# ---- parity_tx_mos ----
==> parity_tx_mos/final_placement.png <==
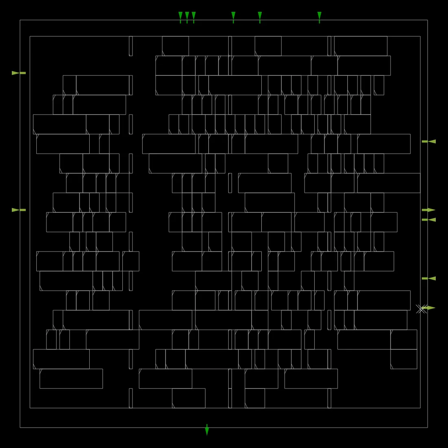
==> parity_tx_mos/drive_strength.png <==
The bar under the picture is 20 µm long.
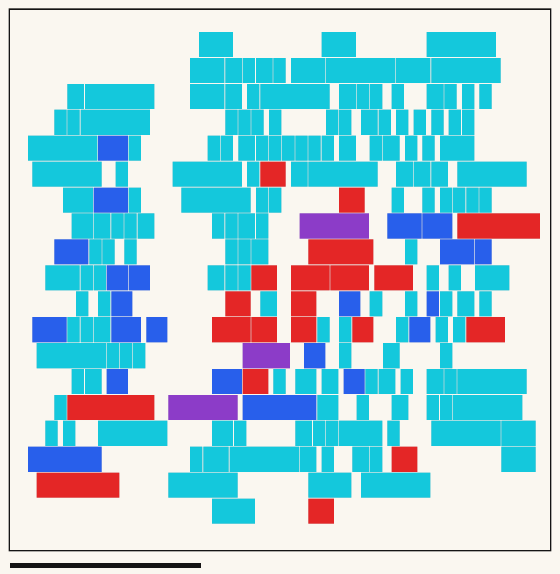
$ cat src/rtl/parity_tx_mos.sv
`timescale 1ns/1ps
// Serial byte transmitter: start, 8 data bits LSB first, optional odd-parity bit (PARITY_TX_PARITY_EN), stop.
// tx_out goes low the cycle after a valid/ready handshake; ready_out is high only in IDLE, and valid_in is ignored while a frame is in flight.

`ifdef PARITY_TX_PARITY_EN
// Static CMOS inverter.
module cmos_not (
  input  wire a,
  output wire y
);
  supply1 vdd;
  supply0 gnd;
  pmos p0 (y, vdd, a);
  nmos n0 (y, gnd, a);
endmodule

// NAND stage followed by an inverter.
module cmos_and2 (
  input  wire a,
  input  wire b,
  output wire y
);
  supply1 vdd;
  supply0 gnd;
  wire nd;
  wire mid;
  pmos p0 (nd, vdd, a);
  pmos p1 (nd, vdd, b);
  nmos n0 (nd, mid, a);
  nmos n1 (mid, gnd, b);
  cmos_not u_inv (.a(nd), .y(y));
endmodule

// NOR stage followed by an inverter.
module cmos_or2 (
  input  wire a,
  input  wire b,
  output wire y
);
  supply1 vdd;
  supply0 gnd;
  wire nr;
  wire mid;
  pmos p0 (mid, vdd, a);
  pmos p1 (nr, mid, b);
  nmos n0 (nr, gnd, a);
  nmos n1 (nr, gnd, b);
  cmos_not u_inv (.a(nr), .y(y));
endmodule

// y = (a & b) | (~a & ~b).
module cmos_xnor2 (
  input  wire a,
  input  wire b,
  output wire y
);
  wire na;
  wire nb;
  wire both_hi;
  wire both_lo;
  cmos_not  u_na (.a(a), .y(na));
  cmos_not  u_nb (.a(b), .y(nb));
  cmos_and2 u_hi (.a(a), .b(b), .y(both_hi));
  cmos_and2 u_lo (.a(na), .b(nb), .y(both_lo));
  cmos_or2  u_or (.a(both_hi), .b(both_lo), .y(y));
endmodule

// XNOR tree: every level stays inverted, so the root equals ~^d.
module parity_xnor8 (
  input  wire [7:0] d,
  output wire       y
);
  wire [3:0] l1;
  wire [1:0] l2;
  cmos_xnor2 u_a0 (.a(d[0]),  .b(d[1]),  .y(l1[0]));
  cmos_xnor2 u_a1 (.a(d[2]),  .b(d[3]),  .y(l1[1]));
  cmos_xnor2 u_a2 (.a(d[4]),  .b(d[5]),  .y(l1[2]));
  cmos_xnor2 u_a3 (.a(d[6]),  .b(d[7]),  .y(l1[3]));
  cmos_xnor2 u_b0 (.a(l1[0]), .b(l1[1]), .y(l2[0]));
  cmos_xnor2 u_b1 (.a(l1[2]), .b(l1[3]), .y(l2[1]));
  cmos_xnor2 u_c0 (.a(l2[0]), .b(l2[1]), .y(y));
endmodule
`endif

// Frame sequencer; tx_out and busy are registered.
module parity_tx_mos #(
  parameter int CLKS_PER_BIT = 4
) (
  input  logic       clk,
  input  logic       rst_n,
  input  logic [7:0] data_in,
  input  logic       valid_in,
  output logic       ready_out,
  output logic       tx_out,
  output logic       busy
);
  localparam logic [2:0] S_IDLE   = 3'd0;
  localparam logic [2:0] S_START  = 3'd1;
  localparam logic [2:0] S_DATA   = 3'd2;
`ifdef PARITY_TX_PARITY_EN
  localparam logic [2:0] S_PARITY = 3'd3;
`endif
  localparam logic [2:0] S_STOP   = 3'd4;
  localparam logic [7:0] LAST_CNT = 8'(CLKS_PER_BIT - 1);

  logic [2:0] state_q, state_d;
  logic [7:0] cnt_q, cnt_d;
  logic [2:0] bit_q, bit_d;
  logic [7:0] shift_q, shift_d;
  logic       tx_q, tx_d;
  logic       busy_q, busy_d;
  logic       bit_end;

  // Rotating rather than shifting keeps the parity of shift_q equal to the captured byte.
`ifdef PARITY_TX_PARITY_EN
  logic parity_bit;
  parity_xnor8 u_parity (.d(shift_q), .y(parity_bit));
`endif

  assign bit_end   = (cnt_q == LAST_CNT);
  assign ready_out = (state_q == S_IDLE);
  assign tx_out    = tx_q;
  assign busy      = busy_q;

  always_comb begin
    state_d = state_q;
    cnt_d   = cnt_q;
    bit_d   = bit_q;
    shift_d = shift_q;
    tx_d    = tx_q;
    case (state_q)
      S_IDLE: begin
        tx_d  = 1'b1;
        cnt_d = 8'd0;
        bit_d = 3'd0;
        if (valid_in) begin
          state_d = S_START;
          shift_d = data_in;
          tx_d    = 1'b0;
        end
      end
      S_START: begin
        if (bit_end) begin
          state_d = S_DATA;
          cnt_d   = 8'd0;
          tx_d    = shift_q[0];
          shift_d = {shift_q[0], shift_q[7:1]};
        end else begin
          cnt_d = cnt_q + 8'd1;
        end
      end
      S_DATA: begin
        if (bit_end) begin
          cnt_d = 8'd0;
          if (bit_q == 3'd7) begin
`ifdef PARITY_TX_PARITY_EN
            state_d = S_PARITY;
            tx_d    = parity_bit;
`else
            state_d = S_STOP;
            tx_d    = 1'b1;
`endif
          end else begin
            bit_d   = bit_q + 3'd1;
            tx_d    = shift_q[0];
            shift_d = {shift_q[0], shift_q[7:1]};
          end
        end else begin
          cnt_d = cnt_q + 8'd1;
        end
      end
`ifdef PARITY_TX_PARITY_EN
      S_PARITY: begin
        if (bit_end) begin
          state_d = S_STOP;
          cnt_d   = 8'd0;
          tx_d    = 1'b1;
        end else begin
          cnt_d = cnt_q + 8'd1;
        end
      end
`endif
      S_STOP: begin
        if (bit_end) begin
          state_d = S_IDLE;
          cnt_d   = 8'd0;
          tx_d    = 1'b1;
        end else begin
          cnt_d = cnt_q + 8'd1;
        end
      end
      default: begin
        state_d = S_IDLE;
        cnt_d   = 8'd0;
        bit_d   = 3'd0;
        tx_d    = 1'b1;
      end
    endcase
    busy_d = (state_d != S_IDLE);
  end

  always_ff @(posedge clk) begin
    if (!rst_n) begin
      state_q <= S_IDLE;
      cnt_q   <= 8'd0;
      bit_q   <= 3'd0;
      shift_q <= 8'd0;
      tx_q    <= 1'b1;
      busy_q  <= 1'b0;
    end else begin
      state_q <= state_d;
      cnt_q   <= cnt_d;
      bit_q   <= bit_d;
      shift_q <= shift_d;
      tx_q    <= tx_d;
      busy_q  <= busy_d;
    end
  end
endmodule

$ cat config.mk
export PLATFORM = sky130hd
export DESIGN_NAME = parity_tx_mos
export DESIGN_NICKNAME = d
export VERILOG_FILES = /design/src/rtl/parity_tx_mos.sv
export SDC_FILE = /design/constraint.sdc
export NUM_CORES = 1
export LEC_CHECK = 0
export ABC_AREA = 1
export CORE_UTILIZATION = 45
export DETAILED_ROUTE_END_ITERATION = 6
export PLACE_DENSITY = 0.67
export SLEW_MARGIN = 20
export SYNTH_ARGS = -nofsm -noshare
export SYNTH_HDL_FRONTEND = slang
export SYNTH_SLANG_ARGS = --single-unit
$ cat constraint.sdc
create_clock -name clk -period 1.59 [get_ports clk]
set_input_delay 0.318 -clock clk [delete_from_list [all_inputs] [get_ports clk]]
set_output_delay 0.318 -clock clk [all_outputs]
set_load 0.02 [all_outputs]
==> impl_metrics.toml <==
# synthesis and place-and-route metrics
[grt]
antenna_found_initial = 0
grt_max_degree = 14
grt_busiest_layer = "met2"

[layout]
layout-drive-gt1-share = 0.2093
layout_top_cells = "46 x nand2_1, 27 x nor2_1, 26 x inv_1, 22 x nand3_1, 20 x dfxtp_1"
clock_buffers = 4
bufAreaShareNonClock = 0.1228
top_regs = "cnt_q: 8 flops, shift_q: 8 flops"
dominant_cells = "multi-input combinational cells"

[power]
vdd.ir_drop.worst_mv = 0.4537
p_per_area_nw_per_um2 = 747.8

[critical_path]
r2r_end = "shift_q[5]$_SDFFE_PN0P_"
cp_num_buf_inv = 1

[cts]
cts_tree = "built"
clk_latency_ps = 310

[outcome]
run_status = "complete, but fails checks"
failed_checks = "DRC"

[synthesis]
synth_cells = 194
compound_area_frac = 0.07256
netlist_area_um2 = 1345
synth_nets = 208
synthMuxAreaShare = 0

[route]
drc = 2
About parity_tx_mos/final_placement.png:
seq_cells: 24
Util after Layout: 0.5812

About parity_tx_mos/drive_strength.png:
| color | size | cells | share |
|---|---|---|---|
| cyan | drive 1 or less | 170 | 79% |
| red | drive 3 to 4 | 20 | 9.3% |
| purple | drive 6 and up | 3 | 1.4% |
| blue | drive 2 | 22 | 10% |
Final Instance Area: 1630 µm²
Syn-to-layout area delta: 21.21%
final setup margin: 36.11 ps
non-clock buffer total of the final layout: 21

metrics by stage:
| step | util | TNS [ps] | power (mW) | hold WS (ps) |
|---|---|---|---|---|
| 5_1_grt | 0.5812 | -24.07 | 1.283 | 471.4 |
| 3_5_place_dp | 0.5517 | 0 | 0.9084 | 449.8 |
| 2_1_floorplan | - | 0 | 0.8303 | 417.5 |
| 6_report | 0.5812 | 0 | 1.219 | 452.1 |
| 3_3_place_gp | 0.5517 | 0 | 0.9031 | 434.2 |
| 4_1_cts | 0.5651 | 0 | 1.221 | 468.0 |

# ---- keypad_scanner_flat ----
`src/rtl/keypad_scanner_if.sv`:
```
// Keypad matrix signals plus the key-code/strobe path toward the classifier.
// The scanner drives the columns and key outputs; the keypad side drives the rows.
interface keypad_scanner_if;
  logic [3:0] row_n;
  logic [3:0] col_n;
  logic [3:0] key_code;
  logic       key_valid;
  logic       key_held;

  modport master (
    input  row_n,
    output col_n,
    output key_code,
    output key_valid,
    output key_held
  );

  modport slave (
    output row_n,
    input  col_n,
    input  key_code,
    input  key_valid,
    input  key_held
  );
endinterface

```
`src/rtl/keypad_scanner.sv`:
```
// 4x4 keypad scanner: rotates a low column, debounces press/release on the latched
// row and emits one key code with a single-cycle strobe per accepted press.
module keypad_scanner #(
  parameter int SCAN_DIV = 1000,
  parameter int DB_COUNT = 20000
) (
  input  logic               clk,
  input  logic               rst_n,
  keypad_scanner_if.master   kp
);

  localparam int DW_W = $clog2(SCAN_DIV);
  localparam int DB_W = $clog2(DB_COUNT);
  localparam logic [DW_W-1:0] DW_LAST = DW_W'(SCAN_DIV - 1);
  localparam logic [DB_W-1:0] DB_LAST = DB_W'(DB_COUNT - 1);

  typedef enum logic [1:0] {
    SCAN     = 2'd0,
    DEBOUNCE = 2'd1,
    HELD     = 2'd2
  } state_t;

  state_t          state_q, state_d;
  logic [3:0]      row_meta_q, row_s_q;
  logic [1:0]      col_q, col_d;
  logic [3:0]      col_n_q, col_n_d;
  logic [1:0]      row_sel_q, row_sel_d;
  logic [DW_W-1:0] dwell_q, dwell_d;
  logic [DB_W-1:0] db_q, db_d;
  logic            pend_q, pend_d;
  logic [3:0]      key_code_q, key_code_d;
  logic            key_valid_q, key_valid_d;
  logic            key_held_q, key_held_d;
  logic            row_low_s;

  function automatic logic [3:0] key_map(input logic [1:0] row, input logic [1:0] col);
    logic [3:0] code;
    case ({row, col})
      4'h0:    code = 4'h1;
      4'h1:    code = 4'h2;
      4'h2:    code = 4'h3;
      4'h3:    code = 4'hA;
      4'h4:    code = 4'h4;
      4'h5:    code = 4'h5;
      4'h6:    code = 4'h6;
      4'h7:    code = 4'hB;
      4'h8:    code = 4'h7;
      4'h9:    code = 4'h8;
      4'hA:    code = 4'h9;
      4'hB:    code = 4'hC;
      4'hC:    code = 4'hE;
      4'hD:    code = 4'h0;
      4'hE:    code = 4'hF;
      4'hF:    code = 4'hD;
      default: code = 4'h0;
    endcase
    return code;
  endfunction

  // Multiple keys in one column: the lowest-index low row wins.
  function automatic logic [1:0] lowest_low(input logic [3:0] rows);
    logic [1:0] idx;
    if (!rows[0]) begin
      idx = 2'd0;
    end else if (!rows[1]) begin
      idx = 2'd1;
    end else if (!rows[2]) begin
      idx = 2'd2;
    end else begin
      idx = 2'd3;
    end
    return idx;
  endfunction

  assign row_low_s = ~row_s_q[row_sel_q];

  // Next-state and output logic for the scan/debounce/hold machine.
  always_comb begin
    state_d     = state_q;
    col_d       = col_q;
    row_sel_d   = row_sel_q;
    dwell_d     = dwell_q;
    db_d        = db_q;
    pend_d      = 1'b0;
    key_code_d  = key_code_q;
    key_valid_d = 1'b0;
    key_held_d  = key_held_q;

    // Code, strobe and held flag land one edge after the press is accepted.
    if (pend_q) begin
      key_code_d  = key_map(row_sel_q, col_q);
      key_valid_d = 1'b1;
      key_held_d  = 1'b1;
    end else begin
      key_held_d  = key_held_q;
    end

    case (state_q)
      SCAN: begin
        if (dwell_q == DW_LAST) begin
          if (row_s_q != 4'b1111) begin
            state_d   = DEBOUNCE;
            row_sel_d = lowest_low(row_s_q);
            db_d      = {DB_W{1'b0}};
          end else begin
            col_d     = col_q + 2'd1;
            dwell_d   = {DW_W{1'b0}};
          end
        end else begin
          dwell_d = dwell_q + DW_W'(1);
        end
      end
      DEBOUNCE: begin
        if (row_low_s) begin
          if (db_q == DB_LAST) begin
            state_d = HELD;
            db_d    = {DB_W{1'b0}};
            pend_d  = 1'b1;
          end else begin
            db_d    = db_q + DB_W'(1);
          end
        end else begin
          state_d = SCAN;
          col_d   = col_q + 2'd1;
          dwell_d = {DW_W{1'b0}};
        end
      end
      HELD: begin
        if (!row_low_s) begin
          if (db_q == DB_LAST) begin
            state_d    = SCAN;
            col_d      = col_q + 2'd1;
            dwell_d    = {DW_W{1'b0}};
            db_d       = {DB_W{1'b0}};
            key_held_d = 1'b0;
          end else begin
            db_d       = db_q + DB_W'(1);
          end
        end else begin
          db_d = {DB_W{1'b0}};
        end
      end
      default: begin
        state_d    = SCAN;
        col_d      = 2'd0;
        dwell_d    = {DW_W{1'b0}};
        db_d       = {DB_W{1'b0}};
        key_held_d = 1'b0;
      end
    endcase

    case (col_d)
      2'd0:    col_n_d = 4'b1110;
      2'd1:    col_n_d = 4'b1101;
      2'd2:    col_n_d = 4'b1011;
      2'd3:    col_n_d = 4'b0111;
      default: col_n_d = 4'b1110;
    endcase
  end

  // State, counters, synchronizer and registered outputs.
  always_ff @(posedge clk or negedge rst_n) begin
    if (!rst_n) begin
      state_q     <= SCAN;
      row_meta_q  <= 4'b1111;
      row_s_q     <= 4'b1111;
      col_q       <= 2'd0;
      col_n_q     <= 4'b1110;
      row_sel_q   <= 2'd0;
      dwell_q     <= {DW_W{1'b0}};
      db_q        <= {DB_W{1'b0}};
      pend_q      <= 1'b0;
      key_code_q  <= 4'h0;
      key_valid_q <= 1'b0;
      key_held_q  <= 1'b0;
    end else begin
      state_q     <= state_d;
      row_meta_q  <= kp.row_n;
      row_s_q     <= row_meta_q;
      col_q       <= col_d;
      col_n_q     <= col_n_d;
      row_sel_q   <= row_sel_d;
      dwell_q     <= dwell_d;
      db_q        <= db_d;
      pend_q      <= pend_d;
      key_code_q  <= key_code_d;
      key_valid_q <= key_valid_d;
      key_held_q  <= key_held_d;
    end
  end

  assign kp.col_n     = col_n_q;
  assign kp.key_code  = key_code_q;
  assign kp.key_valid = key_valid_q;
  assign kp.key_held  = key_held_q;

endmodule

```
`src/flat_wrapper.sv`:
```
// flat-port wrapper written by rule: the top's interface ports become plain ports
module keypad_scanner_flat 
#(
  parameter int SCAN_DIV = 1000,
  parameter int DB_COUNT = 20000
)
  (clk, rst_n, kp_row_n, kp_col_n, kp_key_code, kp_key_valid, kp_key_held);
  keypad_scanner_if kp_i ();
  input  logic clk;
  input  logic rst_n;
  input wire logic [$bits(kp_i.row_n)-1:0] kp_row_n;
  output wire logic [$bits(kp_i.col_n)-1:0] kp_col_n;
  output wire logic [$bits(kp_i.key_code)-1:0] kp_key_code;
  output wire logic [$bits(kp_i.key_valid)-1:0] kp_key_valid;
  output wire logic [$bits(kp_i.key_held)-1:0] kp_key_held;
  assign kp_i.row_n = kp_row_n;
  assign kp_col_n = kp_i.col_n;
  assign kp_key_code = kp_i.key_code;
  assign kp_key_valid = kp_i.key_valid;
  assign kp_key_held = kp_i.key_held;
  keypad_scanner #(.SCAN_DIV(SCAN_DIV), .DB_COUNT(DB_COUNT)) u_core (.clk(clk), .rst_n(rst_n), .kp(kp_i));
endmodule
```
`config.mk`:
```
export PLATFORM = sky130hd
export DESIGN_NAME = keypad_scanner_flat
export DESIGN_NICKNAME = d
export VERILOG_FILES = /design/src/rtl/keypad_scanner_if.sv /design/src/rtl/keypad_scanner.sv /design/src/flat_wrapper.sv
export SDC_FILE = /design/constraint.sdc
export NUM_CORES = 1
export LEC_CHECK = 0
export CAP_MARGIN = 20
export CORE_ASPECT_RATIO = 1.2
export CORE_MARGIN = 10
export CORE_UTILIZATION = 57
export CTS_CLUSTER_SIZE = 14
export DETAILED_ROUTE_END_ITERATION = 16
export GPL_TIMING_DRIVEN = 0
export PLACE_DENSITY_LB_ADDON = 0.05
export SYNTH_ARGS = -nofsm -noshare
export SYNTH_HDL_FRONTEND = slang
export SYNTH_SLANG_ARGS = --single-unit
```
`constraint.sdc`:
```
create_clock -name clk -period 5.3 [get_ports clk]
set_input_delay 0.795 -clock clk [delete_from_list [all_inputs] [get_ports clk]]
set_output_delay 0.795 -clock clk [all_outputs]
set_load 0.02 [all_outputs]
```
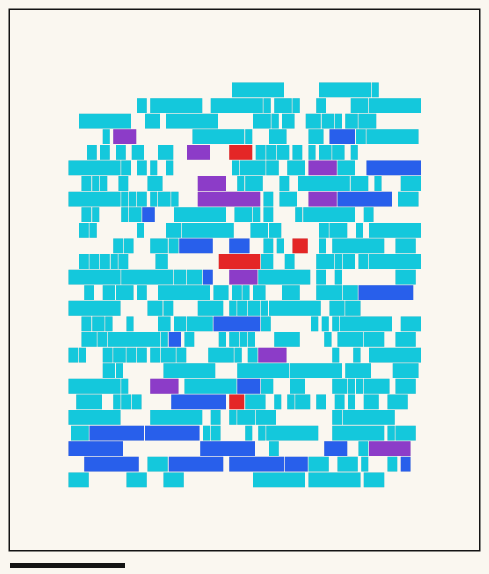
(keypad_scanner_flat/drive_strength.png)
The bar under the picture is 20 µm long.
| color | size | cells | share |
|---|---|---|---|
| cyan | drive 1 or less | 252 | 88% |
| red | drive 3 to 4 | 4 | 1.4% |
| blue | drive 2 | 22 | 7.6% |
| purple | drive 6 and up | 10 | 3.5% |

==> impl_metrics.toml <==
# synthesis and place-and-route metrics
[outcome]
run_status = "finished, final reports clean"

[route]
drc = 0

[floorplan]
die_h_um = 94.18

[cts]
cts_tree = "built"
path_clk_slew_ps = 90

[synthesis]
yosysMostFrequentCell = "dfrtp_1"
topCellsByArea = "dfrtp_1 37%, dfstp_2 11%, ha_1 5.3%"
synth.top_cell.area_share = 0.3734

[final_timing]
setup_violations = 0
post-route-period-util = 0.4823
fmax_mhz = 391.2

[grt]
track_usage = 0.1491

[layout]
layout_top_cells = "39 x dfrtp_1, 26 x o21ai_0, 25 x nand2_1, 21 x nor2_1, 18 x nand3_1"

[critical_path]
critPathMostFrequentCell = "or4_1"

[flow_run]
warnings = 33
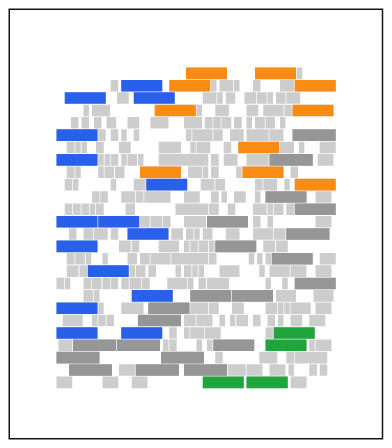
(keypad_scanner_flat/registers.png)
Other sequential cells in the stronger gray, the rest of the logic in the fainter gray.
| color | signal | placed flops |
|---|---|---|
| orange | u_core.dwell_q | 10 |
| blue | u_core.db_q | 15 |
| green | u_core.kp.key_code | 4 |
not colored: 21
seq pwr: 0.390 mW
register share of the cell area: 0.4266
Flop area: 1265 µm²
Util after Layout: 0.6803

[cell families (layout without fill, tap and decap cells)]
| family | count (synthesis) | in the layout | share of synthesized area |
|---|---|---|---|
| flip-flops | 50 | 50 | 0.4840 |
| adder cells (fa/ha/maj) | 11 | 11 | 0.05266 |
| AND/OR/NAND/NOR | 99 | 99 | 0.1963 |
| buffers and inverters | 21 | 45 | 0.03925 |
| multiplexers | 9 | 9 | 0.04069 |
| AND-OR/OR-AND | 67 | 67 | 0.1637 |
| XOR/XNOR | 7 | 7 | 0.02346 |

# ---- deco_frame_loader ----
<file path="src/rtl/deco_pkg.sv">
// deco_pkg: shared types and constants for the turbo decoder frame loader.
//   deco_state_e   loader FSM states
//   DECO_*         default beat width, beats per frame and result width
//   clog2()        counter width helper (never returns less than 1)
package deco_pkg;

    typedef enum logic [1:0] {
        IDLE  = 2'd0,
        LOAD  = 2'd1,
        ISSUE = 2'd2,
        WAIT  = 2'd3
    } deco_state_e;

    localparam int unsigned DECO_BEAT_W = 21;
    localparam int unsigned DECO_BEATS  = 4;
    localparam int unsigned DECO_OUT_W  = 5;

    // Minimum of 1 bit so a one-value counter still has a legal width.
    function automatic int unsigned clog2(input int unsigned n);
        int unsigned r;
        r = 0;
        while ((32'd1 << r) < n) r = r + 1;
        return (r == 0) ? 1 : r;
    endfunction

endpackage

</file>
<file path="src/rtl/deco_beat_shift.sv">
// deco_beat_shift: shadow register that assembles one frame from beats.
//   clk, rst_n   clock / async active-low reset
//   first        beat 0 strobe; beat order is taken from msb_first and latched
//   load         capture data into the slot selected by beat_idx and order
//   beat_idx     index of the beat presented on data
//   msb_first    order select (0: beat k in slot k, 1: beat k in slot BEATS-1-k)
//   data         beat value
//   shadow_nxt   shadow contents including the beat being captured this cycle
module deco_beat_shift
    import deco_pkg::*;
#(
    parameter int unsigned BEAT_W = DECO_BEAT_W,
    parameter int unsigned BEATS  = DECO_BEATS,
    parameter int unsigned BCW    = clog2(BEATS)
) (
    input  logic                    clk,
    input  logic                    rst_n,
    input  logic                    first,
    input  logic                    load,
    input  logic [BCW-1:0]          beat_idx,
    input  logic                    msb_first,
    input  logic [BEAT_W-1:0]       data,
    output logic [BEATS*BEAT_W-1:0] shadow_nxt
);

    localparam logic [BCW-1:0] LAST_SLOT = BCW'(BEATS - 1);

    logic [BEATS*BEAT_W-1:0] shadow_q;
    logic                    msb_q;
    logic                    order;
    logic [BCW-1:0]          slot;

    // Beat 0 uses the live order input; later beats use the latched copy.
    assign order = first ? msb_first : msb_q;
    assign slot  = order ? (LAST_SLOT - beat_idx) : beat_idx;

    // Exposing the next value lets the top load frame_o in the same cycle
    // the last beat arrives.
    always_comb begin
        shadow_nxt = shadow_q;
        if (load) begin
            for (int unsigned k = 0; k < BEATS; k++) begin
                if (slot == BCW'(k)) shadow_nxt[k*BEAT_W +: BEAT_W] = data;
            end
        end
    end

    always_ff @(posedge clk or negedge rst_n) begin
        if (!rst_n) begin
            shadow_q <= '0;
            msb_q    <= 1'b0;
        end else begin
            if (load)  shadow_q <= shadow_nxt;
            if (first) msb_q    <= msb_first;
        end
    end

endmodule

</file>
<file path="src/rtl/deco_frame_loader.sv">
// deco_frame_loader: deserialises BEATS beats into a frame, hands it to the
// turbo decoder core over valid/ready, and captures the decoder result.
//   clk_p_i, reset_n_i        clock / async active-low reset
//   start_i, data_i           beat bus; a frame begins on the rising edge of start_i
//   msb_first_i               beat order, sampled with beat 0
//   frame_o, frame_valid_o    assembled frame, held until dec_ready_i
//   dec_ready_i               decoder accepts frame_o
//   dec_done_i, dec_data_i    decoder result pulse and value
//   data_o, done_o            last result and its one-cycle update pulse
//   busy_o                    high outside IDLE
//   abort_o, timeout_o        short-frame and decoder-timeout pulses
//   frame_cnt_o               completed frames, wrapping
module deco_frame_loader
    import deco_pkg::*;
#(
    parameter int unsigned BEAT_W  = DECO_BEAT_W,
    parameter int unsigned BEATS   = DECO_BEATS,
    parameter int unsigned OUT_W   = DECO_OUT_W,
    parameter int unsigned TIMEOUT = 1024,
    parameter int unsigned CNT_W   = 16
) (
    input  logic                    clk_p_i,
    input  logic                    reset_n_i,
    input  logic                    start_i,
    input  logic [BEAT_W-1:0]       data_i,
    input  logic                    msb_first_i,
    output logic [BEATS*BEAT_W-1:0] frame_o,
    output logic                    frame_valid_o,
    input  logic                    dec_ready_i,
    input  logic                    dec_done_i,
    input  logic [OUT_W-1:0]        dec_data_i,
    output logic [OUT_W-1:0]        data_o,
    output logic                    done_o,
    output logic                    busy_o,
    output logic                    abort_o,
    output logic                    timeout_o,
    output logic [CNT_W-1:0]        frame_cnt_o
);

    localparam int unsigned    BCW       = clog2(BEATS);
    localparam int unsigned    TW        = clog2(TIMEOUT);
    localparam logic [BCW-1:0] LAST_BEAT = BCW'(BEATS - 1);
    localparam logic [TW-1:0]  TO_LAST   = TW'(TIMEOUT - 1);

    deco_state_e             state;
    logic                    start_q;
    logic [BCW-1:0]          beat_cnt;
    logic [TW-1:0]           to_cnt;
    logic                    start_rise;
    logic                    first_beat;
    logic                    capture;
    logic [BCW-1:0]          beat_idx;
    logic [BEATS*BEAT_W-1:0] shadow_nxt;

    assign start_rise = start_i & ~start_q;
    assign first_beat = (state == IDLE) & start_rise;
    assign capture    = first_beat | ((state == LOAD) & start_i);
    assign beat_idx   = first_beat ? '0 : beat_cnt;

    deco_beat_shift #(
        .BEAT_W (BEAT_W),
        .BEATS  (BEATS),
        .BCW    (BCW)
    ) u_shift (
        .clk        (clk_p_i),
        .rst_n      (reset_n_i),
        .first      (first_beat),
        .load       (capture),
        .beat_idx   (beat_idx),
        .msb_first  (msb_first_i),
        .data       (data_i),
        .shadow_nxt (shadow_nxt)
    );

    always_ff @(posedge clk_p_i or negedge reset_n_i) begin
        if (!reset_n_i) begin
            state         <= IDLE;
            // Reset high so a start_i already asserted at release is not an edge.
            start_q       <= 1'b1;
            beat_cnt      <= '0;
            to_cnt        <= '0;
            frame_o       <= '0;
            frame_valid_o <= 1'b0;
            data_o        <= '0;
            done_o        <= 1'b0;
            busy_o        <= 1'b0;
            abort_o       <= 1'b0;
            timeout_o     <= 1'b0;
            frame_cnt_o   <= '0;
        end else begin
            start_q   <= start_i;
            done_o    <= 1'b0;
            abort_o   <= 1'b0;
            timeout_o <= 1'b0;
            case (state)
                IDLE: begin
                    if (start_rise) begin
                        busy_o <= 1'b1;
                        if (BEATS == 1) begin
                            frame_o       <= shadow_nxt;
                            frame_valid_o <= 1'b1;
                            state         <= ISSUE;
                        end else begin
                            beat_cnt <= BCW'(1);
                            state    <= LOAD;
                        end
                    end
                end
                LOAD: begin
                    if (start_i) begin
                        if (beat_cnt == LAST_BEAT) begin
                            frame_o       <= shadow_nxt;
                            frame_valid_o <= 1'b1;
                            state         <= ISSUE;
                        end else begin
                            beat_cnt <= beat_cnt + BCW'(1);
                        end
                    end else begin
                        abort_o <= 1'b1;
                        busy_o  <= 1'b0;
                        state   <= IDLE;
                    end
                end
                ISSUE: begin
                    if (dec_ready_i) begin
                        frame_valid_o <= 1'b0;
                        to_cnt        <= '0;
                        state         <= WAIT;
                    end
                end
                WAIT: begin
                    // A result on the last allowed cycle still counts as done.
                    if (dec_done_i) begin
                        data_o      <= dec_data_i;
                        done_o      <= 1'b1;
                        frame_cnt_o <= frame_cnt_o + CNT_W'(1);
                        busy_o      <= 1'b0;
                        state       <= IDLE;
                    end else if (to_cnt == TO_LAST) begin
                        timeout_o <= 1'b1;
                        busy_o    <= 1'b0;
                        state     <= IDLE;
                    end else begin
                        to_cnt <= to_cnt + TW'(1);
                    end
                end
                default: begin
                    busy_o <= 1'b0;
                    state  <= IDLE;
                end
            endcase
        end
    end

endmodule

</file>
<file path="config.mk">
export PLATFORM = sky130hd
export DESIGN_NAME = deco_frame_loader
export DESIGN_NICKNAME = d
export VERILOG_FILES = /design/src/rtl/deco_pkg.sv /design/src/rtl/deco_beat_shift.sv /design/src/rtl/deco_frame_loader.sv
export SDC_FILE = /design/constraint.sdc
export NUM_CORES = 1
export LEC_CHECK = 0
export CORE_ASPECT_RATIO = 1.4
export CORE_MARGIN = 2
export CORE_UTILIZATION = 45
export CTS_CLUSTER_SIZE = 28
export DETAILED_ROUTE_END_ITERATION = 10
export GPL_TIMING_DRIVEN = 0
export MAX_ROUTING_LAYER = met4
export PLACE_DENSITY = 0.67
export SLEW_MARGIN = 40
export SYNTH_ARGS = -nofsm -noshare
export SYNTH_HDL_FRONTEND = slang
export SYNTH_HIERARCHICAL = 1
export SYNTH_SLANG_ARGS = --single-unit
</file>
<file path="constraint.sdc">
create_clock -name clk_p_i -period 3.4 [get_ports clk_p_i]
set_input_delay 0.68 -clock clk_p_i [delete_from_list [all_inputs] [get_ports clk_p_i]]
set_output_delay 0.68 -clock clk_p_i [all_outputs]
set_load 0.01 [all_outputs]
</file>
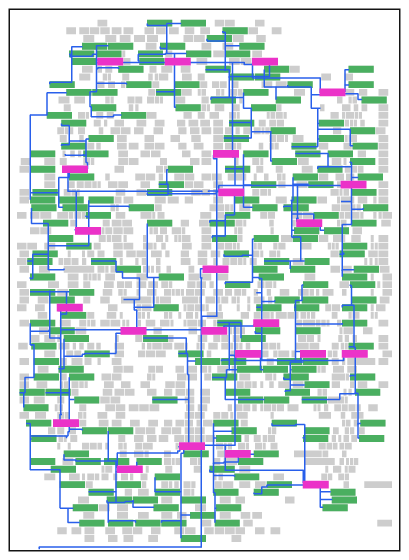
(deco_frame_loader/clock_map.png)
[magenta] cells driving clock nets | count: 23
[blue] clock wires | length: 2770 µm
[green] flip-flops | count: 210
flops lie: widely spread
routed clock nets: 24

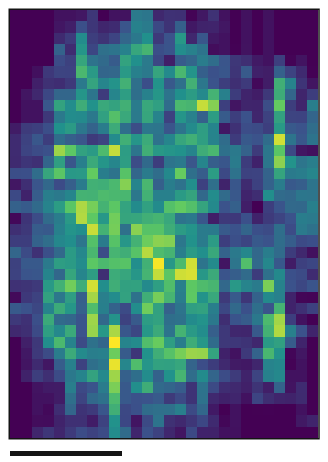
(deco_frame_loader/wire_density.png)
The bar under the picture is 50 µm long. The die is cut into 28 by 38 equal tiles; dark purple is low, yellow is high, scaled to the fullest tile. Values are wire area over tile area, all layers added.
mean over tiles: 0.18
densest ninth of the die: center
tiles over half the peak: 24%
fullest tile: 0.53
nearly empty tiles: 9.6%
GRT Util Overall: 0.2312
detailed-route via count: 8906

==> impl_metrics.toml <==
# synthesis and place-and-route metrics
[critical_path]
crit_slowest_cell = "clkdlybuf4s50_1"
worst_setup_path_end_kind = "register"
r2r_setup_slack_ps = 240

[cts]
clk_latency_ps = 510
cts_buffers = 23

[synthesis]
ys_cells = 1038
yosys.area.top_type = "dfrtp_1"

[layout]
final-clk-cell-share = 0.05559
buffers_excl_clock = 229

[placement]
place_congestion = 0.8511
dp_slack_ps = -342.4
dpl.cell_count = 1497

[route]
drtPass1Iterations = 5
routedWlPerCell_um = 18.88

[floorplan]
ios = 142

[outcome]
run_status = "finished, final reports clean"

[final_timing]
setup_violations = 0
setup_ws_ps = 124.0

[power]
p_clk_frac = 0.198
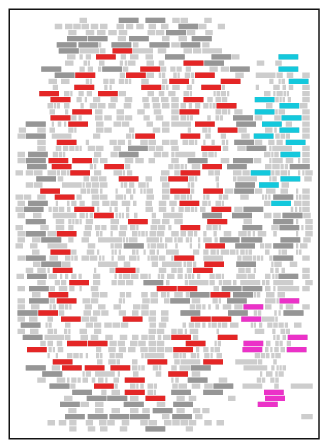
(deco_frame_loader/registers.png)
Other sequential cells in the stronger gray, the rest of the logic in the fainter gray.
| color | signal | placed flops |
|---|---|---|
| magenta | to_cnt | 10 |
| red | u_shift/shadow_q | 84 |
| cyan | frame_cnt_o | 16 |
Util after Layout: 0.5657
seq pwr: 3.88 mW
register share of the cell area: 0.3779
Flop area: 5256 µm²

## flip-flops by register name (all words and copies together), names as in the netlist, named ones only
name / cells
frame_o: 84
to_cnt: 10
abort_o: 1
frame_valid_o: 1
data_o: 5
state: 1
beat_cnt: 2
start_q: 1
done_o: 1
u_shift/msb_q: 1
u_shift/shadow_q: 84
busy_o: 1
frame_cnt_o: 16
timeout_o: 1
## routing by layer
metal	track usage	part of all wire	wire length, µm	up-vias
li1	-	-	-	4206
met1	0.2822	0.41	12070	4421
met2	0.3999	0.51	14840	238
met3	0.02440	0.047	1365	41
met4	0.07335	0.028	807	0
met5	-	0	0	-

# ---- dmem_arbiter ----
$ cat config.mk
export PLATFORM = sky130hd
export DESIGN_NAME = dmem_arbiter
export DESIGN_NICKNAME = d
export VERILOG_FILES = /design/src/rtl/dmem_arbiter.sv
export SDC_FILE = /design/constraint.sdc
export NUM_CORES = 1
export LEC_CHECK = 0
export CORE_AREA = 2 2 104 106
export DETAILED_ROUTE_END_ITERATION = 16
export DIE_AREA = 0 0 106 108
export SKIP_CTS_REPAIR_TIMING = 1
export SLEW_MARGIN = 20
export SYNTH_ARGS = -nofsm -noshare
export SYNTH_HDL_FRONTEND = slang
export SYNTH_SLANG_ARGS = --single-unit
$ cat constraint.sdc
create_clock -name clk -period 2.2 [get_ports clk]
set_input_delay 0.44 -clock clk [delete_from_list [all_inputs] [get_ports clk]]
set_output_delay 0.44 -clock clk [all_outputs]
set_load 0.005 [all_outputs]
$ cat src/rtl/dmem_arbiter.sv
// Per-cycle arbiter sharing the single-port data memory between the CPU (port C) and an aux master (port A).
// The CPU has priority; a saturating wait counter forces an aux grant after MAX_WAIT consecutive denials.
module dmem_arbiter #(
  parameter int DATA_WIDTH = 32,
  parameter int MAX_WAIT   = 4
) (
  input  logic                  clk,
  input  logic                  reset,
  input  logic                  c_req,
  input  logic                  c_we,
  input  logic [DATA_WIDTH-1:0] c_addr,
  input  logic [DATA_WIDTH-1:0] c_wdata,
  output logic                  c_gnt,
  output logic                  c_stall,
  output logic                  c_rvalid,
  input  logic                  a_req,
  input  logic                  a_we,
  input  logic [DATA_WIDTH-1:0] a_addr,
  input  logic [DATA_WIDTH-1:0] a_wdata,
  output logic                  a_gnt,
  output logic                  a_rvalid,
  output logic [DATA_WIDTH-1:0] rdata,
  output logic                  mem_w_en,
  output logic [DATA_WIDTH-1:0] mem_addr,
  output logic [DATA_WIDTH-1:0] mem_w_data,
  input  logic [DATA_WIDTH-1:0] mem_r_data
);

  typedef enum logic [1:0] {
    IDLE = 2'd0,
    RD_C = 2'd1,
    RD_A = 2'd2
  } state_e;

  localparam logic [3:0] MAX_WAIT_C = 4'(MAX_WAIT);

  state_e     state_q, state_d;
  logic [3:0] wait_cnt_q, wait_cnt_d;

  always_comb begin
    // NOTE: every output and next-state value is defaulted first so no path leaves a latch.
    c_gnt      = 1'b0;
    a_gnt      = 1'b0;
    mem_w_en   = 1'b0;
    mem_addr   = '0;
    mem_w_data = '0;
    state_d    = IDLE;
    wait_cnt_d = '0;

    // Grants are forced low while reset is held so no write can slip out.
    a_gnt = reset && a_req && (!c_req || wait_cnt_q == MAX_WAIT_C);
    c_gnt = reset && c_req && !a_gnt;

    if (reset) begin
      if (a_gnt) begin
        mem_addr   = a_addr;
        mem_w_data = a_wdata;
        mem_w_en   = a_we;
      end else begin
        mem_addr   = c_addr;
        mem_w_data = c_wdata;
        mem_w_en   = c_gnt && c_we;
      end
    end

    if (c_gnt && !c_we) begin
      state_d = RD_C;
    end else if (a_gnt && !a_we) begin
      state_d = RD_A;
    end

    if (a_req && !a_gnt) begin
      wait_cnt_d = (wait_cnt_q == MAX_WAIT_C) ? wait_cnt_q : wait_cnt_q + 4'd1;
    end
  end

  // NOTE: state registers use non-blocking assignments so every flop samples pre-edge values.
  always_ff @(posedge clk or negedge reset) begin
    if (!reset) begin
      state_q    <= IDLE;
      wait_cnt_q <= '0;
    end else begin
      state_q    <= state_d;
      wait_cnt_q <= wait_cnt_d;
    end
  end

  assign c_stall  = c_req && !c_gnt;
  assign c_rvalid = (state_q == RD_C);
  assign a_rvalid = (state_q == RD_A);
  assign rdata    = mem_r_data;

endmodule

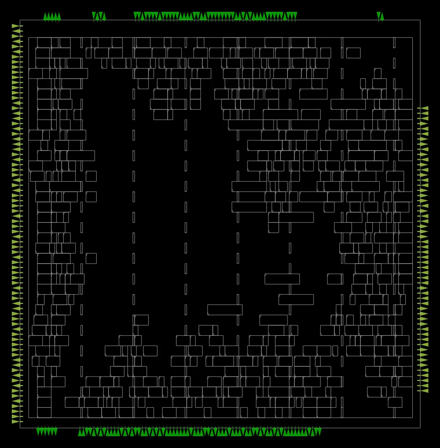
(dmem_arbiter/final_placement.png)
Util after Layout: 0.4077
Core Region: 10230 µm²
row count: 37

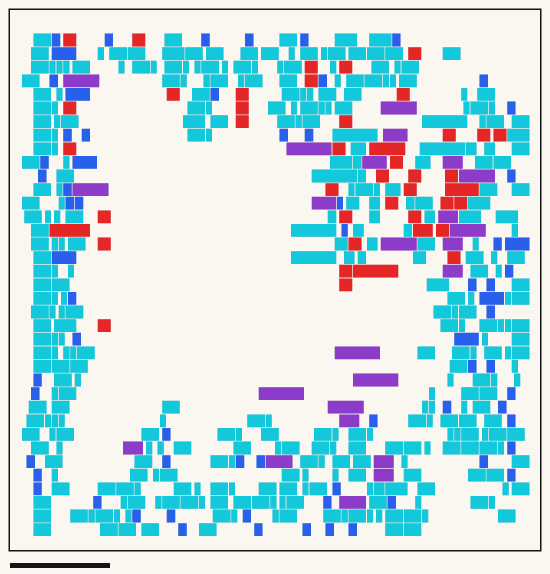
(dmem_arbiter/drive_strength.png)
The bar under the picture is 20 µm long.
| color | size | cells | share |
|---|---|---|---|
| red | drive 3 to 4 | 42 | 8.5% |
| blue | drive 2 | 68 | 14% |
| cyan | drive 1 or less | 359 | 73% |
| purple | drive 6 and up | 24 | 4.9% |
final setup margin: -201.0 ps
Final Instance Area: 4172 µm²
Syn-to-layout area delta: 122.9%
non-clock buffer total of the final layout: 260

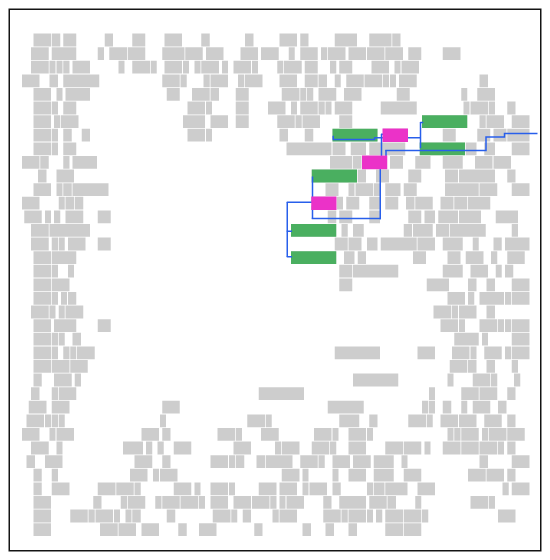
(dmem_arbiter/clock_map.png)
[magenta] cells driving clock nets | count: 3
[green] flip-flops | count: 6
[blue] clock wires | length: 125 µm
routed clock nets: 4
clock group share of total power: 0.150
Latency at later pin: 220 ps
Clock net power: 0.164 mW

==> impl_metrics.toml <==
# synthesis and place-and-route metrics
[outcome]
run_status = "complete, but fails checks"
failed_checks = "setup timing"

[power]
p_leak_nw = 2.099

[critical_path]
cp_max_fo = 14
worst_setup_path_end_kind = "output pin"
crit_family = "buffers and inverters"
cp_num_cells = 9
arrival_ps = 1960

[synthesis]
synth_cells = 284
yosys.area_share.simple = 0.3215
ys_ff = 6
synth-edff-count = 0
ys_sh_xor = 0.004679
synth-main-ff-cell = "dfrtp_1"

[cts]
cts_root_buf = "clkbuf_8"
ctsLongestPathBuffers = 2
cts_sinks = 6

[grt]
antenna_found_initial = 0
use_met2 = 0.2429

[final_timing]
setup_violations = 58
fin_setup_tns_ps = -5140
setup_ws_ps = -201.0

[floorplan]
die_w_um = 106
fp_util = 0.1830

[route]
wl_met2_um = 4626
drc = 0
ant_nets = 0

[layout]
final_common_cell = "clkdlybuf4s50_1"

[placement]
dp_slack_ps = -555.2

[worst_hold_path]
hold_path_class = "input port to async pin"
layout make-up:
class	count	area share
timing repair buffer	260	0.5735
multi-input combinational	222	0.3380
tap	136	0.04079
sequential	6	0.03599
clock buffer	3	0.009898
inverter	2	0.001800
report_power, final:
| group | switching [mW] | internal, mW |
|---|---|---|
| clock network | 0.0463 | 0.117 |
| logic | 0.289 | 0.520 |
| registers | 0.00510 | 0.118 |
| total | 0.340 | 0.755 |
flip-flops by register name (all words and copies together), names as in the netlist:
| name | flops |
|---|---|
| wait_cnt_q | 4 |
| state_q | 2 |

# ---- muldiv ----
==> muldiv/wire_density.png <==
The bar under the picture is 50 µm long. The die is cut into 13 by 26 equal tiles; dark purple is low, yellow is high, scaled to the fullest tile. Values are wire area over tile area, all layers added.
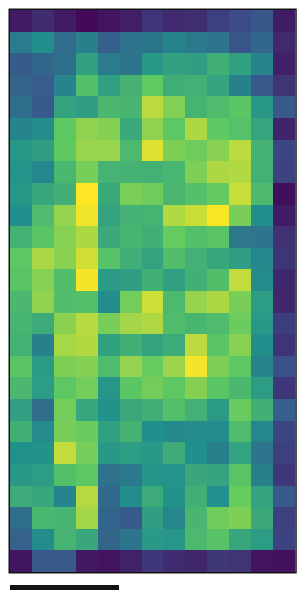
==> muldiv/registers.png <==
Other sequential cells in the stronger gray, the rest of the logic in the fainter gray.
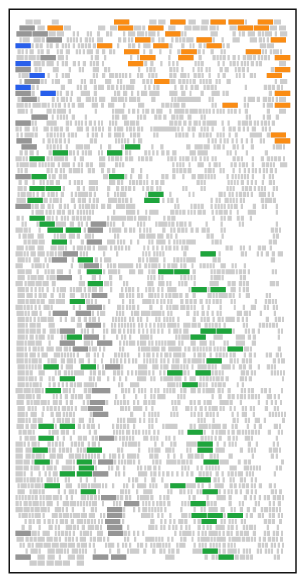
`config.mk`:
```
export PLATFORM = sky130hd
export DESIGN_NAME = muldiv
export DESIGN_NICKNAME = d
export VERILOG_FILES = /design/src/rtl/muldiv.sv
export SDC_FILE = /design/constraint.sdc
export NUM_CORES = 1
export LEC_CHECK = 0
export ABC_AREA = 1
export CORE_ASPECT_RATIO = 2
export CORE_MARGIN = 2
export CORE_UTILIZATION = 55
export CTS_BUF_LIST = sky130_fd_sc_hd__clkbuf_8
export DETAILED_ROUTE_END_ITERATION = 6
export PLACE_DENSITY = 0.73
export SLEW_MARGIN = 10
export SYNTH_ARGS = -nofsm -noshare
export SYNTH_HDL_FRONTEND = slang
export SYNTH_SLANG_ARGS = --single-unit
export TNS_END_PERCENT = 10
```
`constraint.sdc`:
```
create_clock -name clk -period 6.6 [get_ports clk]
set_clock_uncertainty 0.1 [all_clocks]
set_input_delay 1.32 -clock clk [delete_from_list [all_inputs] [get_ports clk]]
set_output_delay 1.32 -clock clk [all_outputs]
set_load 0.1 [all_outputs]
```
`src/rtl/muldiv.sv`:
```
// RV32M multiply/divide unit with a fixed 32-iteration latency.
// An accepted operation runs 32 CALC cycles (one partial product or quotient
// bit per cycle), then spends one DONE cycle presenting the register-file write.
//
// Ports:
//   clk    in   clock, all state updates on rising edge
//   rst    in   synchronous active-high reset
//   start  in   request a new operation (sampled only while busy=0)
//   op     in   [2:0] RV32M funct3
//   a, b   in   [31:0] operands
//   rd     in   [4:0] destination register
//   busy   out  operation in flight (CALC or DONE)
//   we     out  register-file write strobe (DONE only, suppressed for rd=0)
//   wa     out  [4:0] write address
//   wd     out  [31:0] write data
module muldiv (
  input  logic        clk,
  input  logic        rst,
  input  logic        start,
  input  logic [2:0]  op,
  input  logic [31:0] a,
  input  logic [31:0] b,
  input  logic [4:0]  rd,
  output logic        busy,
  output logic        we,
  output logic [4:0]  wa,
  output logic [31:0] wd
);

  typedef enum logic [1:0] {StIdle, StCalc, StDone} state_e;

  state_e      state_q;
  logic [4:0]  cnt_q;
  logic [2:0]  op_q;
  logic [4:0]  rd_q;
  logic [31:0] opnd_q;   // multiplicand or divisor magnitude
  logic [63:0] acc_q;    // mul: {product hi, multiplier/product lo}; div: {remainder, quotient}
  logic        nq_q;     // negate product / quotient at the end
  logic        nr_q;     // negate remainder at the end

  // Operand capture: signed operands are turned into magnitudes up front.
  logic        sa, sb;
  logic [31:0] ma, mb;

  always_comb begin
    sa = a[31] & (op == 3'b001 || op == 3'b010 || op == 3'b100 || op == 3'b110);
    sb = b[31] & (op == 3'b001 || op == 3'b100 || op == 3'b110);
    ma = sa ? -a : a;
    mb = sb ? -b : b;
  end

  // One iteration of the shared datapath, plus the result it would finish with.
  logic [32:0] msum;
  logic [32:0] dtrial;
  logic [63:0] acc_d;
  logic [63:0] prod;
  logic [31:0] quo, rem;
  logic [31:0] result;

  always_comb begin
    msum   = {1'b0, acc_q[63:32]} + (acc_q[0] ? {1'b0, opnd_q} : 33'd0);
    // Shifted partial remainder {rem, next dividend bit} minus divisor;
    // bit 32 set means the trial went negative and must be restored.
    dtrial = acc_q[63:31] - {1'b0, opnd_q};
    if (op_q[2]) begin
      acc_d = dtrial[32] ? {acc_q[62:0], 1'b0} : {dtrial[31:0], acc_q[30:0], 1'b1};
    end else begin
      acc_d = {msum, acc_q[31:1]};
    end
    prod = nq_q ? -acc_d : acc_d;
    quo  = nq_q ? -acc_d[31:0] : acc_d[31:0];
    rem  = nr_q ? -acc_d[63:32] : acc_d[63:32];
    unique case (op_q)
      3'b000:                 result = prod[31:0];
      3'b001, 3'b010, 3'b011: result = prod[63:32];
      3'b100, 3'b101:         result = quo;
      default:                result = rem;
    endcase
  end

  always_ff @(posedge clk) begin
    if (rst) begin
      state_q <= StIdle;
      cnt_q   <= 5'd0;
      op_q    <= 3'd0;
      rd_q    <= 5'd0;
      opnd_q  <= 32'd0;
      acc_q   <= 64'd0;
      nq_q    <= 1'b0;
      nr_q    <= 1'b0;
      busy    <= 1'b0;
      we      <= 1'b0;
      wa      <= 5'd0;
      wd      <= 32'd0;
    end else begin
      unique case (state_q)
        StIdle: begin
          if (start) begin
            state_q <= StCalc;
            busy    <= 1'b1;
            cnt_q   <= 5'd0;
            op_q    <= op;
            rd_q    <= rd;
            nr_q    <= sa;
            if (op[2]) begin
              acc_q  <= {32'd0, ma};
              opnd_q <= mb;
              // Divide by zero keeps the all-ones quotient unsigned.
              nq_q   <= (sa ^ sb) & (b != 32'd0);
            end else begin
              acc_q  <= {32'd0, mb};
              opnd_q <= ma;
              nq_q   <= sa ^ sb;
            end
          end
        end
        StCalc: begin
          acc_q <= acc_d;
          cnt_q <= cnt_q + 5'd1;
          if (cnt_q == 5'd31) begin
            state_q <= StDone;
            we      <= (rd_q != 5'd0);
            wa      <= rd_q;
            wd      <= result;
          end
        end
        default: begin
          state_q <= StIdle;
          busy    <= 1'b0;
          we      <= 1'b0;
          wa      <= 5'd0;
          wd      <= 32'd0;
        end
      endcase
    end
  end

endmodule

```
==> impl_metrics.toml <==
# synthesis and place-and-route metrics
[outcome]
run_status = "finished, final reports clean"

[power]
p_leak_nw = 9.701
power_leader = "combinational logic"

[cts]
path_clk_slew_ps = 100
cts_tree = "built"

[critical_path]
r2r_end = "wd[20]$_SDFFE_PP0P_"
startpoint_type = "register"

[layout]
areaGrowthSynthToFinish_pct = 9.809

[route]
drtPass1Iterations = 6
viasPerCell = 5.898

[synthesis]
compound_area_frac = 0.1669
yosys.area.top_type = "nand2_1"
synth_nets = 3330

[worst_hold_path]
hold_path.startpoint = "wd[29]$_SDFFE_PP0P_"
hold_path_class = "register to register"

[placement]
io_buffers = 113
place_area_um2 = 18940

[floorplan]
taps = 423

[final_timing]
fin_setup_tns_ps = 0
Notes on muldiv/wire_density.png above:
fullest tile: 0.72
mean over tiles: 0.41
tiles over half the peak: 66%
GRT Util Overall: 0.4515
detailed-route via count: 21615
WL/cell: 20.63 µm
final WL: 75630 µm

Notes on muldiv/registers.png above:
| color | signal | placed flops |
|---|---|---|
| orange | wd | 32 |
| blue | rd_q | 5 |
| green | acc_q | 64 |
not colored: 51

Yosys cell counts, drive strengths merged, types with 7 or more instances:
master,instances
dfxtp,152
clkbuf,77
inv,479
o21ai,182
ha,70
o22ai,24
xor2,61
buf,35
a21oi,189
nand3b,21
nor2,370
a221oi,22
nand4,28
nand3,256
or2,8
o21bai,7
o221ai,11
nand2,1037
a31oi,24
o31ai,9
xnor2,32
nor3,34
sequential cells by signal (all words and copies together), names as in the netlist:
register	flops
acc_q	64
opnd_q	32
wd	32
cnt_q	5
rd_q	5
wa	5
op_q	3
state_q	2
busy	1
nq_q	1
nr_q	1
we	1

# ---- pipeline_hazard_controller ----
[config.mk]
export PLATFORM = sky130hd
export DESIGN_NAME = pipeline_hazard_controller
export DESIGN_NICKNAME = d
export VERILOG_FILES = /design/src/rtl/hazard_ctrl_pkg.sv /design/src/rtl/load_use_detector.sv /design/src/rtl/pipeline_hazard_controller.sv
export SDC_FILE = /design/constraint.sdc
export NUM_CORES = 1
export LEC_CHECK = 0
export ABC_AREA = 0
export CORE_MARGIN = 2
export CORE_UTILIZATION = 43
export CTS_CLUSTER_SIZE = 10
export DETAILED_ROUTE_END_ITERATION = 12
export HOLD_SLACK_MARGIN = 0.08
export MAX_ROUTING_LAYER = met4
export PLACE_DENSITY = 0.76
export SLEW_MARGIN = 20
export SYNTH_ARGS = -nofsm -noshare
export SYNTH_HDL_FRONTEND = slang
export SYNTH_HIERARCHICAL = 1
export SYNTH_SLANG_ARGS = --single-unit
[constraint.sdc]
create_clock -name clk -period 1.7 [get_ports clk]
set_input_delay 0.34 -clock clk [delete_from_list [all_inputs] [get_ports clk]]
set_output_delay 0.34 -clock clk [all_outputs]
set_load 0.01 [all_outputs]
[src/rtl/hazard_ctrl_pkg.sv]
// Shared types and constants for the pipeline hazard controller and its helpers.
// Optional feature macro used by the top: HAZARD_PERF_COUNTERS_EN.
package hazard_ctrl_pkg;

    localparam int REG_INDEX_WIDTH = 5;
    localparam int BUSY_CNT_WIDTH  = 8;
    localparam int SCRUB_CNT_WIDTH = 4;

    localparam logic [REG_INDEX_WIDTH-1:0] ZERO_REG_INDEX = '0;
    localparam logic [BUSY_CNT_WIDTH-1:0]  BUSY_CNT_MAX   = '1;

    typedef enum logic [1:0] {
        SCRUB    = 2'd0,
        RUN      = 2'd1,
        MEM_WAIT = 2'd2,
        HUNG     = 2'd3
    } ctrl_state_t;

    // Field order (MSB first) is also the bit order of the packed constants below.
    typedef struct packed {
        logic pcDontUpdate;
        logic ifIdDontUpdate;
        logic ifIdFlush;
        logic idExDontUpdate;
        logic idExFlush;
        logic exMemDontUpdate;
    } barrier_ctrl_t;

    localparam barrier_ctrl_t CTRL_NONE   = barrier_ctrl_t'(6'b000000);
    localparam barrier_ctrl_t CTRL_SCRUB  = barrier_ctrl_t'(6'b101010);
    localparam barrier_ctrl_t CTRL_FREEZE = barrier_ctrl_t'(6'b110101);
    localparam barrier_ctrl_t CTRL_BRANCH = barrier_ctrl_t'(6'b001010);
    localparam barrier_ctrl_t CTRL_STALL  = barrier_ctrl_t'(6'b110010);

endpackage

[src/rtl/load_use_detector.sv]
// Combinational load-use detector: flags an ID instruction that reads the
// destination of a load currently in EX. Register x0 never produces a hazard.
module load_use_detector
    import hazard_ctrl_pkg::*;
(
    input  logic [4:0] idLHSRegisterIndex,
    input  logic [4:0] idRHSRegisterIndex,
    input  logic       idUsesLHS,
    input  logic       idUsesRHS,
    input  logic       exMemRead,
    input  logic [4:0] exWriteRegisterIndex,
    output logic       hazard
);

    logic lhsMatch;
    logic rhsMatch;
    logic writesRealReg;

    always_comb begin
        lhsMatch      = idUsesLHS && (idLHSRegisterIndex == exWriteRegisterIndex);
        rhsMatch      = idUsesRHS && (idRHSRegisterIndex == exWriteRegisterIndex);
        writesRealReg = (exWriteRegisterIndex != ZERO_REG_INDEX);
        hazard        = exMemRead && writesRealReg && (lhsMatch || rhsMatch);
    end

endmodule

[src/rtl/pipeline_hazard_controller.sv]
// Central barrier sequencer: reset scrub, load-use stall, branch squash, memory freeze
// and stall watchdog. Define HAZARD_PERF_COUNTERS_EN to add stall/flush counters.
module pipeline_hazard_controller
    import hazard_ctrl_pkg::*;
#(
    parameter int RESET_FLUSH_CYCLES = 2,
    parameter int MEM_TIMEOUT        = 64
)
(
    input  logic        clk,
    input  logic        rst,
    input  logic [4:0]  idLHSRegisterIndex,
    input  logic [4:0]  idRHSRegisterIndex,
    input  logic        idUsesLHS,
    input  logic        idUsesRHS,
    input  logic        exMemRead,
    input  logic [4:0]  exWriteRegisterIndex,
    input  logic        exBranchTaken,
    input  logic        memBusy,
    output logic        pcDontUpdate,
    output logic        ifIdDontUpdate,
    output logic        ifIdFlush,
    output logic        idExDontUpdate,
    output logic        idExFlush,
    output logic        exMemDontUpdate,
    output logic        memTimeout,
    output logic [1:0]  ctrlState
`ifdef HAZARD_PERF_COUNTERS_EN
    ,
    output logic [31:0] stallCycles,
    output logic [31:0] flushEvents
`endif
);

    localparam logic [SCRUB_CNT_WIDTH-1:0] SCRUB_LAST    = SCRUB_CNT_WIDTH'(RESET_FLUSH_CYCLES - 1);
    localparam logic [BUSY_CNT_WIDTH-1:0]  TIMEOUT_COUNT = BUSY_CNT_WIDTH'(MEM_TIMEOUT);

    ctrl_state_t                state;
    ctrl_state_t                stateNext;
    logic [SCRUB_CNT_WIDTH-1:0] scrubCnt;
    logic [SCRUB_CNT_WIDTH-1:0] scrubCntNext;
    logic [BUSY_CNT_WIDTH-1:0]  busyCnt;
    logic [BUSY_CNT_WIDTH-1:0]  busyCntNext;
    logic [BUSY_CNT_WIDTH-1:0]  busyInc;
    logic                       memTimeoutQ;
    logic                       memTimeoutNext;
    logic                       loadUse;
    logic                       loadUseStall;
    barrier_ctrl_t              runCtrl;
    barrier_ctrl_t              ctrl;

    load_use_detector u_loadUse (
        .idLHSRegisterIndex   (idLHSRegisterIndex),
        .idRHSRegisterIndex   (idRHSRegisterIndex),
        .idUsesLHS            (idUsesLHS),
        .idUsesRHS            (idUsesRHS),
        .exMemRead            (exMemRead),
        .exWriteRegisterIndex (exWriteRegisterIndex),
        .hazard               (loadUse)
    );

    always_ff @(posedge clk) begin
        if (rst) begin
            state       <= SCRUB;
            scrubCnt    <= '0;
            busyCnt     <= '0;
            memTimeoutQ <= 1'b0;
        end else begin
            state       <= stateNext;
            scrubCnt    <= scrubCntNext;
            busyCnt     <= busyCntNext;
            memTimeoutQ <= memTimeoutNext;
        end
    end

    always_comb begin
        stateNext      = state;
        scrubCntNext   = scrubCnt;
        busyCntNext    = busyCnt;
        memTimeoutNext = memTimeoutQ;
        busyInc        = (busyCnt == BUSY_CNT_MAX) ? busyCnt : busyCnt + 1'b1;
        case (state)
            SCRUB: begin
                scrubCntNext = scrubCnt + 1'b1;
                if (scrubCnt == SCRUB_LAST) begin
                    stateNext = RUN;
                end
            end
            RUN: begin
                if (memBusy) begin
                    stateNext   = MEM_WAIT;
                    busyCntNext = BUSY_CNT_WIDTH'(1);
                end else begin
                    busyCntNext = '0;
                end
            end
            MEM_WAIT: begin
                if (memBusy) begin
                    busyCntNext = busyInc;
                    // busyCnt counts completed busy cycles, so reaching the limit here
                    // means memory has been busy for MEM_TIMEOUT consecutive cycles.
                    if (busyInc >= TIMEOUT_COUNT) begin
                        stateNext      = HUNG;
                        memTimeoutNext = 1'b1;
                    end
                end else begin
                    stateNext   = RUN;
                    busyCntNext = '0;
                end
            end
            HUNG: begin
                stateNext = HUNG;
            end
            default: begin
                stateNext = SCRUB;
            end
        endcase
    end

    // A taken branch squashes the ID instruction, so it outranks the load-use stall.
    always_comb begin
        loadUseStall = 1'b0;
        if (memBusy) begin
            runCtrl = CTRL_FREEZE;
        end else if (exBranchTaken) begin
            runCtrl = CTRL_BRANCH;
        end else if (loadUse) begin
            runCtrl      = CTRL_STALL;
            loadUseStall = 1'b1;
        end else begin
            runCtrl = CTRL_NONE;
        end
    end

    always_comb begin
        ctrl = CTRL_NONE;
        if (rst) begin
            ctrl = CTRL_SCRUB;
        end else begin
            case (state)
                SCRUB:    ctrl = CTRL_SCRUB;
                RUN:      ctrl = runCtrl;
                MEM_WAIT: ctrl = memBusy ? CTRL_FREEZE : runCtrl;
                HUNG:     ctrl = CTRL_FREEZE;
                default:  ctrl = CTRL_SCRUB;
            endcase
        end
    end

    assign pcDontUpdate    = ctrl.pcDontUpdate;
    assign ifIdDontUpdate  = ctrl.ifIdDontUpdate;
    assign ifIdFlush       = ctrl.ifIdFlush;
    assign idExDontUpdate  = ctrl.idExDontUpdate;
    assign idExFlush       = ctrl.idExFlush;
    assign exMemDontUpdate = ctrl.exMemDontUpdate;
    assign memTimeout      = memTimeoutQ && !rst;
    assign ctrlState       = state;

`ifdef HAZARD_PERF_COUNTERS_EN
    always_ff @(posedge clk) begin
        if (rst) begin
            stallCycles <= '0;
            flushEvents <= '0;
        end else begin
            if ((state == RUN && loadUseStall) || state == MEM_WAIT) begin
                stallCycles <= stallCycles + 32'd1;
            end
            if (state == RUN && exBranchTaken) begin
                flushEvents <= flushEvents + 32'd1;
            end
        end
    end
`endif

endmodule

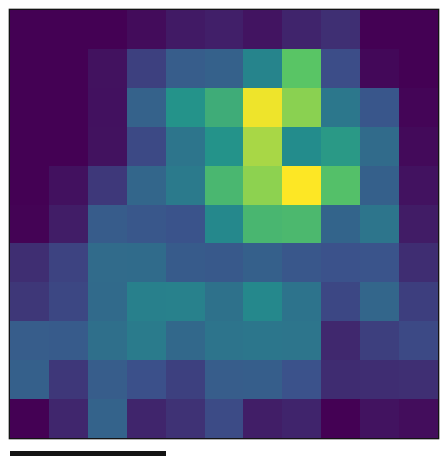
(pipeline_hazard_controller/wire_density.png)
The bar under the picture is 20 µm long. The die is cut into 11 by 11 equal tiles; dark purple is low, yellow is high, scaled to the fullest tile. Values are wire area over tile area, all layers added.
emptiest ninth of the die: upper left
densest ninth of the die: center
fullest tile: 0.68
GRT Util Overall: 0.2354
detailed-route via count: 1253
WL/cell: 15.21 µm

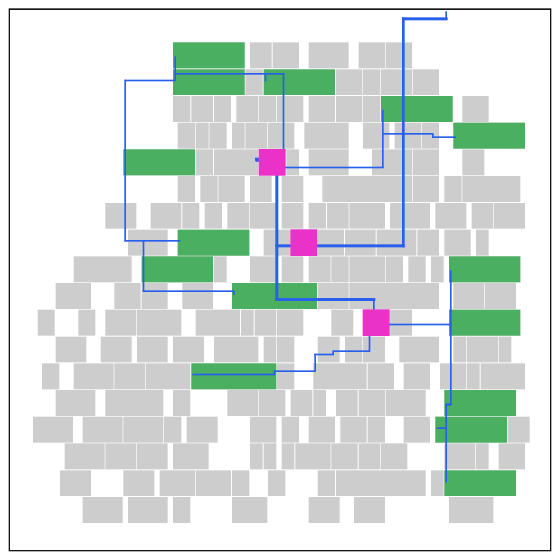
(pipeline_hazard_controller/clock_map.png)
[green] flip-flops | count: 15
[blue] clock wires | length: 214 µm
[magenta] cells driving clock nets | count: 3
routed clock nets: 4
Latency at later pin: 290 ps
Fin Clk Skew: 11.39 ps
Clock net power: 0.211 mW
clock group share of total power: 0.112

==> impl_metrics.toml <==
# synthesis and place-and-route metrics
[critical_path]
crit_required_ps = 1360
cp_num_cells = 10
crit_family = "simple AND/OR/NAND/NOR gates"

[layout]
buffers_excl_clock = 57
final_common_cell = "buf_4"
dominant_cells = "multi-input combinational cells"
layout_top_cells = "23 x buf_4, 13 x dfxtp_1, 11 x buf_6, 10 x buf_2, 9 x a21oi_1"
comb_share = 0.4989
layout-drive-gt1-share = 0.4136
regArea_um2 = 307.8

[final_timing]
setup_violations = 5
fin_setup_tns_ps = -1026
setup_ws_ps = -359.5

[placement]
io_buffers = 30
place_congestion = 0.8043

[route]
routed_wirelength_um = 3361
viasPerCell = 5.670

[floorplan]
core_um2 = 2477
die_w_um = 54.95

[outcome]
failed_checks = "setup timing"
run_status = "complete, but fails checks"

[synthesis]
yosysWarnings = 6

[worst_hold_path]
holdPathEnd = "busyCnt[1]$_SDFFE_PP0P_"
-- layer usage --
layer  track usage  part of all wire  vias to the layer above
met1        0.2405              0.36                      593
met5             -                 0                        -
met4       0.08130             0.035                        0
met3       0.03763             0.044                       15
met2        0.4504              0.56                       44
li1              -                 -                      601
-- kinds of logic after synthesis --
family / count (synthesis) / share of synthesized area
AOI/OAI and AO/OA: 36 / 0.2052
xor gates and xnor gates: 13 / 0.1020
adders and majority gates: 9 / 0.1009
buffers and inverters: 12 / 0.06502
DFF: 15 / 0.2691
and+or+nand+nor: 52 / 0.2579

# ---- fetch_controller_flat ----
**config.mk**
```make
export PLATFORM = sky130hd
export DESIGN_NAME = fetch_controller_flat
export DESIGN_NICKNAME = d
export VERILOG_FILES = /design/src/rtl/fetch_controller_if.sv /design/src/rtl/fetch_controller.sv /design/src/flat_wrapper.sv
export SDC_FILE = /design/constraint.sdc
export NUM_CORES = 1
export LEC_CHECK = 0
export CAP_MARGIN = 25
export CELL_PAD_IN_SITES_DETAIL_PLACEMENT = 1
export CELL_PAD_IN_SITES_GLOBAL_PLACEMENT = 1
export CORE_AREA = 2 2 54 56
export CTS_CLUSTER_DIAMETER = 50
export CTS_CLUSTER_SIZE = 30
export DETAILED_ROUTE_END_ITERATION = 8
export DIE_AREA = 0 0 56 58
export DONT_BUFFER_PORTS = 1
export PLACE_DENSITY = 0.74
export SLEW_MARGIN = 20
export SYNTH_ARGS = -nofsm -noshare
export SYNTH_HDL_FRONTEND = slang
export SYNTH_SLANG_ARGS = --single-unit
```
**constraint.sdc**
```tcl
create_clock -name clk -period 2.2 [get_ports clk]
set_input_delay 0.33 -clock clk [delete_from_list [all_inputs] [get_ports clk]]
set_output_delay 0.33 -clock clk [all_outputs]
set_load 0.05 [all_outputs]
```
**src/rtl/fetch_controller_if.sv**
```systemverilog
// Fetch controller bus: PC strobes, instruction memory port,
// datapath dispatch handshake and status.
interface fetch_controller_if;
    logic       run;
    logic [7:0] pc_count;
    logic       IncPC;
    logic       LoadPC;
    logic [7:0] new_count;
    logic       mem_req;
    logic [7:0] mem_addr;
    logic       mem_ack;
    logic [7:0] mem_rdata;
    logic       zero_flag;
    logic [7:0] ir;
    logic       exec_valid;
    logic       exec_done;
    logic       halted;
    logic [7:0] retired;

    modport master (
        input  run,
        input  pc_count,
        input  mem_ack,
        input  mem_rdata,
        input  zero_flag,
        input  exec_done,
        output IncPC,
        output LoadPC,
        output new_count,
        output mem_req,
        output mem_addr,
        output ir,
        output exec_valid,
        output halted,
        output retired
    );

    modport slave (
        output run,
        output pc_count,
        output mem_ack,
        output mem_rdata,
        output zero_flag,
        output exec_done,
        input  IncPC,
        input  LoadPC,
        input  new_count,
        input  mem_req,
        input  mem_addr,
        input  ir,
        input  exec_valid,
        input  halted,
        input  retired
    );
endinterface

```
**src/rtl/fetch_controller.sv**
```systemverilog
// Instruction sequencer: fetches opcodes and jump operands,
// drives the PC strobes and dispatches plain ops to the datapath.
module fetch_controller (
    input logic                clk,
    input logic                reset,
    fetch_controller_if.master bus
);

    typedef enum logic [2:0] {
        IDLE,
        FETCH,
        DECODE,
        OPERAND,
        EXEC,
        HALT
    } state_t;

    state_t     state;
    state_t     state_nxt;
    logic [7:0] ir_q;
    logic [7:0] retired_q;
    logic [3:0] opcode;
    logic       take_jump;
    logic       capture;
    logic       boundary;
    logic       inc;
    logic       load;
    logic       req;
    logic       ev;

    assign opcode    = ir_q[7:4];
    assign take_jump = (opcode == 4'hE) ||
                       ((opcode == 4'hD) && bus.zero_flag);

    always_comb begin
        state_nxt = state;
        capture   = 1'b0;
        boundary  = 1'b0;
        inc       = 1'b0;
        load      = 1'b0;
        req       = 1'b0;
        ev        = 1'b0;
        unique case (state)
            IDLE: begin
                if (bus.run)
                    state_nxt = FETCH;
            end
            FETCH: begin
                req = 1'b1;
                if (bus.mem_ack) begin
                    capture   = 1'b1;
                    inc       = 1'b1;
                    state_nxt = DECODE;
                end
            end
            DECODE: begin
                unique case (1'b1)
                    opcode == 4'hF:
                        state_nxt = HALT;
                    opcode == 4'hE || opcode == 4'hD:
                        state_nxt = OPERAND;
                    default:
                        state_nxt = EXEC;
                endcase
            end
            OPERAND: begin
                req = 1'b1;
                if (bus.mem_ack) begin
                    load     = take_jump;
                    inc      = !take_jump;
                    boundary = 1'b1;
                end
            end
            EXEC: begin
                ev = 1'b1;
                if (bus.exec_done)
                    boundary = 1'b1;
            end
            HALT: begin
                state_nxt = HALT;
            end
            default: begin
                state_nxt = IDLE;
            end
        endcase
        if (boundary)
            state_nxt = bus.run ? FETCH : IDLE;
        // Reset must silence the PC and bus strobes in the same cycle.
        if (!reset) begin
            inc  = 1'b0;
            load = 1'b0;
            req  = 1'b0;
            ev   = 1'b0;
        end
    end

    always_ff @(posedge clk) begin
        if (!reset) begin
            state     <= IDLE;
            ir_q      <= 8'h00;
            retired_q <= 8'h00;
        end else begin
            state <= state_nxt;
            if (capture)
                ir_q <= bus.mem_rdata;
            if (boundary)
                retired_q <= retired_q + 8'h01;
        end
    end

    assign bus.IncPC      = inc;
    assign bus.LoadPC     = load;
    assign bus.new_count  = load ? bus.mem_rdata : 8'h00;
    assign bus.mem_req    = req;
    assign bus.mem_addr   = bus.pc_count;
    assign bus.exec_valid = ev;
    assign bus.ir         = ir_q;
    assign bus.halted     = (state == HALT);
    assign bus.retired    = retired_q;

endmodule
```
**src/flat_wrapper.sv**
```systemverilog
// flat-port wrapper written by rule: the top's interface ports become plain ports
module fetch_controller_flat 
  (clk, reset, bus_run, bus_pc_count, bus_mem_ack, bus_mem_rdata, bus_zero_flag, bus_exec_done, bus_IncPC, bus_LoadPC, bus_new_count, bus_mem_req, bus_mem_addr, bus_ir, bus_exec_valid, bus_halted, bus_retired);
  fetch_controller_if bus_i ();
  input logic clk;
  input logic reset;
  input wire logic [$bits(bus_i.run)-1:0] bus_run;
  input wire logic [$bits(bus_i.pc_count)-1:0] bus_pc_count;
  input wire logic [$bits(bus_i.mem_ack)-1:0] bus_mem_ack;
  input wire logic [$bits(bus_i.mem_rdata)-1:0] bus_mem_rdata;
  input wire logic [$bits(bus_i.zero_flag)-1:0] bus_zero_flag;
  input wire logic [$bits(bus_i.exec_done)-1:0] bus_exec_done;
  output wire logic [$bits(bus_i.IncPC)-1:0] bus_IncPC;
  output wire logic [$bits(bus_i.LoadPC)-1:0] bus_LoadPC;
  output wire logic [$bits(bus_i.new_count)-1:0] bus_new_count;
  output wire logic [$bits(bus_i.mem_req)-1:0] bus_mem_req;
  output wire logic [$bits(bus_i.mem_addr)-1:0] bus_mem_addr;
  output wire logic [$bits(bus_i.ir)-1:0] bus_ir;
  output wire logic [$bits(bus_i.exec_valid)-1:0] bus_exec_valid;
  output wire logic [$bits(bus_i.halted)-1:0] bus_halted;
  output wire logic [$bits(bus_i.retired)-1:0] bus_retired;
  assign bus_i.run = bus_run;
  assign bus_i.pc_count = bus_pc_count;
  assign bus_i.mem_ack = bus_mem_ack;
  assign bus_i.mem_rdata = bus_mem_rdata;
  assign bus_i.zero_flag = bus_zero_flag;
  assign bus_i.exec_done = bus_exec_done;
  assign bus_IncPC = bus_i.IncPC;
  assign bus_LoadPC = bus_i.LoadPC;
  assign bus_new_count = bus_i.new_count;
  assign bus_mem_req = bus_i.mem_req;
  assign bus_mem_addr = bus_i.mem_addr;
  assign bus_ir = bus_i.ir;
  assign bus_exec_valid = bus_i.exec_valid;
  assign bus_halted = bus_i.halted;
  assign bus_retired = bus_i.retired;
  fetch_controller u_core (.clk(clk), .reset(reset), .bus(bus_i));
endmodule
```
==> impl_metrics.toml <==
# synthesis and place-and-route metrics
[critical_path]
critPathLaunch = "u_core.bus.ir[5]$_SDFFE_PN0N_"
crit_family = "simple AND/OR/NAND/NOR gates"

[synthesis]
yosys.area.top_type = "dfxtp_1"
synth-main-ff-cell = "dfxtp_1"
avgSynthCellArea_um2 = 8.656
synth_async_sr_flop_share = 0
synth_cells = 134
ys_cells = 134
compound_area_frac = 0.1305

[route]
drc = 0

[power]
vdd.ir_drop.worst_mv = 0.3806
p_seq_frac = 0.460
switching_share = 0.4080
switching_power_mw = 0.4076

[grt]
grt_busiest_layer = "met2"

[final_timing]
hold_violations = 0
fmax_mhz = 468.2

[layout]
layout-drive-gt1-share = 0.2553
flops = 19
final-clk-cell-share = 0.02130

[outcome]
run_status = "finished, final reports clean"

[worst_hold_path]
holdPathEnd = "u_core.bus.retired[6]$_SDFFE_PN0P_"
[flip-flops by register name, summed over array words and instances (netlist names)]
| register | cells |
|---|---|
| u_core.bus.ir | 8 |
| u_core.bus.retired | 8 |
| u_core.state | 3 |
[power by group through the flow]
stage,clock [mW],sequential (mW),combinational [mW]
2_1_floorplan,0,0.494,0.287
3_3_place_gp,0,0.465,0.341
3_5_place_dp,0,0.468,0.360
4_1_cts,0.190,0.461,0.361
5_1_grt,0.206,0.465,0.390
6_report,0.181,0.459,0.359
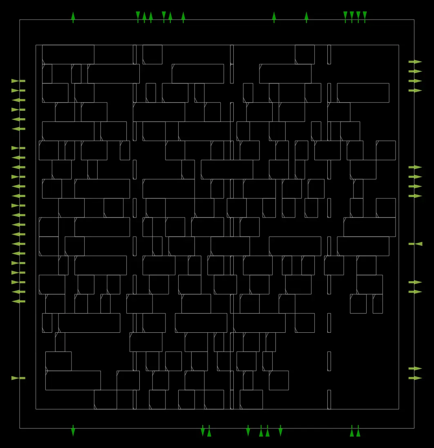
(fetch_controller_flat/final_placement.png)
Fillers: 332
Final Non-Filler Cells: 172

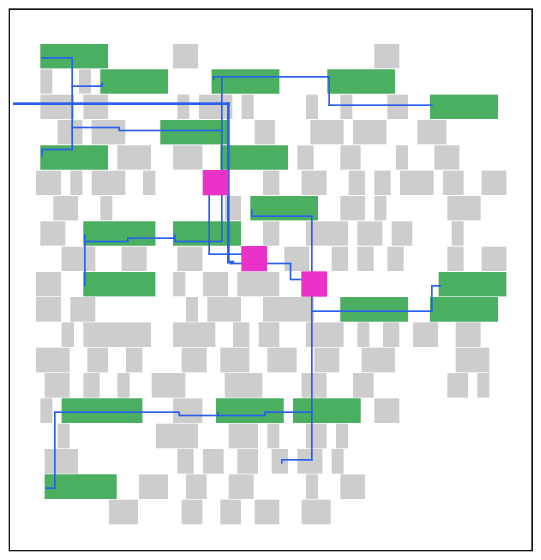
(fetch_controller_flat/clock_map.png)
[blue] clock wires | length: 256 µm
[green] flip-flops | count: 19
[magenta] cells driving clock nets | count: 3
flops lie: widely spread
routed clock nets: 4
Latency at later pin: 290 ps
Clock net power: 0.181 mW


# ---- seq_char_emitter ----
==> seq_char_emitter/drive_strength.png <==
The bar under the picture is 20 µm long.
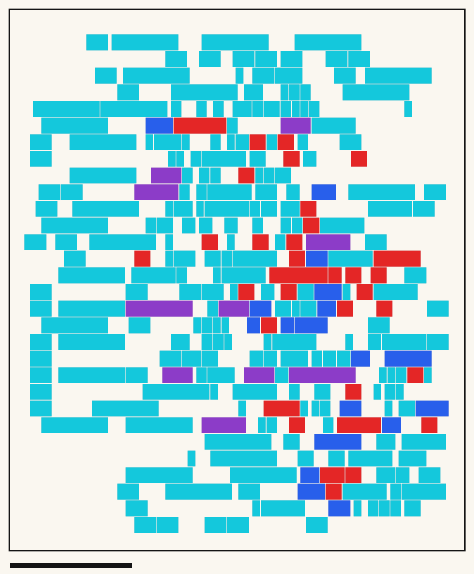
==> seq_char_emitter/final_placement.png <==
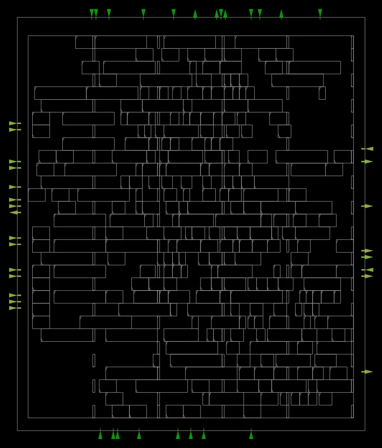
--- src/rtl/seq_char_emitter.sv ---
// Framed ASCII sequence emitter: NUL, prefix, d2, d1, d0, op, L1, L0, NUL, one char per slot.
// Define SEQ_EMIT_GAP_EN to append a 100-cycle idle gap before done.
module seq_char_emitter #(
    parameter int unsigned UART_RX_BAUD = 20,
    parameter int unsigned freq         = 200
) (
    input  logic        clk,
    input  logic        rst,
    input  logic        start,
    input  logic        prefix_sel,
    input  logic [11:0] digits,
    input  logic        op_sel,
    input  logic [15:0] letters,
    output logic [7:0]  ascii_char,
    output logic        char_valid,
    output logic        busy,
    output logic        done
);

    localparam int unsigned TR      = freq / UART_RX_BAUD;
    localparam int unsigned CntW    = (TR > 1) ? $clog2(TR) : 1;
    localparam logic [CntW-1:0] CntLast = CntW'(TR - 1);

`ifdef SEQ_EMIT_GAP_EN
    localparam logic [6:0] GapLast = 7'd99;
    typedef enum logic [1:0] {StIdle, StSend, StGap} state_e;
    logic [6:0] gap_q, gap_d;
`else
    typedef enum logic [1:0] {StIdle, StSend} state_e;
`endif

    state_e          state_q, state_d;
    logic [3:0]      idx_q, idx_d;
    logic [CntW-1:0] cnt_q, cnt_d;
    logic            accept;
    logic            done_d;
    logic [7:0]      slot_char;

    logic        prefix_q;
    logic [11:0] digits_q;
    logic        op_q;
    logic [15:0] letters_q;

    function automatic logic [7:0] hex_char(input logic [3:0] code);
        // 0x37 + 10 lands on 'A'
        return (code < 4'd10) ? (8'h30 + {4'h0, code}) : (8'h37 + {4'h0, code});
    endfunction

    assign accept = (state_q == StIdle) && start;

    always_comb begin
        state_d = state_q;
        idx_d   = idx_q;
        cnt_d   = cnt_q;
        done_d  = 1'b0;
`ifdef SEQ_EMIT_GAP_EN
        gap_d   = gap_q;
`endif
        case (state_q)
            StIdle: begin
                if (start) begin
                    state_d = StSend;
                    idx_d   = 4'd0;
                    cnt_d   = '0;
                end
            end
            StSend: begin
                if (cnt_q == CntLast) begin
                    cnt_d = '0;
                    if (idx_q < 4'd8) begin
                        idx_d = idx_q + 4'd1;
                    end else begin
                        idx_d = 4'd0;
`ifdef SEQ_EMIT_GAP_EN
                        state_d = StGap;
                        gap_d   = '0;
`else
                        state_d = StIdle;
                        done_d  = 1'b1;
`endif
                    end
                end else begin
                    cnt_d = cnt_q + 1'b1;
                end
            end
`ifdef SEQ_EMIT_GAP_EN
            StGap: begin
                if (gap_q == GapLast) begin
                    state_d = StIdle;
                    gap_d   = '0;
                    done_d  = 1'b1;
                end else begin
                    gap_d = gap_q + 7'd1;
                end
            end
`endif
            default: state_d = StIdle;
        endcase
    end

    // Slot 0 char is NUL, so the fields are already latched before they are ever selected.
    always_comb begin
        slot_char = 8'h00;
        case (idx_d)
            4'd1:    slot_char = prefix_q ? 8'h40 : 8'h24;
            4'd2:    slot_char = hex_char(digits_q[11:8]);
            4'd3:    slot_char = hex_char(digits_q[7:4]);
            4'd4:    slot_char = hex_char(digits_q[3:0]);
            4'd5:    slot_char = op_q ? 8'h2A : 8'h2B;
            4'd6:    slot_char = letters_q[15:8];
            4'd7:    slot_char = letters_q[7:0];
            default: slot_char = 8'h00;
        endcase
    end

    always_ff @(posedge clk) begin
        if (rst) begin
            state_q    <= StIdle;
            idx_q      <= 4'd0;
            cnt_q      <= '0;
            ascii_char <= 8'h00;
            char_valid <= 1'b0;
            busy       <= 1'b0;
            done       <= 1'b0;
`ifdef SEQ_EMIT_GAP_EN
            gap_q      <= '0;
`endif
        end else begin
            state_q    <= state_d;
            idx_q      <= idx_d;
            cnt_q      <= cnt_d;
            ascii_char <= (state_d == StSend) ? slot_char : 8'h00;
            char_valid <= (state_d == StSend) && (cnt_d == CntLast);
            busy       <= (state_d != StIdle);
            done       <= done_d;
`ifdef SEQ_EMIT_GAP_EN
            gap_q      <= gap_d;
`endif
        end
    end

    always_ff @(posedge clk) begin
        if (accept) begin
            prefix_q  <= prefix_sel;
            digits_q  <= digits;
            op_q      <= op_sel;
            letters_q <= letters;
        end
    end

endmodule

--- config.mk ---
export PLATFORM = sky130hd
export DESIGN_NAME = seq_char_emitter
export DESIGN_NICKNAME = d
export VERILOG_FILES = /design/src/rtl/seq_char_emitter.sv
export SDC_FILE = /design/constraint.sdc
export NUM_CORES = 1
export LEC_CHECK = 0
export CORE_ASPECT_RATIO = 1.2
export CORE_MARGIN = 2
export CORE_UTILIZATION = 40
export CTS_BUF_LIST = sky130_fd_sc_hd__clkbuf_4 sky130_fd_sc_hd__clkbuf_8 sky130_fd_sc_hd__clkbuf_16
export DETAILED_ROUTE_END_ITERATION = 10
export PLACE_DENSITY = 0.68
export SLEW_MARGIN = 20
export SYNTH_ARGS = -nofsm -noshare
export SYNTH_HDL_FRONTEND = slang
export SYNTH_SLANG_ARGS = --single-unit
--- constraint.sdc ---
create_clock -name clk -period 2.2 [get_ports clk]
set_input_delay 0.33 -clock clk [delete_from_list [all_inputs] [get_ports clk]]
set_output_delay 0.33 -clock clk [all_outputs]
set_load 0.01 [all_outputs]
==> impl_metrics.toml <==
# synthesis and place-and-route metrics
[layout]
bufAreaShareNonClock = 0.2039
comb_share = 0.3115
final_cell_area_um2 = 3326
sh_seq_area = 0.3980

[synthesis]
synth.logic.top_family = "AND-OR/OR-AND gates"
yosys.area.top_type = "edfxtp_1"
netlist_area_um2 = 2366

[critical_path]
crit_required_ps = 2390
critical_path_class = "input port to register"

[cts]
cts_root_buf = "clkbuf_8"
cts_tree = "built"
cts_repair_resize_count = 0

[placement]
hpwl_um = 3781
dpl.cell_count = 359

[route]
routed-wl-met3_um = 206
ant_nets = 0
viasPerCell = 5.209
routed_wirelength_um = 5297

[final_timing]
slew_viol_final = 0

[power]
p_seq_frac = 0.534

[floorplan]
taps = 80
ios = 44

[outcome]
run_status = "finished, final reports clean"
## Picture notes: seq_char_emitter/drive_strength.png
| color | size | cells | share |
|---|---|---|---|
| cyan | drive 1 or less | 227 | 79% |
| red | drive 3 to 4 | 33 | 11% |
| purple | drive 6 and up | 10 | 3.5% |
| blue | drive 2 | 18 | 6.3% |

## Picture notes: seq_char_emitter/final_placement.png
Core Region: 5668 µm²
Util after Layout: 0.5868
seq_cells: 51
Final Non-Filler Cells: 368

## registers in the layout, indices dropped and copies added, names as in the netlist
| name | cells |
|---|---|
| busy | 1 |
| state_q | 2 |
| letters_q | 16 |
| op_q | 1 |
| char_valid | 1 |
| done | 1 |
| idx_q | 4 |
| prefix_q | 1 |
| digits_q | 12 |
| ascii_char | 8 |
| cnt_q | 4 |
## per-layer routing
metal | track usage | up-vias
li1 | - | 952
met1 | 0.2110 | 909
met2 | 0.2808 | 48
met3 | 0.04214 | 8
met4 | 0.08117 | 0
met5 | 0 | -

# ---- iter_rshift ----
**src/rtl/iter_rshift.sv**
```systemverilog
// iter_rshift: multi-cycle right shifter, one bit position per clock.
// Logical (zero fill) or arithmetic (sign fill) shift of a WIDTH-bit operand
// by 0..WIDTH-1 positions. WIDTH must equal 2**SHW.
//
// Handshake: a request is taken on a rising edge where start=1 and busy=0
// (IDLE or DONE state); num/shamt/arith are captured on that edge only.
// busy is high for exactly shamt cycles while shifting, and start is ignored
// throughout. done is a one-cycle pulse and result is valid in that cycle.
// result then holds until the next completion or reset.
module iter_rshift #(
  parameter int WIDTH = 32,
  parameter int SHW   = 5
) (
  input  logic             clk,
  input  logic             rst,
  input  logic             start,
  input  logic [WIDTH-1:0] num,
  input  logic [SHW-1:0]   shamt,
  input  logic             arith,
  output logic [WIDTH-1:0] result,
  output logic             busy,
  output logic             done,
  output logic [1:0]       state_dbg
);

  typedef enum logic [1:0] {
    S_IDLE  = 2'd0,
    S_SHIFT = 2'd1,
    S_DONE  = 2'd2
  } state_t;

  localparam logic [SHW-1:0] ONE  = {{(SHW-1){1'b0}}, 1'b1};
  localparam logic [SHW-1:0] ZERO = {SHW{1'b0}};

  state_t           state;
  state_t           state_nxt;
  logic [WIDTH-1:0] work;
  logic [WIDTH-1:0] shifted;
  logic [SHW-1:0]   count;
  logic             fill_flag;
  logic             accept;
  logic             last_shift;

  // A request is only taken while not shifting.
  assign accept     = start && (state != S_SHIFT);
  // count==1 before the edge marks the final shift of the operation.
  assign last_shift = (state == S_SHIFT) && (count == ONE);
  assign state_dbg  = state;

  // One-position right shift of the work register with the captured fill mode.
  always_comb begin
    shifted = {fill_flag & work[WIDTH-1], work[WIDTH-1:1]};
  end

  // State register.
  always_ff @(posedge clk or posedge rst) begin
    if (rst) begin
      state <= S_IDLE;
    end else begin
      state <= state_nxt;
    end
  end

  // Next-state logic and state-decoded busy/done.
  always_comb begin
    state_nxt = state;
    busy      = 1'b0;
    done      = 1'b0;
    case (state)
      S_IDLE, S_DONE: begin
        done = (state == S_DONE);
        if (start) begin
          state_nxt = (shamt == ZERO) ? S_DONE : S_SHIFT;
        end else begin
          state_nxt = S_IDLE;
        end
      end
      S_SHIFT: begin
        busy = 1'b1;
        if (count == ONE) begin
          state_nxt = S_DONE;
        end
      end
      default: begin
        state_nxt = S_IDLE;
      end
    endcase
  end

  // Datapath: capture on accept, shift while in SHIFT, publish on completion.
  always_ff @(posedge clk or posedge rst) begin
    if (rst) begin
      work      <= '0;
      count     <= '0;
      fill_flag <= 1'b0;
      result    <= '0;
    end else if (accept) begin
      work      <= num;
      count     <= shamt;
      fill_flag <= arith;
      if (shamt == ZERO) begin
        result <= num;
      end
    end else if (state == S_SHIFT) begin
      work  <= shifted;
      count <= count - ONE;
      if (last_shift) begin
        result <= shifted;
      end
    end
  end

endmodule
```
**config.mk**
```make
export PLATFORM = sky130hd
export DESIGN_NAME = iter_rshift
export DESIGN_NICKNAME = d
export VERILOG_FILES = /design/src/rtl/iter_rshift.sv
export SDC_FILE = /design/constraint.sdc
export NUM_CORES = 1
export LEC_CHECK = 0
export CAP_MARGIN = 20
export CORE_UTILIZATION = 46
export DETAILED_ROUTE_END_ITERATION = 6
export PLACE_DENSITY = 0.73
export SLEW_MARGIN = 0
export SYNTH_ARGS = -nofsm -noshare
export SYNTH_HDL_FRONTEND = slang
export SYNTH_SLANG_ARGS = --single-unit
```
**constraint.sdc**
```tcl
create_clock -name clk -period 1.92 [get_ports clk]
set_input_delay 0.192 -clock clk [delete_from_list [all_inputs] [get_ports clk]]
set_output_delay 0.192 -clock clk [all_outputs]
set_load 0.005 [all_outputs]
```
==> impl_metrics.toml <==
# synthesis and place-and-route metrics
[worst_hold_path]
hold_path_class = "input port to async pin"

[power]
p_total_mw = 6.733
clock_net_power_mw = 1.31
switching_share = 0.3552
p_per_area_nw_per_um2 = 1400
p_int_mw = 4.342

[layout]
nNetsFinal = 482
fill_cells = 608
logic_area_um2 = 1584
layout_top_cells = "75 x clkdlybuf4s50_1, 71 x dfrtp_1, 34 x inv_1, 33 x nor3_1"
antenna_cells = 0
final_common_cell = "clkdlybuf4s50_1"
stdcell_count = 543

[critical_path]
ff2ff_path_depth = 6

[placement]
place_congestion = 0.8032
dp_slack_ps = -253.6
place_area_um2 = 4477

[synthesis]
compound_area_frac = 0.1450
yosysMostFrequentCell = "dfrtp_1"
synth_nets = 414
synth_cells = 371

[floorplan]
fp_util = 0.4835

[flow_run]
cap_violations = 0

[outcome]
run_status = "finished, final reports clean"

[final_timing]
fin_setup_tns_ps = 0
-- what timing repair did --
action,4_1_cts,5_1_grt
setup endpoints to repair,13,16
gates resized,2,15
pin swaps,0,4
cloned,0,1
endpoints found under the hold margin,0,0
hold buffers,0,0
setup buffers,0,0
-- critical path: stages (launching register included) --
cell,delay (ps)
dfrtp_1,390
inv_2,70
ha_1,130
or4b_4,470
or2_4,290
buf_12,160
a311oi_2,290
-- per-layer routing --
metal	vias up	global-route usage	wire (µm)
met2	103	0.3569	4594
met4	0	0.08602	127
met3	12	0.04992	515
met5	-	0	0
met1	1541	0.3202	4251
li1	1489	-	-
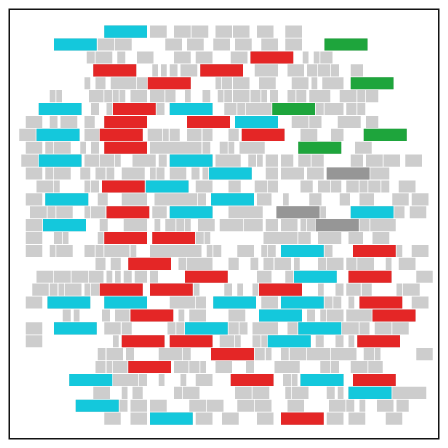
(iter_rshift/registers.png)
Other sequential cells in the stronger gray, the rest of the logic in the fainter gray.
| color | signal | placed flops |
|---|---|---|
| red | result | 32 |
| green | count | 5 |
| cyan | work | 31 |
not colored: 3

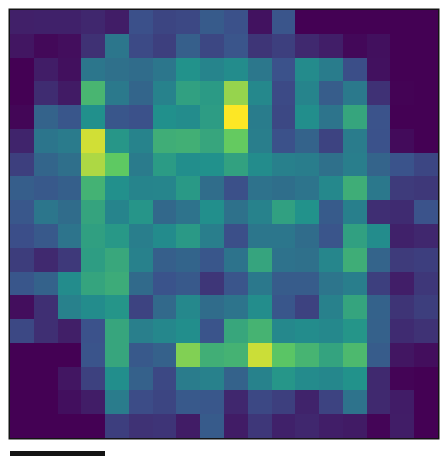
(iter_rshift/wire_density.png)
The bar under the picture is 20 µm long. The die is cut into 18 by 18 equal tiles; dark purple is low, yellow is high, scaled to the fullest tile. Values are wire area over tile area, all layers added.
tiles over half the peak: 16%
nearly empty tiles: 11%
mean over tiles: 0.18
emptiest ninth of the die: upper right
GRT Util Overall: 0.2312
detailed-route via count: 3145
WL/cell: 17.48 µm


# ---- ahb_lite_cordic_master ----
==> ahb_lite_cordic_master/final_placement.png <==
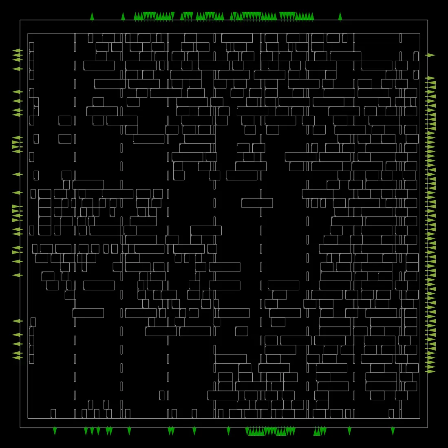
==> ahb_lite_cordic_master/wire_density.png <==
The bar under the picture is 20 µm long. The die is cut into 24 by 24 equal tiles; dark purple is low, yellow is high, scaled to the fullest tile. Values are wire area over tile area, all layers added.
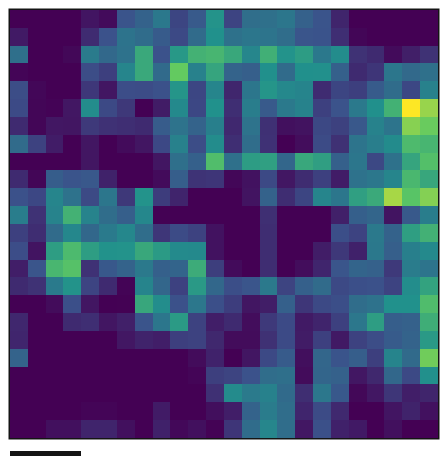
==> ahb_lite_cordic_master/drive_strength.png <==
The bar under the picture is 20 µm long.
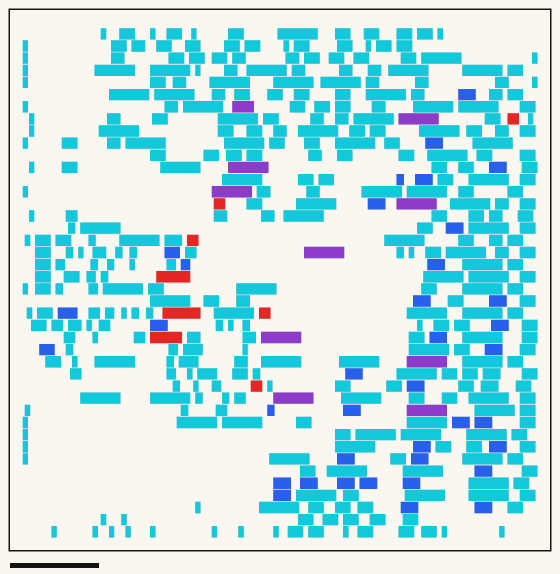
$ cat src/rtl/cordic_ahb_pkg.sv
// Shared encodings for the AHB-Lite CORDIC master.
//   - AHB-Lite HTRANS/HSIZE/HBURST/HPROT constants driven by the master.
//   - Master FSM state encoding. S_IDLE uses the same name as in the slave
//     wrapper's S_IDLE/S_READ/S_WRITE set.
//   - Width helper for the write-to-read latency counter.
package cordic_ahb_pkg;

    localparam logic [1:0] HTRANS_IDLE   = 2'b00;
    localparam logic [1:0] HTRANS_NONSEQ = 2'b10;

    localparam logic [2:0] HSIZE_WORD    = 3'b010;
    localparam logic [2:0] HBURST_SINGLE = 3'b000;
    localparam logic [3:0] HPROT_DEFAULT = 4'b0011;

    typedef logic [2:0] state_t;

    localparam state_t S_IDLE  = 3'd0;
    localparam state_t S_WADDR = 3'd1;
    localparam state_t S_WDATA = 3'd2;
    localparam state_t S_WAIT  = 3'd3;
    localparam state_t S_RADDR = 3'd4;
    localparam state_t S_RDATA = 3'd5;
    localparam state_t S_RESP  = 3'd6;

    // Counter must hold LATENCY itself; a zero latency still needs one bit.
    function automatic int unsigned lat_cnt_width(input int unsigned latency);
        return (latency == 0) ? 1 : $clog2(latency + 1);
    endfunction

endpackage

$ cat src/rtl/cordic_ahb_latency_timer.sv
// Down-counter that spaces the operand write and the result read.
// Ports:
//   HCLK, HRESETn : clock, asynchronous active-low reset
//   load          : load the counter with LATENCY
//   en            : count down (master is waiting)
//   done          : high while enabled and the count has reached 1, i.e. in
//                   the last idle cycle before the read address phase
module cordic_ahb_latency_timer
    import cordic_ahb_pkg::*;
#(
    parameter int unsigned LATENCY = 16
) (
    input  logic HCLK,
    input  logic HRESETn,
    input  logic load,
    input  logic en,
    output logic done
);

    localparam int unsigned   CW       = lat_cnt_width(LATENCY);
    localparam logic [CW-1:0] LOAD_VAL = CW'(LATENCY);
    localparam logic [CW-1:0] LAST     = CW'(1);

    logic [CW-1:0] count;

    // NOTE: sequential state is written only with non-blocking assignments so
    // every flop samples pre-edge values regardless of block ordering.
    always_ff @(posedge HCLK or negedge HRESETn) begin
        if (!HRESETn) begin
            count <= '0;
        end else if (load) begin
            count <= LOAD_VAL;
        end else if (en && (count != '0)) begin
            count <= count - 1'b1;
        end
    end

    assign done = en && (count == LAST);

endmodule

$ cat src/rtl/ahb_lite_cordic_master.sv
// AHB-Lite initiator for the CORDIC slave: writes one operand, waits LATENCY
// idle cycles, reads the result back and returns it on a valid/ready port.
// Ports:
//   HCLK, HRESETn           : bus clock, asynchronous active-low reset
//   HADDR/HTRANS/HWRITE/... : AHB-Lite master outputs (all registered)
//   HREADY, HRESP, HRDATA   : AHB-Lite slave-side returns
//   req_valid/ready/data    : operand command port
//   rsp_valid/ready/data/err: result port; rsp_data is 0 when rsp_err is set
module ahb_lite_cordic_master
    import cordic_ahb_pkg::*;
#(
    parameter logic [31:0] WR_ADDR = 32'h4000_0000,
    parameter logic [31:0] RD_ADDR = 32'h4000_0000,
    parameter int unsigned LATENCY = 16
) (
    input  logic        HCLK,
    input  logic        HRESETn,
    output logic [31:0] HADDR,
    output logic [2:0]  HBURST,
    output logic        HMASTLOCK,
    output logic [3:0]  HPROT,
    output logic [2:0]  HSIZE,
    output logic [1:0]  HTRANS,
    output logic        HWRITE,
    output logic [31:0] HWDATA,
    input  logic        HREADY,
    input  logic        HRESP,
    input  logic [31:0] HRDATA,
    input  logic        req_valid,
    output logic        req_ready,
    input  logic [31:0] req_data,
    output logic        rsp_valid,
    input  logic        rsp_ready,
    output logic [31:0] rsp_data,
    output logic        rsp_err
);

    localparam bit ZERO_LAT = (LATENCY == 0);

    state_t state;
    logic   timer_load;
    logic   timer_done;

    assign HBURST    = HBURST_SINGLE;
    assign HMASTLOCK = 1'b0;
    assign HPROT     = HPROT_DEFAULT;
    assign HSIZE     = HSIZE_WORD;

    // NOTE: req_ready is a continuous assign from state, so there is no
    // branch that can leave it unassigned and infer a latch.
    assign req_ready  = (state == S_IDLE);
    assign timer_load = (state == S_WDATA) && HREADY && !HRESP;

    cordic_ahb_latency_timer #(
        .LATENCY (LATENCY)
    ) u_timer (
        .HCLK    (HCLK),
        .HRESETn (HRESETn),
        .load    (timer_load),
        .en      (state == S_WAIT),
        .done    (timer_done)
    );

    // Bus outputs are updated on the same edge that enters the state they
    // belong to, so e.g. HTRANS is already NONSEQ during the first S_WADDR
    // cycle. HWDATA doubles as the operand holding register.
    always_ff @(posedge HCLK or negedge HRESETn) begin
        if (!HRESETn) begin
            state     <= S_IDLE;
            HTRANS    <= HTRANS_IDLE;
            HADDR     <= '0;
            HWRITE    <= 1'b0;
            HWDATA    <= '0;
            rsp_valid <= 1'b0;
            rsp_data  <= '0;
            rsp_err   <= 1'b0;
        end else begin
            case (state)
                S_IDLE: begin
                    if (req_valid && req_ready) begin
                        HWDATA <= req_data;
                        HTRANS <= HTRANS_NONSEQ;
                        HADDR  <= WR_ADDR;
                        HWRITE <= 1'b1;
                        state  <= S_WADDR;
                    end
                end
                S_WADDR: begin
                    if (HREADY) begin
                        HTRANS <= HTRANS_IDLE;
                        state  <= S_WDATA;
                    end
                end
                S_WDATA: begin
                    // First ERROR cycle (HREADY low) simply waits here.
                    if (HREADY) begin
                        if (HRESP) begin
                            rsp_valid <= 1'b1;
                            rsp_err   <= 1'b1;
                            rsp_data  <= '0;
                            state     <= S_RESP;
                        end else if (ZERO_LAT) begin
                            HTRANS <= HTRANS_NONSEQ;
                            HADDR  <= RD_ADDR;
                            HWRITE <= 1'b0;
                            state  <= S_RADDR;
                        end else begin
                            state <= S_WAIT;
                        end
                    end
                end
                S_WAIT: begin
                    if (timer_done) begin
                        HTRANS <= HTRANS_NONSEQ;
                        HADDR  <= RD_ADDR;
                        HWRITE <= 1'b0;
                        state  <= S_RADDR;
                    end
                end
                S_RADDR: begin
                    if (HREADY) begin
                        HTRANS <= HTRANS_IDLE;
                        state  <= S_RDATA;
                    end
                end
                S_RDATA: begin
                    if (HREADY) begin
                        rsp_valid <= 1'b1;
                        rsp_err   <= HRESP;
                        rsp_data  <= HRESP ? '0 : HRDATA;
                        state     <= S_RESP;
                    end
                end
                S_RESP: begin
                    if (rsp_ready) begin
                        rsp_valid <= 1'b0;
                        state     <= S_IDLE;
                    end
                end
                default: begin
                    HTRANS <= HTRANS_IDLE;
                    state  <= S_IDLE;
                end
            endcase
        end
    end

endmodule

$ cat config.mk
export PLATFORM = sky130hd
export DESIGN_NAME = ahb_lite_cordic_master
export DESIGN_NICKNAME = d
export VERILOG_FILES = /design/src/rtl/cordic_ahb_pkg.sv /design/src/rtl/cordic_ahb_latency_timer.sv /design/src/rtl/ahb_lite_cordic_master.sv
export SDC_FILE = /design/constraint.sdc
export NUM_CORES = 1
export LEC_CHECK = 0
export ABC_AREA = 0
export CELL_PAD_IN_SITES_DETAIL_PLACEMENT = 1
export CELL_PAD_IN_SITES_GLOBAL_PLACEMENT = 2
export CORE_MARGIN = 2
export CORE_UTILIZATION = 26
export DETAILED_ROUTE_END_ITERATION = 8
export PLACE_DENSITY = 0.83
export SYNTH_ARGS = -nofsm -noshare
export SYNTH_HDL_FRONTEND = slang
export SYNTH_SLANG_ARGS = --single-unit
$ cat constraint.sdc
create_clock -name HCLK -period 3.8 [get_ports HCLK]
set_clock_uncertainty 0.15 [all_clocks]
set_input_delay 0.76 -clock HCLK [delete_from_list [all_inputs] [get_ports HCLK]]
set_output_delay 0.76 -clock HCLK [all_outputs]
set_load 0.02 [all_outputs]
==> impl_metrics.toml <==
# synthesis and place-and-route metrics
[outcome]
run_status = "finished, final reports clean"

[layout]
dominant_cells = "sequential cells"
comb_share = 0.2552
flops = 77
antenna_cells = 0
regArea_um2 = 1927
layout_top_cells = "138 x clkdlybuf4s50_1, 77 x dfrtp_1, 43 x conb_1, 33 x a22o_1, 31 x mux2_2"

[power]
comb_power_mw = 1.92
switching_power_mw = 1.522
p_seq_frac = 0.354

[final_timing]
post-route-period-util = 0.7359
fin_setup_tns_ps = 0
max-slew-margin-rel = 0.3194
rsz0062_at_grt = "no"

[cts]
cts_buffers = 9
postCtsSetupRepairBufs = 0

[synthesis]
yosys.cell_types.count = 42
synth-main-ff-cell = "dfrtp_1"
netlist_area_um2 = 3556
avgSynthCellArea_um2 = 12.84

[route]
via_count = 2583

[critical_path]
cp_num_cells = 2

[worst_hold_path]
hold_depth = 1
hold_path_class = "register to register"

[grt]
antenna_found_initial = 0

[floorplan]
die_h_um = 120.9
## Picture notes: ahb_lite_cordic_master/final_placement.png
Core Region: 13300 µm²
Final Non-Filler Cells: 590
number of well taps: 176

## Picture notes: ahb_lite_cordic_master/wire_density.png
fullest tile: 0.44
nearly empty tiles: 23%
emptiest ninth of the die: lower left
tiles over half the peak: 11%
mean over tiles: 0.10
WL/cell: 15.51 µm
final WL: 9153 µm

## Picture notes: ahb_lite_cordic_master/drive_strength.png
| color | size | cells | share |
|---|---|---|---|
| cyan | drive 1 or less | 359 | 87% |
| purple | drive 6 and up | 10 | 2.4% |
| red | drive 3 to 4 | 8 | 1.9% |
| blue | drive 2 | 37 | 8.9% |

-- state kept, by name, indices dropped and copies added, names as in the netlist --
name           flops
HADDR              1
HTRANS             1
HWDATA            32
HWRITE             1
rsp_data          32
rsp_err            1
rsp_valid          1
state              3
u_timer.count      5
-- logic make-up (layout without fill, tap and decap cells) --
logic type | Yosys count | count (layout) | share of synthesized area
mux | 34 | 34 | 0.1073
other cells | 2 | 43 | 0.002112
fa+ha+maj | 3 | 3 | 0.01056
compound gates | 64 | 64 | 0.1376
flops | 77 | 77 | 0.5419
buf+inv | 67 | 163 | 0.1316
simple gates | 30 | 30 | 0.06897

# ---- ma_stage_flat ----
==> ma_stage_flat/drive_strength.png <==
The bar under the picture is 50 µm long.
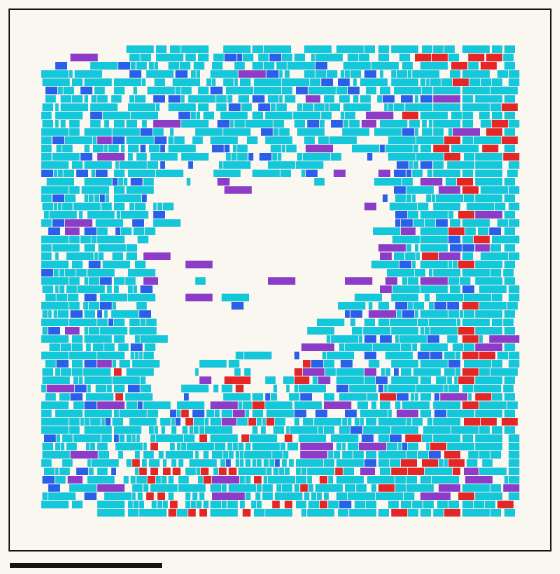
==> ma_stage_flat/clock_map.png <==
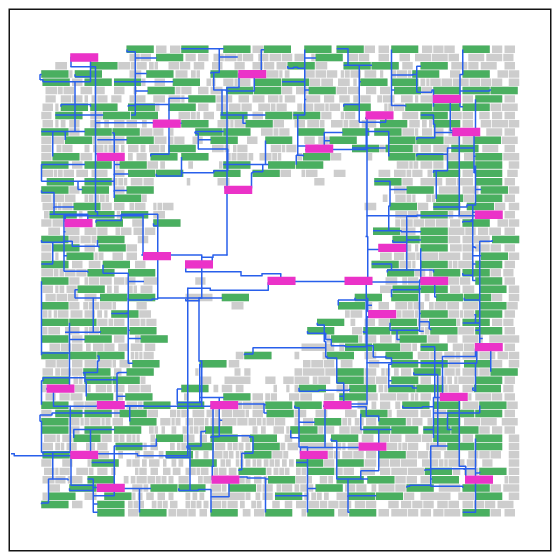
==> ma_stage_flat/wire_density.png <==
The bar under the picture is 50 µm long. The die is cut into 35 by 35 equal tiles; dark purple is low, yellow is high, scaled to the fullest tile. Values are wire area over tile area, all layers added.
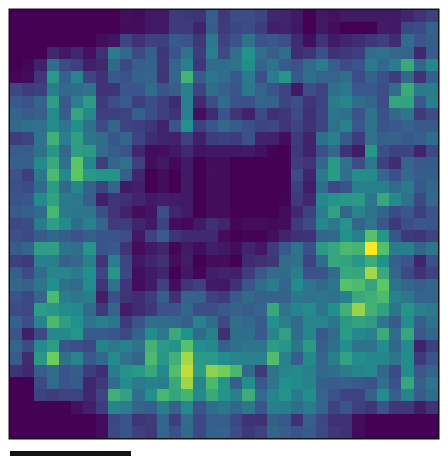
**config.mk**
```make
export PLATFORM = sky130hd
export DESIGN_NAME = ma_stage_flat
export DESIGN_NICKNAME = d
export VERILOG_FILES = /design/src/rtl/ma_stage_pkg.sv /design/src/rtl/ma_stage_if.sv /design/src/rtl/ma_mem_if.sv /design/src/rtl/ma_stage.sv /design/src/flat_wrapper.sv
export SDC_FILE = /design/constraint.sdc
export NUM_CORES = 1
export LEC_CHECK = 0
export CORE_MARGIN = 10
export CORE_UTILIZATION = 51
export DETAILED_ROUTE_END_ITERATION = 16
export GPL_TIMING_DRIVEN = 0
export PLACE_DENSITY = 0.94
export SYNTH_ARGS = -nofsm -noshare
export SYNTH_HDL_FRONTEND = slang
export SYNTH_HIERARCHICAL = 1
export SYNTH_SLANG_ARGS = --single-unit
```
**constraint.sdc**
```tcl
create_clock -name clk -period 5.5 [get_ports clk]
set_clock_uncertainty 0.05 [all_clocks]
set_input_delay 1.1 -clock clk [delete_from_list [all_inputs] [get_ports clk]]
set_output_delay 1.1 -clock clk [all_outputs]
set_load 0.01 [all_outputs]
```
**src/rtl/ma_stage_pkg.sv**
```systemverilog
// ma_stage_pkg: shared memory-access stage types and constants.
package ma_stage_pkg;

    typedef enum logic {
        IDLE = 1'b0,
        WAIT = 1'b1
    } ma_state_e;

    localparam int          MA_DATA_W  = 32;
    localparam logic [31:0] MA_POISON  = 32'hDEADBEEF;
    // MA->RW flag vector layout: {is_ld, is_wb, is_call}
    localparam int          MR_FLAGS_W = 3;
    localparam int          MR_F_LD    = 2;
    localparam int          MR_F_WB    = 1;
    localparam int          MR_F_CALL  = 0;

endpackage

```
**src/rtl/ma_stage_if.sv**
```systemverilog
// ma_stage_if: valid/ready data-memory port between the MA stage and memory.
interface ma_stage_if
    import ma_stage_pkg::*;
#(
    parameter int DATA_W = MA_DATA_W
);

    logic              mem_req;
    logic              mem_we;
    logic [DATA_W-1:0] mem_addr;
    logic [DATA_W-1:0] mem_wdata;
    logic              mem_ready;
    logic [DATA_W-1:0] mem_rdata;

    modport master (
        output mem_req, mem_we, mem_addr, mem_wdata,
        input  mem_ready, mem_rdata
    );

    modport slave (
        input  mem_req, mem_we, mem_addr, mem_wdata,
        output mem_ready, mem_rdata
    );

endinterface

```
**src/rtl/ma_mem_if.sv**
```systemverilog
// ma_mem_if: request holding registers and IDLE/WAIT handshake FSM; abort counter under MA_TIMEOUT_EN.
module ma_mem_if
    import ma_stage_pkg::*;
#(
    parameter int DATA_W = MA_DATA_W
`ifdef MA_TIMEOUT_EN
    , parameter int TIMEOUT_CYCLES = 16
`endif
) (
    input  logic              clk,
    input  logic              rst_n,
    input  logic              start_i,
    input  logic              we_i,
    input  logic [DATA_W-1:0] addr_i,
    input  logic [DATA_W-1:0] wdata_i,
    output logic              busy_o,
    output logic              done_o,
    output logic              timeout_o,
    output logic [DATA_W-1:0] rdata_o,
    ma_stage_if.master        mem
);

    ma_state_e         state_q;
    logic              we_q;
    logic [DATA_W-1:0] addr_q;
    logic [DATA_W-1:0] wdata_q;

    // Latch the request on entry to WAIT and leave on completion or abort
    always_ff @(posedge clk or negedge rst_n) begin
        if (!rst_n) begin
            state_q <= IDLE;
            we_q    <= 1'b0;
            addr_q  <= '0;
            wdata_q <= '0;
        end else if (state_q == IDLE) begin
            if (start_i) begin
                state_q <= WAIT;
                we_q    <= we_i;
                addr_q  <= addr_i;
                wdata_q <= wdata_i;
            end
        end else if (done_o || timeout_o) begin
            state_q <= IDLE;
        end
    end

    assign busy_o        = state_q == WAIT;
    assign done_o        = busy_o & mem.mem_ready;
    assign rdata_o       = mem.mem_rdata;
    assign mem.mem_req   = busy_o;
    assign mem.mem_we    = we_q;
    assign mem.mem_addr  = addr_q;
    assign mem.mem_wdata = wdata_q;

`ifdef MA_TIMEOUT_EN
    localparam int CW = $clog2(TIMEOUT_CYCLES) + 1;

    logic [CW-1:0] cnt_q;

    // Count WAIT cycles without ready; cleared whenever a new access starts
    always_ff @(posedge clk or negedge rst_n) begin
        if (!rst_n) begin
            cnt_q <= '0;
        end else if (start_i && !busy_o) begin
            cnt_q <= '0;
        end else if (busy_o && !mem.mem_ready) begin
            cnt_q <= cnt_q + CW'(1);
        end
    end

    // Abort on the cycle that would bring the count to TIMEOUT_CYCLES; ready wins
    assign timeout_o = busy_o & ~mem.mem_ready & (cnt_q == CW'(TIMEOUT_CYCLES - 1));
`else
    assign timeout_o = 1'b0;
`endif

endmodule

```
**src/rtl/ma_stage.sv**
```systemverilog
// ma_stage: memory-access pipeline stage with MA->RW register; MA_TIMEOUT_EN enables the access abort.
module ma_stage
    import ma_stage_pkg::*;
#(
    parameter int DATA_W = MA_DATA_W
`ifdef MA_TIMEOUT_EN
    , parameter int TIMEOUT_CYCLES = 16
`endif
) (
    input  logic              clk,
    input  logic              rst_n,
    input  logic              em_valid,
    input  logic [DATA_W-1:0] em_aluresult,
    input  logic [DATA_W-1:0] em_op2,
    input  logic [DATA_W-1:0] em_inst,
    input  logic [DATA_W-1:0] em_pc,
    input  logic              em_is_ld,
    input  logic              em_is_st,
    input  logic              em_is_wb,
    input  logic              em_is_call,
    output logic              ma_stall,
    ma_stage_if.master        mem,
    output logic              mr_valid,
    output logic [DATA_W-1:0] mr_aluresult,
    output logic [DATA_W-1:0] mr_ldresult,
    output logic [DATA_W-1:0] mr_pc,
    output logic [DATA_W-1:0] mr_inst,
    output logic              mr_is_ld,
    output logic              mr_is_wb,
    output logic              mr_is_call,
    output logic              mem_err
);

    logic                  busy, done, tout;
    logic [DATA_W-1:0]     rdata;
    logic                  accept, mem_op, start, alu_take;
    logic [DATA_W-1:0]     h_alu_q, h_pc_q, h_inst_q;
    logic [MR_FLAGS_W-1:0] h_flags_q;
    logic                  mr_valid_q;
    logic [DATA_W-1:0]     mr_alu_q, mr_ld_q, mr_pc_q, mr_inst_q;
    logic [MR_FLAGS_W-1:0] mr_flags_q;

    assign accept   = em_valid & ~busy;
    assign mem_op   = em_is_ld | em_is_st;
    assign start    = accept & mem_op;
    assign alu_take = accept & ~mem_op;
    assign ma_stall = busy;

    ma_mem_if #(
        .DATA_W         (DATA_W)
`ifdef MA_TIMEOUT_EN
        , .TIMEOUT_CYCLES (TIMEOUT_CYCLES)
`endif
    ) u_mem (
        .clk       (clk),
        .rst_n     (rst_n),
        .start_i   (start),
        .we_i      (em_is_st & ~em_is_ld),
        .addr_i    (em_aluresult),
        .wdata_i   (em_op2),
        .busy_o    (busy),
        .done_o    (done),
        .timeout_o (tout),
        .rdata_o   (rdata),
        .mem       (mem)
    );

    // Hold the non-memory half of the bundle while the access is outstanding
    always_ff @(posedge clk or negedge rst_n) begin
        if (!rst_n) begin
            h_alu_q   <= '0;
            h_pc_q    <= '0;
            h_inst_q  <= '0;
            h_flags_q <= '0;
        end else if (start) begin
            h_alu_q   <= em_aluresult;
            h_pc_q    <= em_pc;
            h_inst_q  <= em_inst;
            h_flags_q <= {em_is_ld, em_is_wb, em_is_call};
        end
    end

    // MA->RW register: direct capture for ALU ops, from holding regs on completion or abort
    always_ff @(posedge clk or negedge rst_n) begin
        if (!rst_n) begin
            mr_valid_q <= 1'b0;
            mr_alu_q   <= '0;
            mr_ld_q    <= '0;
            mr_pc_q    <= '0;
            mr_inst_q  <= '0;
            mr_flags_q <= '0;
        end else begin
            mr_valid_q <= alu_take | done | tout;
            if (alu_take) begin
                mr_alu_q   <= em_aluresult;
                mr_ld_q    <= '0;
                mr_pc_q    <= em_pc;
                mr_inst_q  <= em_inst;
                mr_flags_q <= {1'b0, em_is_wb, em_is_call};
            end else if (done || tout) begin
                mr_alu_q   <= h_alu_q;
                mr_ld_q    <= tout ? DATA_W'(MA_POISON) : (h_flags_q[MR_F_LD] ? rdata : '0);
                mr_pc_q    <= h_pc_q;
                mr_inst_q  <= h_inst_q;
                mr_flags_q <= {h_flags_q[MR_F_LD], h_flags_q[MR_F_WB] & ~tout, h_flags_q[MR_F_CALL]};
            end
        end
    end

`ifdef MA_TIMEOUT_EN
    logic err_q;

    // Sticky error flag, cleared only by reset
    always_ff @(posedge clk or negedge rst_n) begin
        if (!rst_n) begin
            err_q <= 1'b0;
        end else if (tout) begin
            err_q <= 1'b1;
        end
    end

    assign mem_err = err_q;
`else
    assign mem_err = 1'b0;
`endif

    assign mr_valid     = mr_valid_q;
    assign mr_aluresult = mr_alu_q;
    assign mr_ldresult  = mr_ld_q;
    assign mr_pc        = mr_pc_q;
    assign mr_inst      = mr_inst_q;
    assign mr_is_ld     = mr_flags_q[MR_F_LD];
    assign mr_is_wb     = mr_flags_q[MR_F_WB];
    assign mr_is_call   = mr_flags_q[MR_F_CALL];

endmodule
```
**src/flat_wrapper.sv**
```systemverilog
// flat-port wrapper written by rule: the top's interface ports become plain ports
module ma_stage_flat import ma_stage_pkg::*;
#(
    parameter int DATA_W = MA_DATA_W

)
  (clk, rst_n, em_valid, em_aluresult, em_op2, em_inst, em_pc, em_is_ld, em_is_st, em_is_wb, em_is_call, ma_stall, mr_valid, mr_aluresult, mr_ldresult, mr_pc, mr_inst, mr_is_ld, mr_is_wb, mr_is_call, mem_err, mem_mem_req, mem_mem_we, mem_mem_addr, mem_mem_wdata, mem_mem_ready, mem_mem_rdata);
  ma_stage_if #(.DATA_W(DATA_W)) mem_i ();
  input  logic clk;
  input  logic rst_n;
  input  logic em_valid;
  input  logic [DATA_W-1:0] em_aluresult;
  input  logic [DATA_W-1:0] em_op2;
  input  logic [DATA_W-1:0] em_inst;
  input  logic [DATA_W-1:0] em_pc;
  input  logic em_is_ld;
  input  logic em_is_st;
  input  logic em_is_wb;
  input  logic em_is_call;
  output logic ma_stall;
  output logic mr_valid;
  output logic [DATA_W-1:0] mr_aluresult;
  output logic [DATA_W-1:0] mr_ldresult;
  output logic [DATA_W-1:0] mr_pc;
  output logic [DATA_W-1:0] mr_inst;
  output logic mr_is_ld;
  output logic mr_is_wb;
  output logic mr_is_call;
  output logic mem_err;
  output wire logic [$bits(mem_i.mem_req)-1:0] mem_mem_req;
  output wire logic [$bits(mem_i.mem_we)-1:0] mem_mem_we;
  output wire logic [$bits(mem_i.mem_addr)-1:0] mem_mem_addr;
  output wire logic [$bits(mem_i.mem_wdata)-1:0] mem_mem_wdata;
  input wire logic [$bits(mem_i.mem_ready)-1:0] mem_mem_ready;
  input wire logic [$bits(mem_i.mem_rdata)-1:0] mem_mem_rdata;
  assign mem_mem_req = mem_i.mem_req;
  assign mem_mem_we = mem_i.mem_we;
  assign mem_mem_addr = mem_i.mem_addr;
  assign mem_mem_wdata = mem_i.mem_wdata;
  assign mem_i.mem_ready = mem_mem_ready;
  assign mem_i.mem_rdata = mem_mem_rdata;
  ma_stage #(.DATA_W(DATA_W)) u_core (.clk(clk), .rst_n(rst_n), .em_valid(em_valid), .em_aluresult(em_aluresult), .em_op2(em_op2), .em_inst(em_inst), .em_pc(em_pc), .em_is_ld(em_is_ld), .em_is_st(em_is_st), .em_is_wb(em_is_wb), .em_is_call(em_is_call), .ma_stall(ma_stall), .mem(mem_i), .mr_valid(mr_valid), .mr_aluresult(mr_aluresult), .mr_ldresult(mr_ldresult), .mr_pc(mr_pc), .mr_inst(mr_inst), .mr_is_ld(mr_is_ld), .mr_is_wb(mr_is_wb), .mr_is_call(mr_is_call), .mem_err(mem_err));
endmodule
```
==> impl_metrics.toml <==
# synthesis and place-and-route metrics
[grt]
grt_busiest_layer = "met2"
grt_pass1_vias = 10320

[flow_run]
warnings = 30

[floorplan]
die_h_um = 177.4

[power]
clock_net_power_mw = 2.18
p_clk_frac = 0.214
p_seq_mw = 3.92
switching_share = 0.3193

[cts]
path_clk_slew_ps = 60
ctsLongestPathBuffers = 3

[synthesis]
synth-edff-count = 0
yosysWarnings = 6
synth_nets = 1139
topCellsByArea = "dfrtp_1 59%, mux2_2 10%, mux2i_1 7.8%"
synth.logic.top_family = "multiplexers"
netlist_area_um2 = 12640

[outcome]
run_status = "finished, final reports clean"

[final_timing]
setup_ws_ps = 2402

[critical_path]
crit_end = "u_core/u_mem/mem.mem_addr[22]$_DFFE_PN0P_"
crit_family = "buffers and inverters"

[layout]
stdcell_count = 1687
fill_cells = 1536
dominant_cells = "sequential cells"
sh_seq_area = 0.4239

[route]
via_count = 9328
routedWlPerCell_um = 23.90
About ma_stage_flat/drive_strength.png:
| color | size | cells | share |
|---|---|---|---|
| purple | drive 6 and up | 67 | 4.9% |
| red | drive 3 to 4 | 91 | 6.7% |
| cyan | drive 1 or less | 1057 | 78% |
| blue | drive 2 | 147 | 11% |
Syn-to-layout area delta: 38.69%
non-clock buffer total of the final layout: 438
Final Instance Area: 17530 µm²

About ma_stage_flat/clock_map.png:
[magenta] cells driving clock nets | count: 30
[blue] clock wires | length: 3520 µm
[green] flip-flops | count: 297
flops lie: widely spread

About ma_stage_flat/wire_density.png:
nearly empty tiles: 9.3%
emptiest ninth of the die: center
tiles over half the peak: 10%

==> sequential cells by signal, indices dropped and copies added (netlist names) <==
name / cells
u_core/u_mem/mem.mem_addr: 32
u_core/h_pc_q: 32
u_core/u_mem/busy_o: 1
u_core/h_alu_q: 32
u_core/mr_inst: 32
u_core/mr_pc: 32
u_core/mr_ldresult: 32
u_core/mr_aluresult: 32
u_core/u_mem/mem.mem_we: 1
u_core/mr_valid: 1
u_core/u_mem/mem.mem_wdata: 32
u_core/mr_flags_q: 3
u_core/h_flags_q: 3
u_core/h_inst_q: 32

# ---- seg_scan_driver ----
==> seg_scan_driver/final_placement.png <==
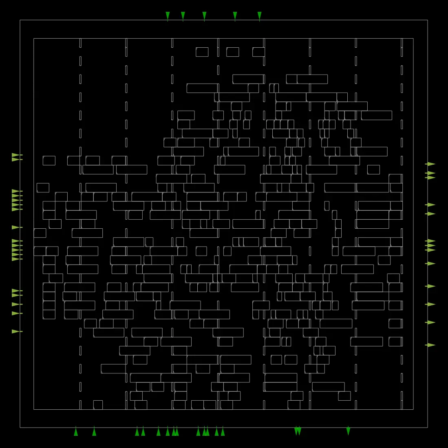
==> seg_scan_driver/drive_strength.png <==
The bar under the picture is 20 µm long.
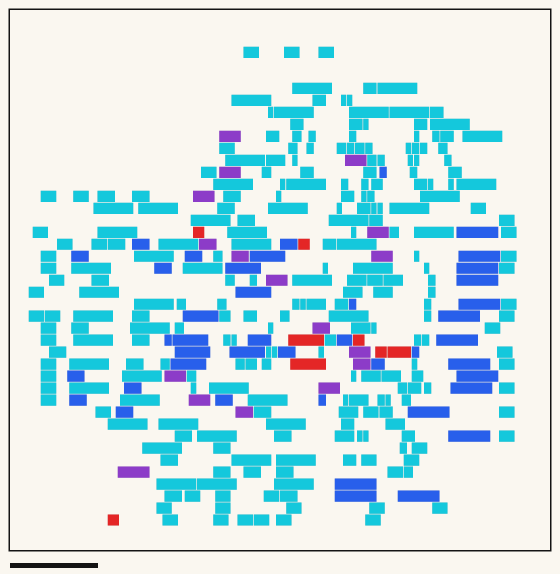
==> seg_scan_driver/clock_map.png <==
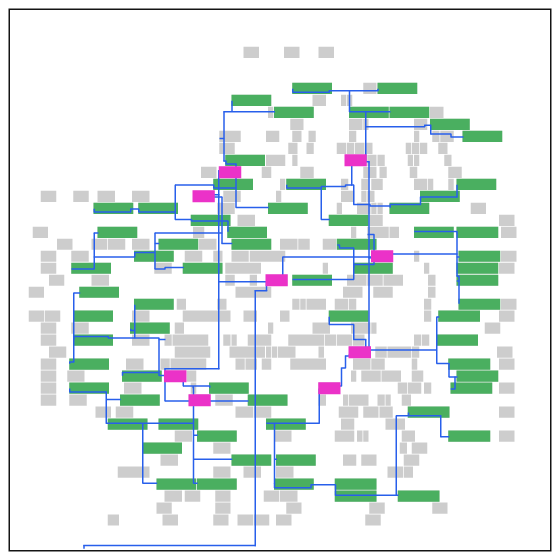
<file path="src/rtl/seg_scan_driver.sv">
// Eight-digit multiplexed hex display scanner with frame-coherent snapshot,
// per-slot anode dead time and optional leading-zero blanking.
module seg_scan_driver #(
  parameter int unsigned DIV  = 50000,
  parameter int unsigned DEAD = 64
) (
  input  logic       CLK,
  input  logic       RESET,
  input  logic [7:0] IOD,
  input  logic [7:0] IOE,
  input  logic [7:0] IOF,
  input  logic [7:0] IOG,
  input  logic       HOLD,
  input  logic       BLANK_LZ,
  output logic [7:0] AN,
  output logic [6:0] SEG,
  output logic       FRAME
);

  logic [15:0] pre;
  logic [2:0]  idx;
  logic [31:0] sh;

  logic        slot_end;
  logic        frame_edge;
  logic [7:0]  upper_zero;
  logic [3:0]  digit;
  logic        blanked;
  logic        dark;
  logic [6:0]  seg_dec;

  assign slot_end   = (pre == 16'(DIV - 1));
  assign frame_edge = slot_end && (idx == 3'd7);

  always_ff @(posedge CLK or negedge RESET) begin
    if (!RESET) begin
      pre <= '0;
      idx <= '0;
      sh  <= '0;
    end else begin
      pre <= slot_end ? '0 : pre + 16'd1;
      if (slot_end)
        idx <= idx + 3'd1;
      if (frame_edge && !HOLD)
        sh <= {IOG, IOF, IOE, IOD};
    end
  end

  // upper_zero[i]: digits i..7 of the snapshot are all zero
  always_comb begin
    upper_zero    = '0;
    upper_zero[7] = (sh[31:28] == 4'h0);
    for (int unsigned k = 1; k < 8; k++)
      upper_zero[7-k] = upper_zero[8-k] && (sh[4*(7-k) +: 4] == 4'h0);
  end

  assign digit   = sh[{idx, 2'b00} +: 4];
  assign blanked = BLANK_LZ && (idx != 3'd0) && upper_zero[idx];
  assign dark    = (pre < 16'(DEAD)) || blanked;

  always_comb begin
    seg_dec = 7'h7F;
    case (digit)
      4'h0: seg_dec = 7'h40;
      4'h1: seg_dec = 7'h79;
      4'h2: seg_dec = 7'h24;
      4'h3: seg_dec = 7'h30;
      4'h4: seg_dec = 7'h19;
      4'h5: seg_dec = 7'h12;
      4'h6: seg_dec = 7'h02;
      4'h7: seg_dec = 7'h78;
      4'h8: seg_dec = 7'h00;
      4'h9: seg_dec = 7'h10;
      4'hA: seg_dec = 7'h08;
      4'hB: seg_dec = 7'h03;
      4'hC: seg_dec = 7'h46;
      4'hD: seg_dec = 7'h21;
      4'hE: seg_dec = 7'h06;
      4'hF: seg_dec = 7'h0E;
      default: seg_dec = 7'h7F;
    endcase
  end

  always_ff @(posedge CLK or negedge RESET) begin
    if (!RESET) begin
      AN    <= '1;
      SEG   <= '1;
      FRAME <= 1'b0;
    end else begin
      AN    <= dark ? '1 : ~(8'b1 << idx);
      SEG   <= dark ? '1 : seg_dec;
      FRAME <= frame_edge;
    end
  end

endmodule

</file>
<file path="config.mk">
export PLATFORM = sky130hd
export DESIGN_NAME = seg_scan_driver
export DESIGN_NICKNAME = d
export VERILOG_FILES = /design/src/rtl/seg_scan_driver.sv
export SDC_FILE = /design/constraint.sdc
export NUM_CORES = 1
export LEC_CHECK = 0
export CORE_MARGIN = 4
export CORE_UTILIZATION = 25
export CTS_BUF_LIST = sky130_fd_sc_hd__clkbuf_8
export CTS_CLUSTER_DIAMETER = 50
export DETAILED_ROUTE_END_ITERATION = 8
export GPL_TIMING_DRIVEN = 0
export HOLD_SLACK_MARGIN = 0.1
export PLACE_DENSITY = 0.45
export SLEW_MARGIN = 15
export SYNTH_ARGS = -nofsm -noshare
export SYNTH_HDL_FRONTEND = slang
export SYNTH_SLANG_ARGS = --single-unit
</file>
<file path="constraint.sdc">
create_clock -name CLK -period 4.5 [get_ports CLK]
set_input_delay 0.675 -clock CLK [delete_from_list [all_inputs] [get_ports CLK]]
set_output_delay 0.675 -clock CLK [all_outputs]
set_load 0.02 [all_outputs]
</file>
==> impl_metrics.toml <==
# synthesis and place-and-route metrics
[final_timing]
fin_setup_tns_ps = 0
whs_ps = 233.9
slew_viol_final = 0
rsz0062_at_grt = "no"

[critical_path]
r2r_start = "idx[0]$_DFFE_PN0N_"
slowest_delay_ps = 470
crit_required_ps = 4760
r2r_end = "SEG[4]$_DFF_PN1_"
ff2ff_path_depth = 9

[layout]
fin_util = 0.3303
regArea_um2 = 1695
inverters = 7
layout-drive-gt1-share = 0.2094
final_common_cell = "dfrtp_1"

[synthesis]
synth-edff-count = 0
ys_area_um2 = 3278
synth-main-ff-cell = "dfrtp_1"

[cts]
postCtsSetupRepairBufs = 0
ctsLongestPathBuffers = 2

[grt]
use_met1 = 0.1567
grt_pass1_wl_um = 12560

[route]
drc = 0
first_iter_violations = 119
viasPerCell = 4.364
ant_nets = 0
wl_met1_um = 3706

[power]
vdd.ir_drop.worst_mv = 0.1066
p_seq_mw = 0.602

[outcome]
run_status = "finished, final reports clean"
Notes on seg_scan_driver/final_placement.png above:
seq_cells: 67
number of well taps: 172
row count: 41

Notes on seg_scan_driver/drive_strength.png above:
| color | size | cells | share |
|---|---|---|---|
| cyan | drive 1 or less | 253 | 79% |
| blue | drive 2 | 42 | 13% |
| red | drive 3 to 4 | 8 | 2.5% |
| purple | drive 6 and up | 17 | 5.3% |
Syn-to-layout area delta: 28.17%
non-clock buffer total of the final layout: 63
final setup margin: 1947 ps
Final Instance Area: 4202 µm²

Notes on seg_scan_driver/clock_map.png above:
[magenta] cells driving clock nets | count: 9
[green] flip-flops | count: 67
[blue] clock wires | length: 1030 µm
flops lie: widely spread
routed clock nets: 10

-- kinds of logic after synthesis --
logic type	Yosys count	synth area share
adder cells (fa/ha/maj)	13	0.04962
XOR/XNOR	15	0.04008
buffers and inverters	18	0.03549
multiplexers	50	0.2050
flip-flops	67	0.5172
AND/OR/NAND/NOR	74	0.1176
AND-OR/OR-AND	15	0.03511
-- flip-flops by register name (all words and copies together) (netlist names) --
register	count
idx	3
FRAME	1
sh	32
SEG	7
pre	16
AN	8


==> layout pictures side by side <==
Sequential cells colored by netlist name.
shot_01.png
Other sequential cells in the stronger gray, the rest of the logic in the fainter gray.
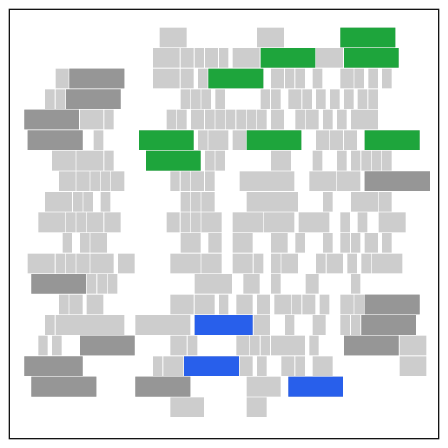
shot_02.png
Other sequential cells in the stronger gray, the rest of the logic in the fainter gray.
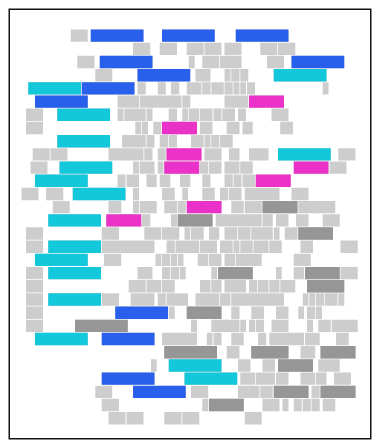
shot_03.png
Other sequential cells in the stronger gray, the rest of the logic in the fainter gray.
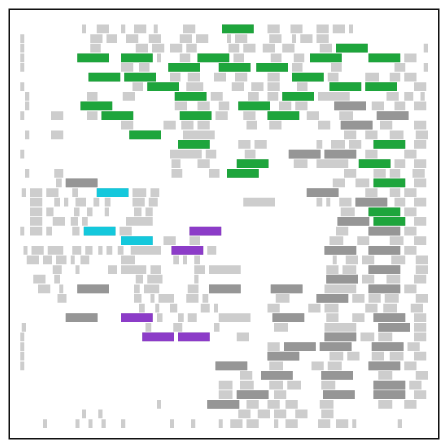
shot_04.png
Other sequential cells in the stronger gray, the rest of the logic in the fainter gray.
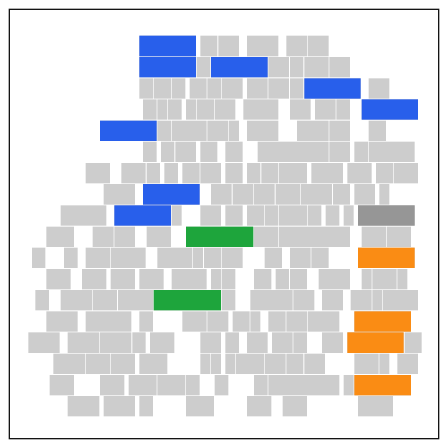
shot_05.png
Other sequential cells in the stronger gray, the rest of the logic in the fainter gray.
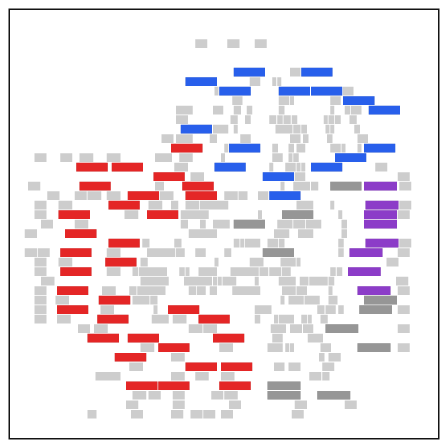
shot_06.png
Other cells in gray.
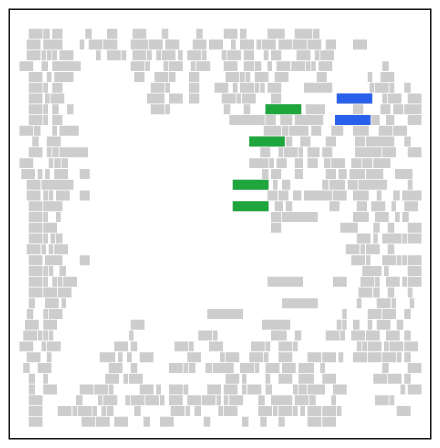
shot_02.png comes from seq_char_emitter.
shot_01.png comes from parity_tx_mos.
shot_04.png comes from pipeline_hazard_controller.
shot_06.png comes from dmem_arbiter.
shot_05.png comes from seg_scan_driver.
shot_03.png comes from ahb_lite_cordic_master.
- fewest sequential cells: shot_06.png

Key to shot_02.png:
| color | signal | placed flops |
|---|---|---|
| blue | digits_q | 12 |
| cyan | letters_q | 16 |
| magenta | ascii_char | 8 |
not colored: 15


==> screenshots <==
Routed metal per tile.
Plate I
The bar under the picture is 20 µm long. The die is cut into 15 by 18 equal tiles; dark purple is low, yellow is high, scaled to the fullest tile. Values are wire area over tile area, all layers added.
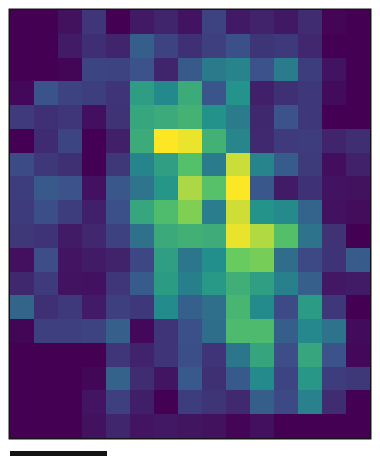
Plate II
The bar under the picture is 20 µm long. The die is cut into 25 by 25 equal tiles; dark purple is low, yellow is high, scaled to the fullest tile. Values are wire area over tile area, all layers added.
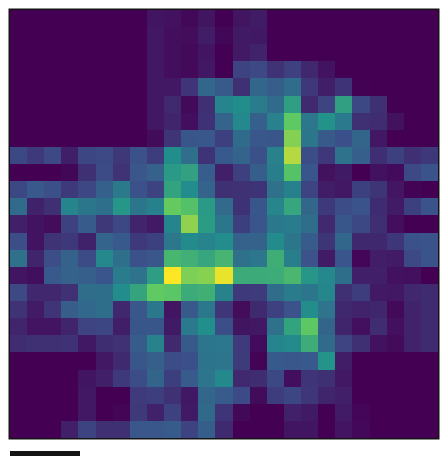
Plate III
The bar under the picture is 20 µm long. The die is cut into 16 by 19 equal tiles; dark purple is low, yellow is high, scaled to the fullest tile. Values are wire area over tile area, all layers added.
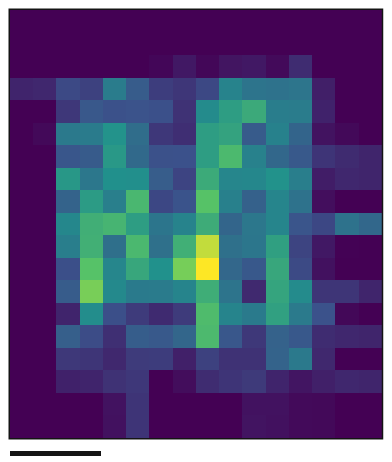
Plate IV
The bar under the picture is 20 µm long. The die is cut into 21 by 22 equal tiles; dark purple is low, yellow is high, scaled to the fullest tile. Values are wire area over tile area, all layers added.
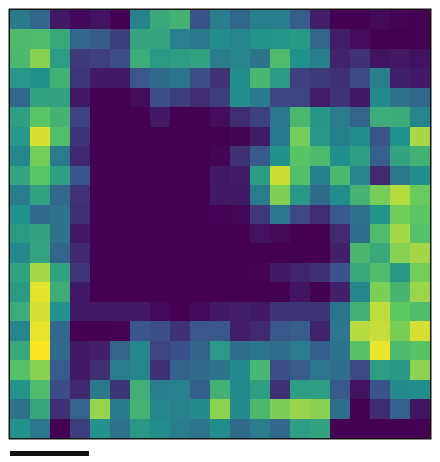
seq_char_emitter is Plate I.
dmem_arbiter is Plate IV.
seg_scan_driver is Plate II.
keypad_scanner_flat is Plate III.

Key to Plate III:
nearly empty tiles: 34%
fullest tile: 0.52
tiles over half the peak: 11%

Power and IR drop assume default switching activity.
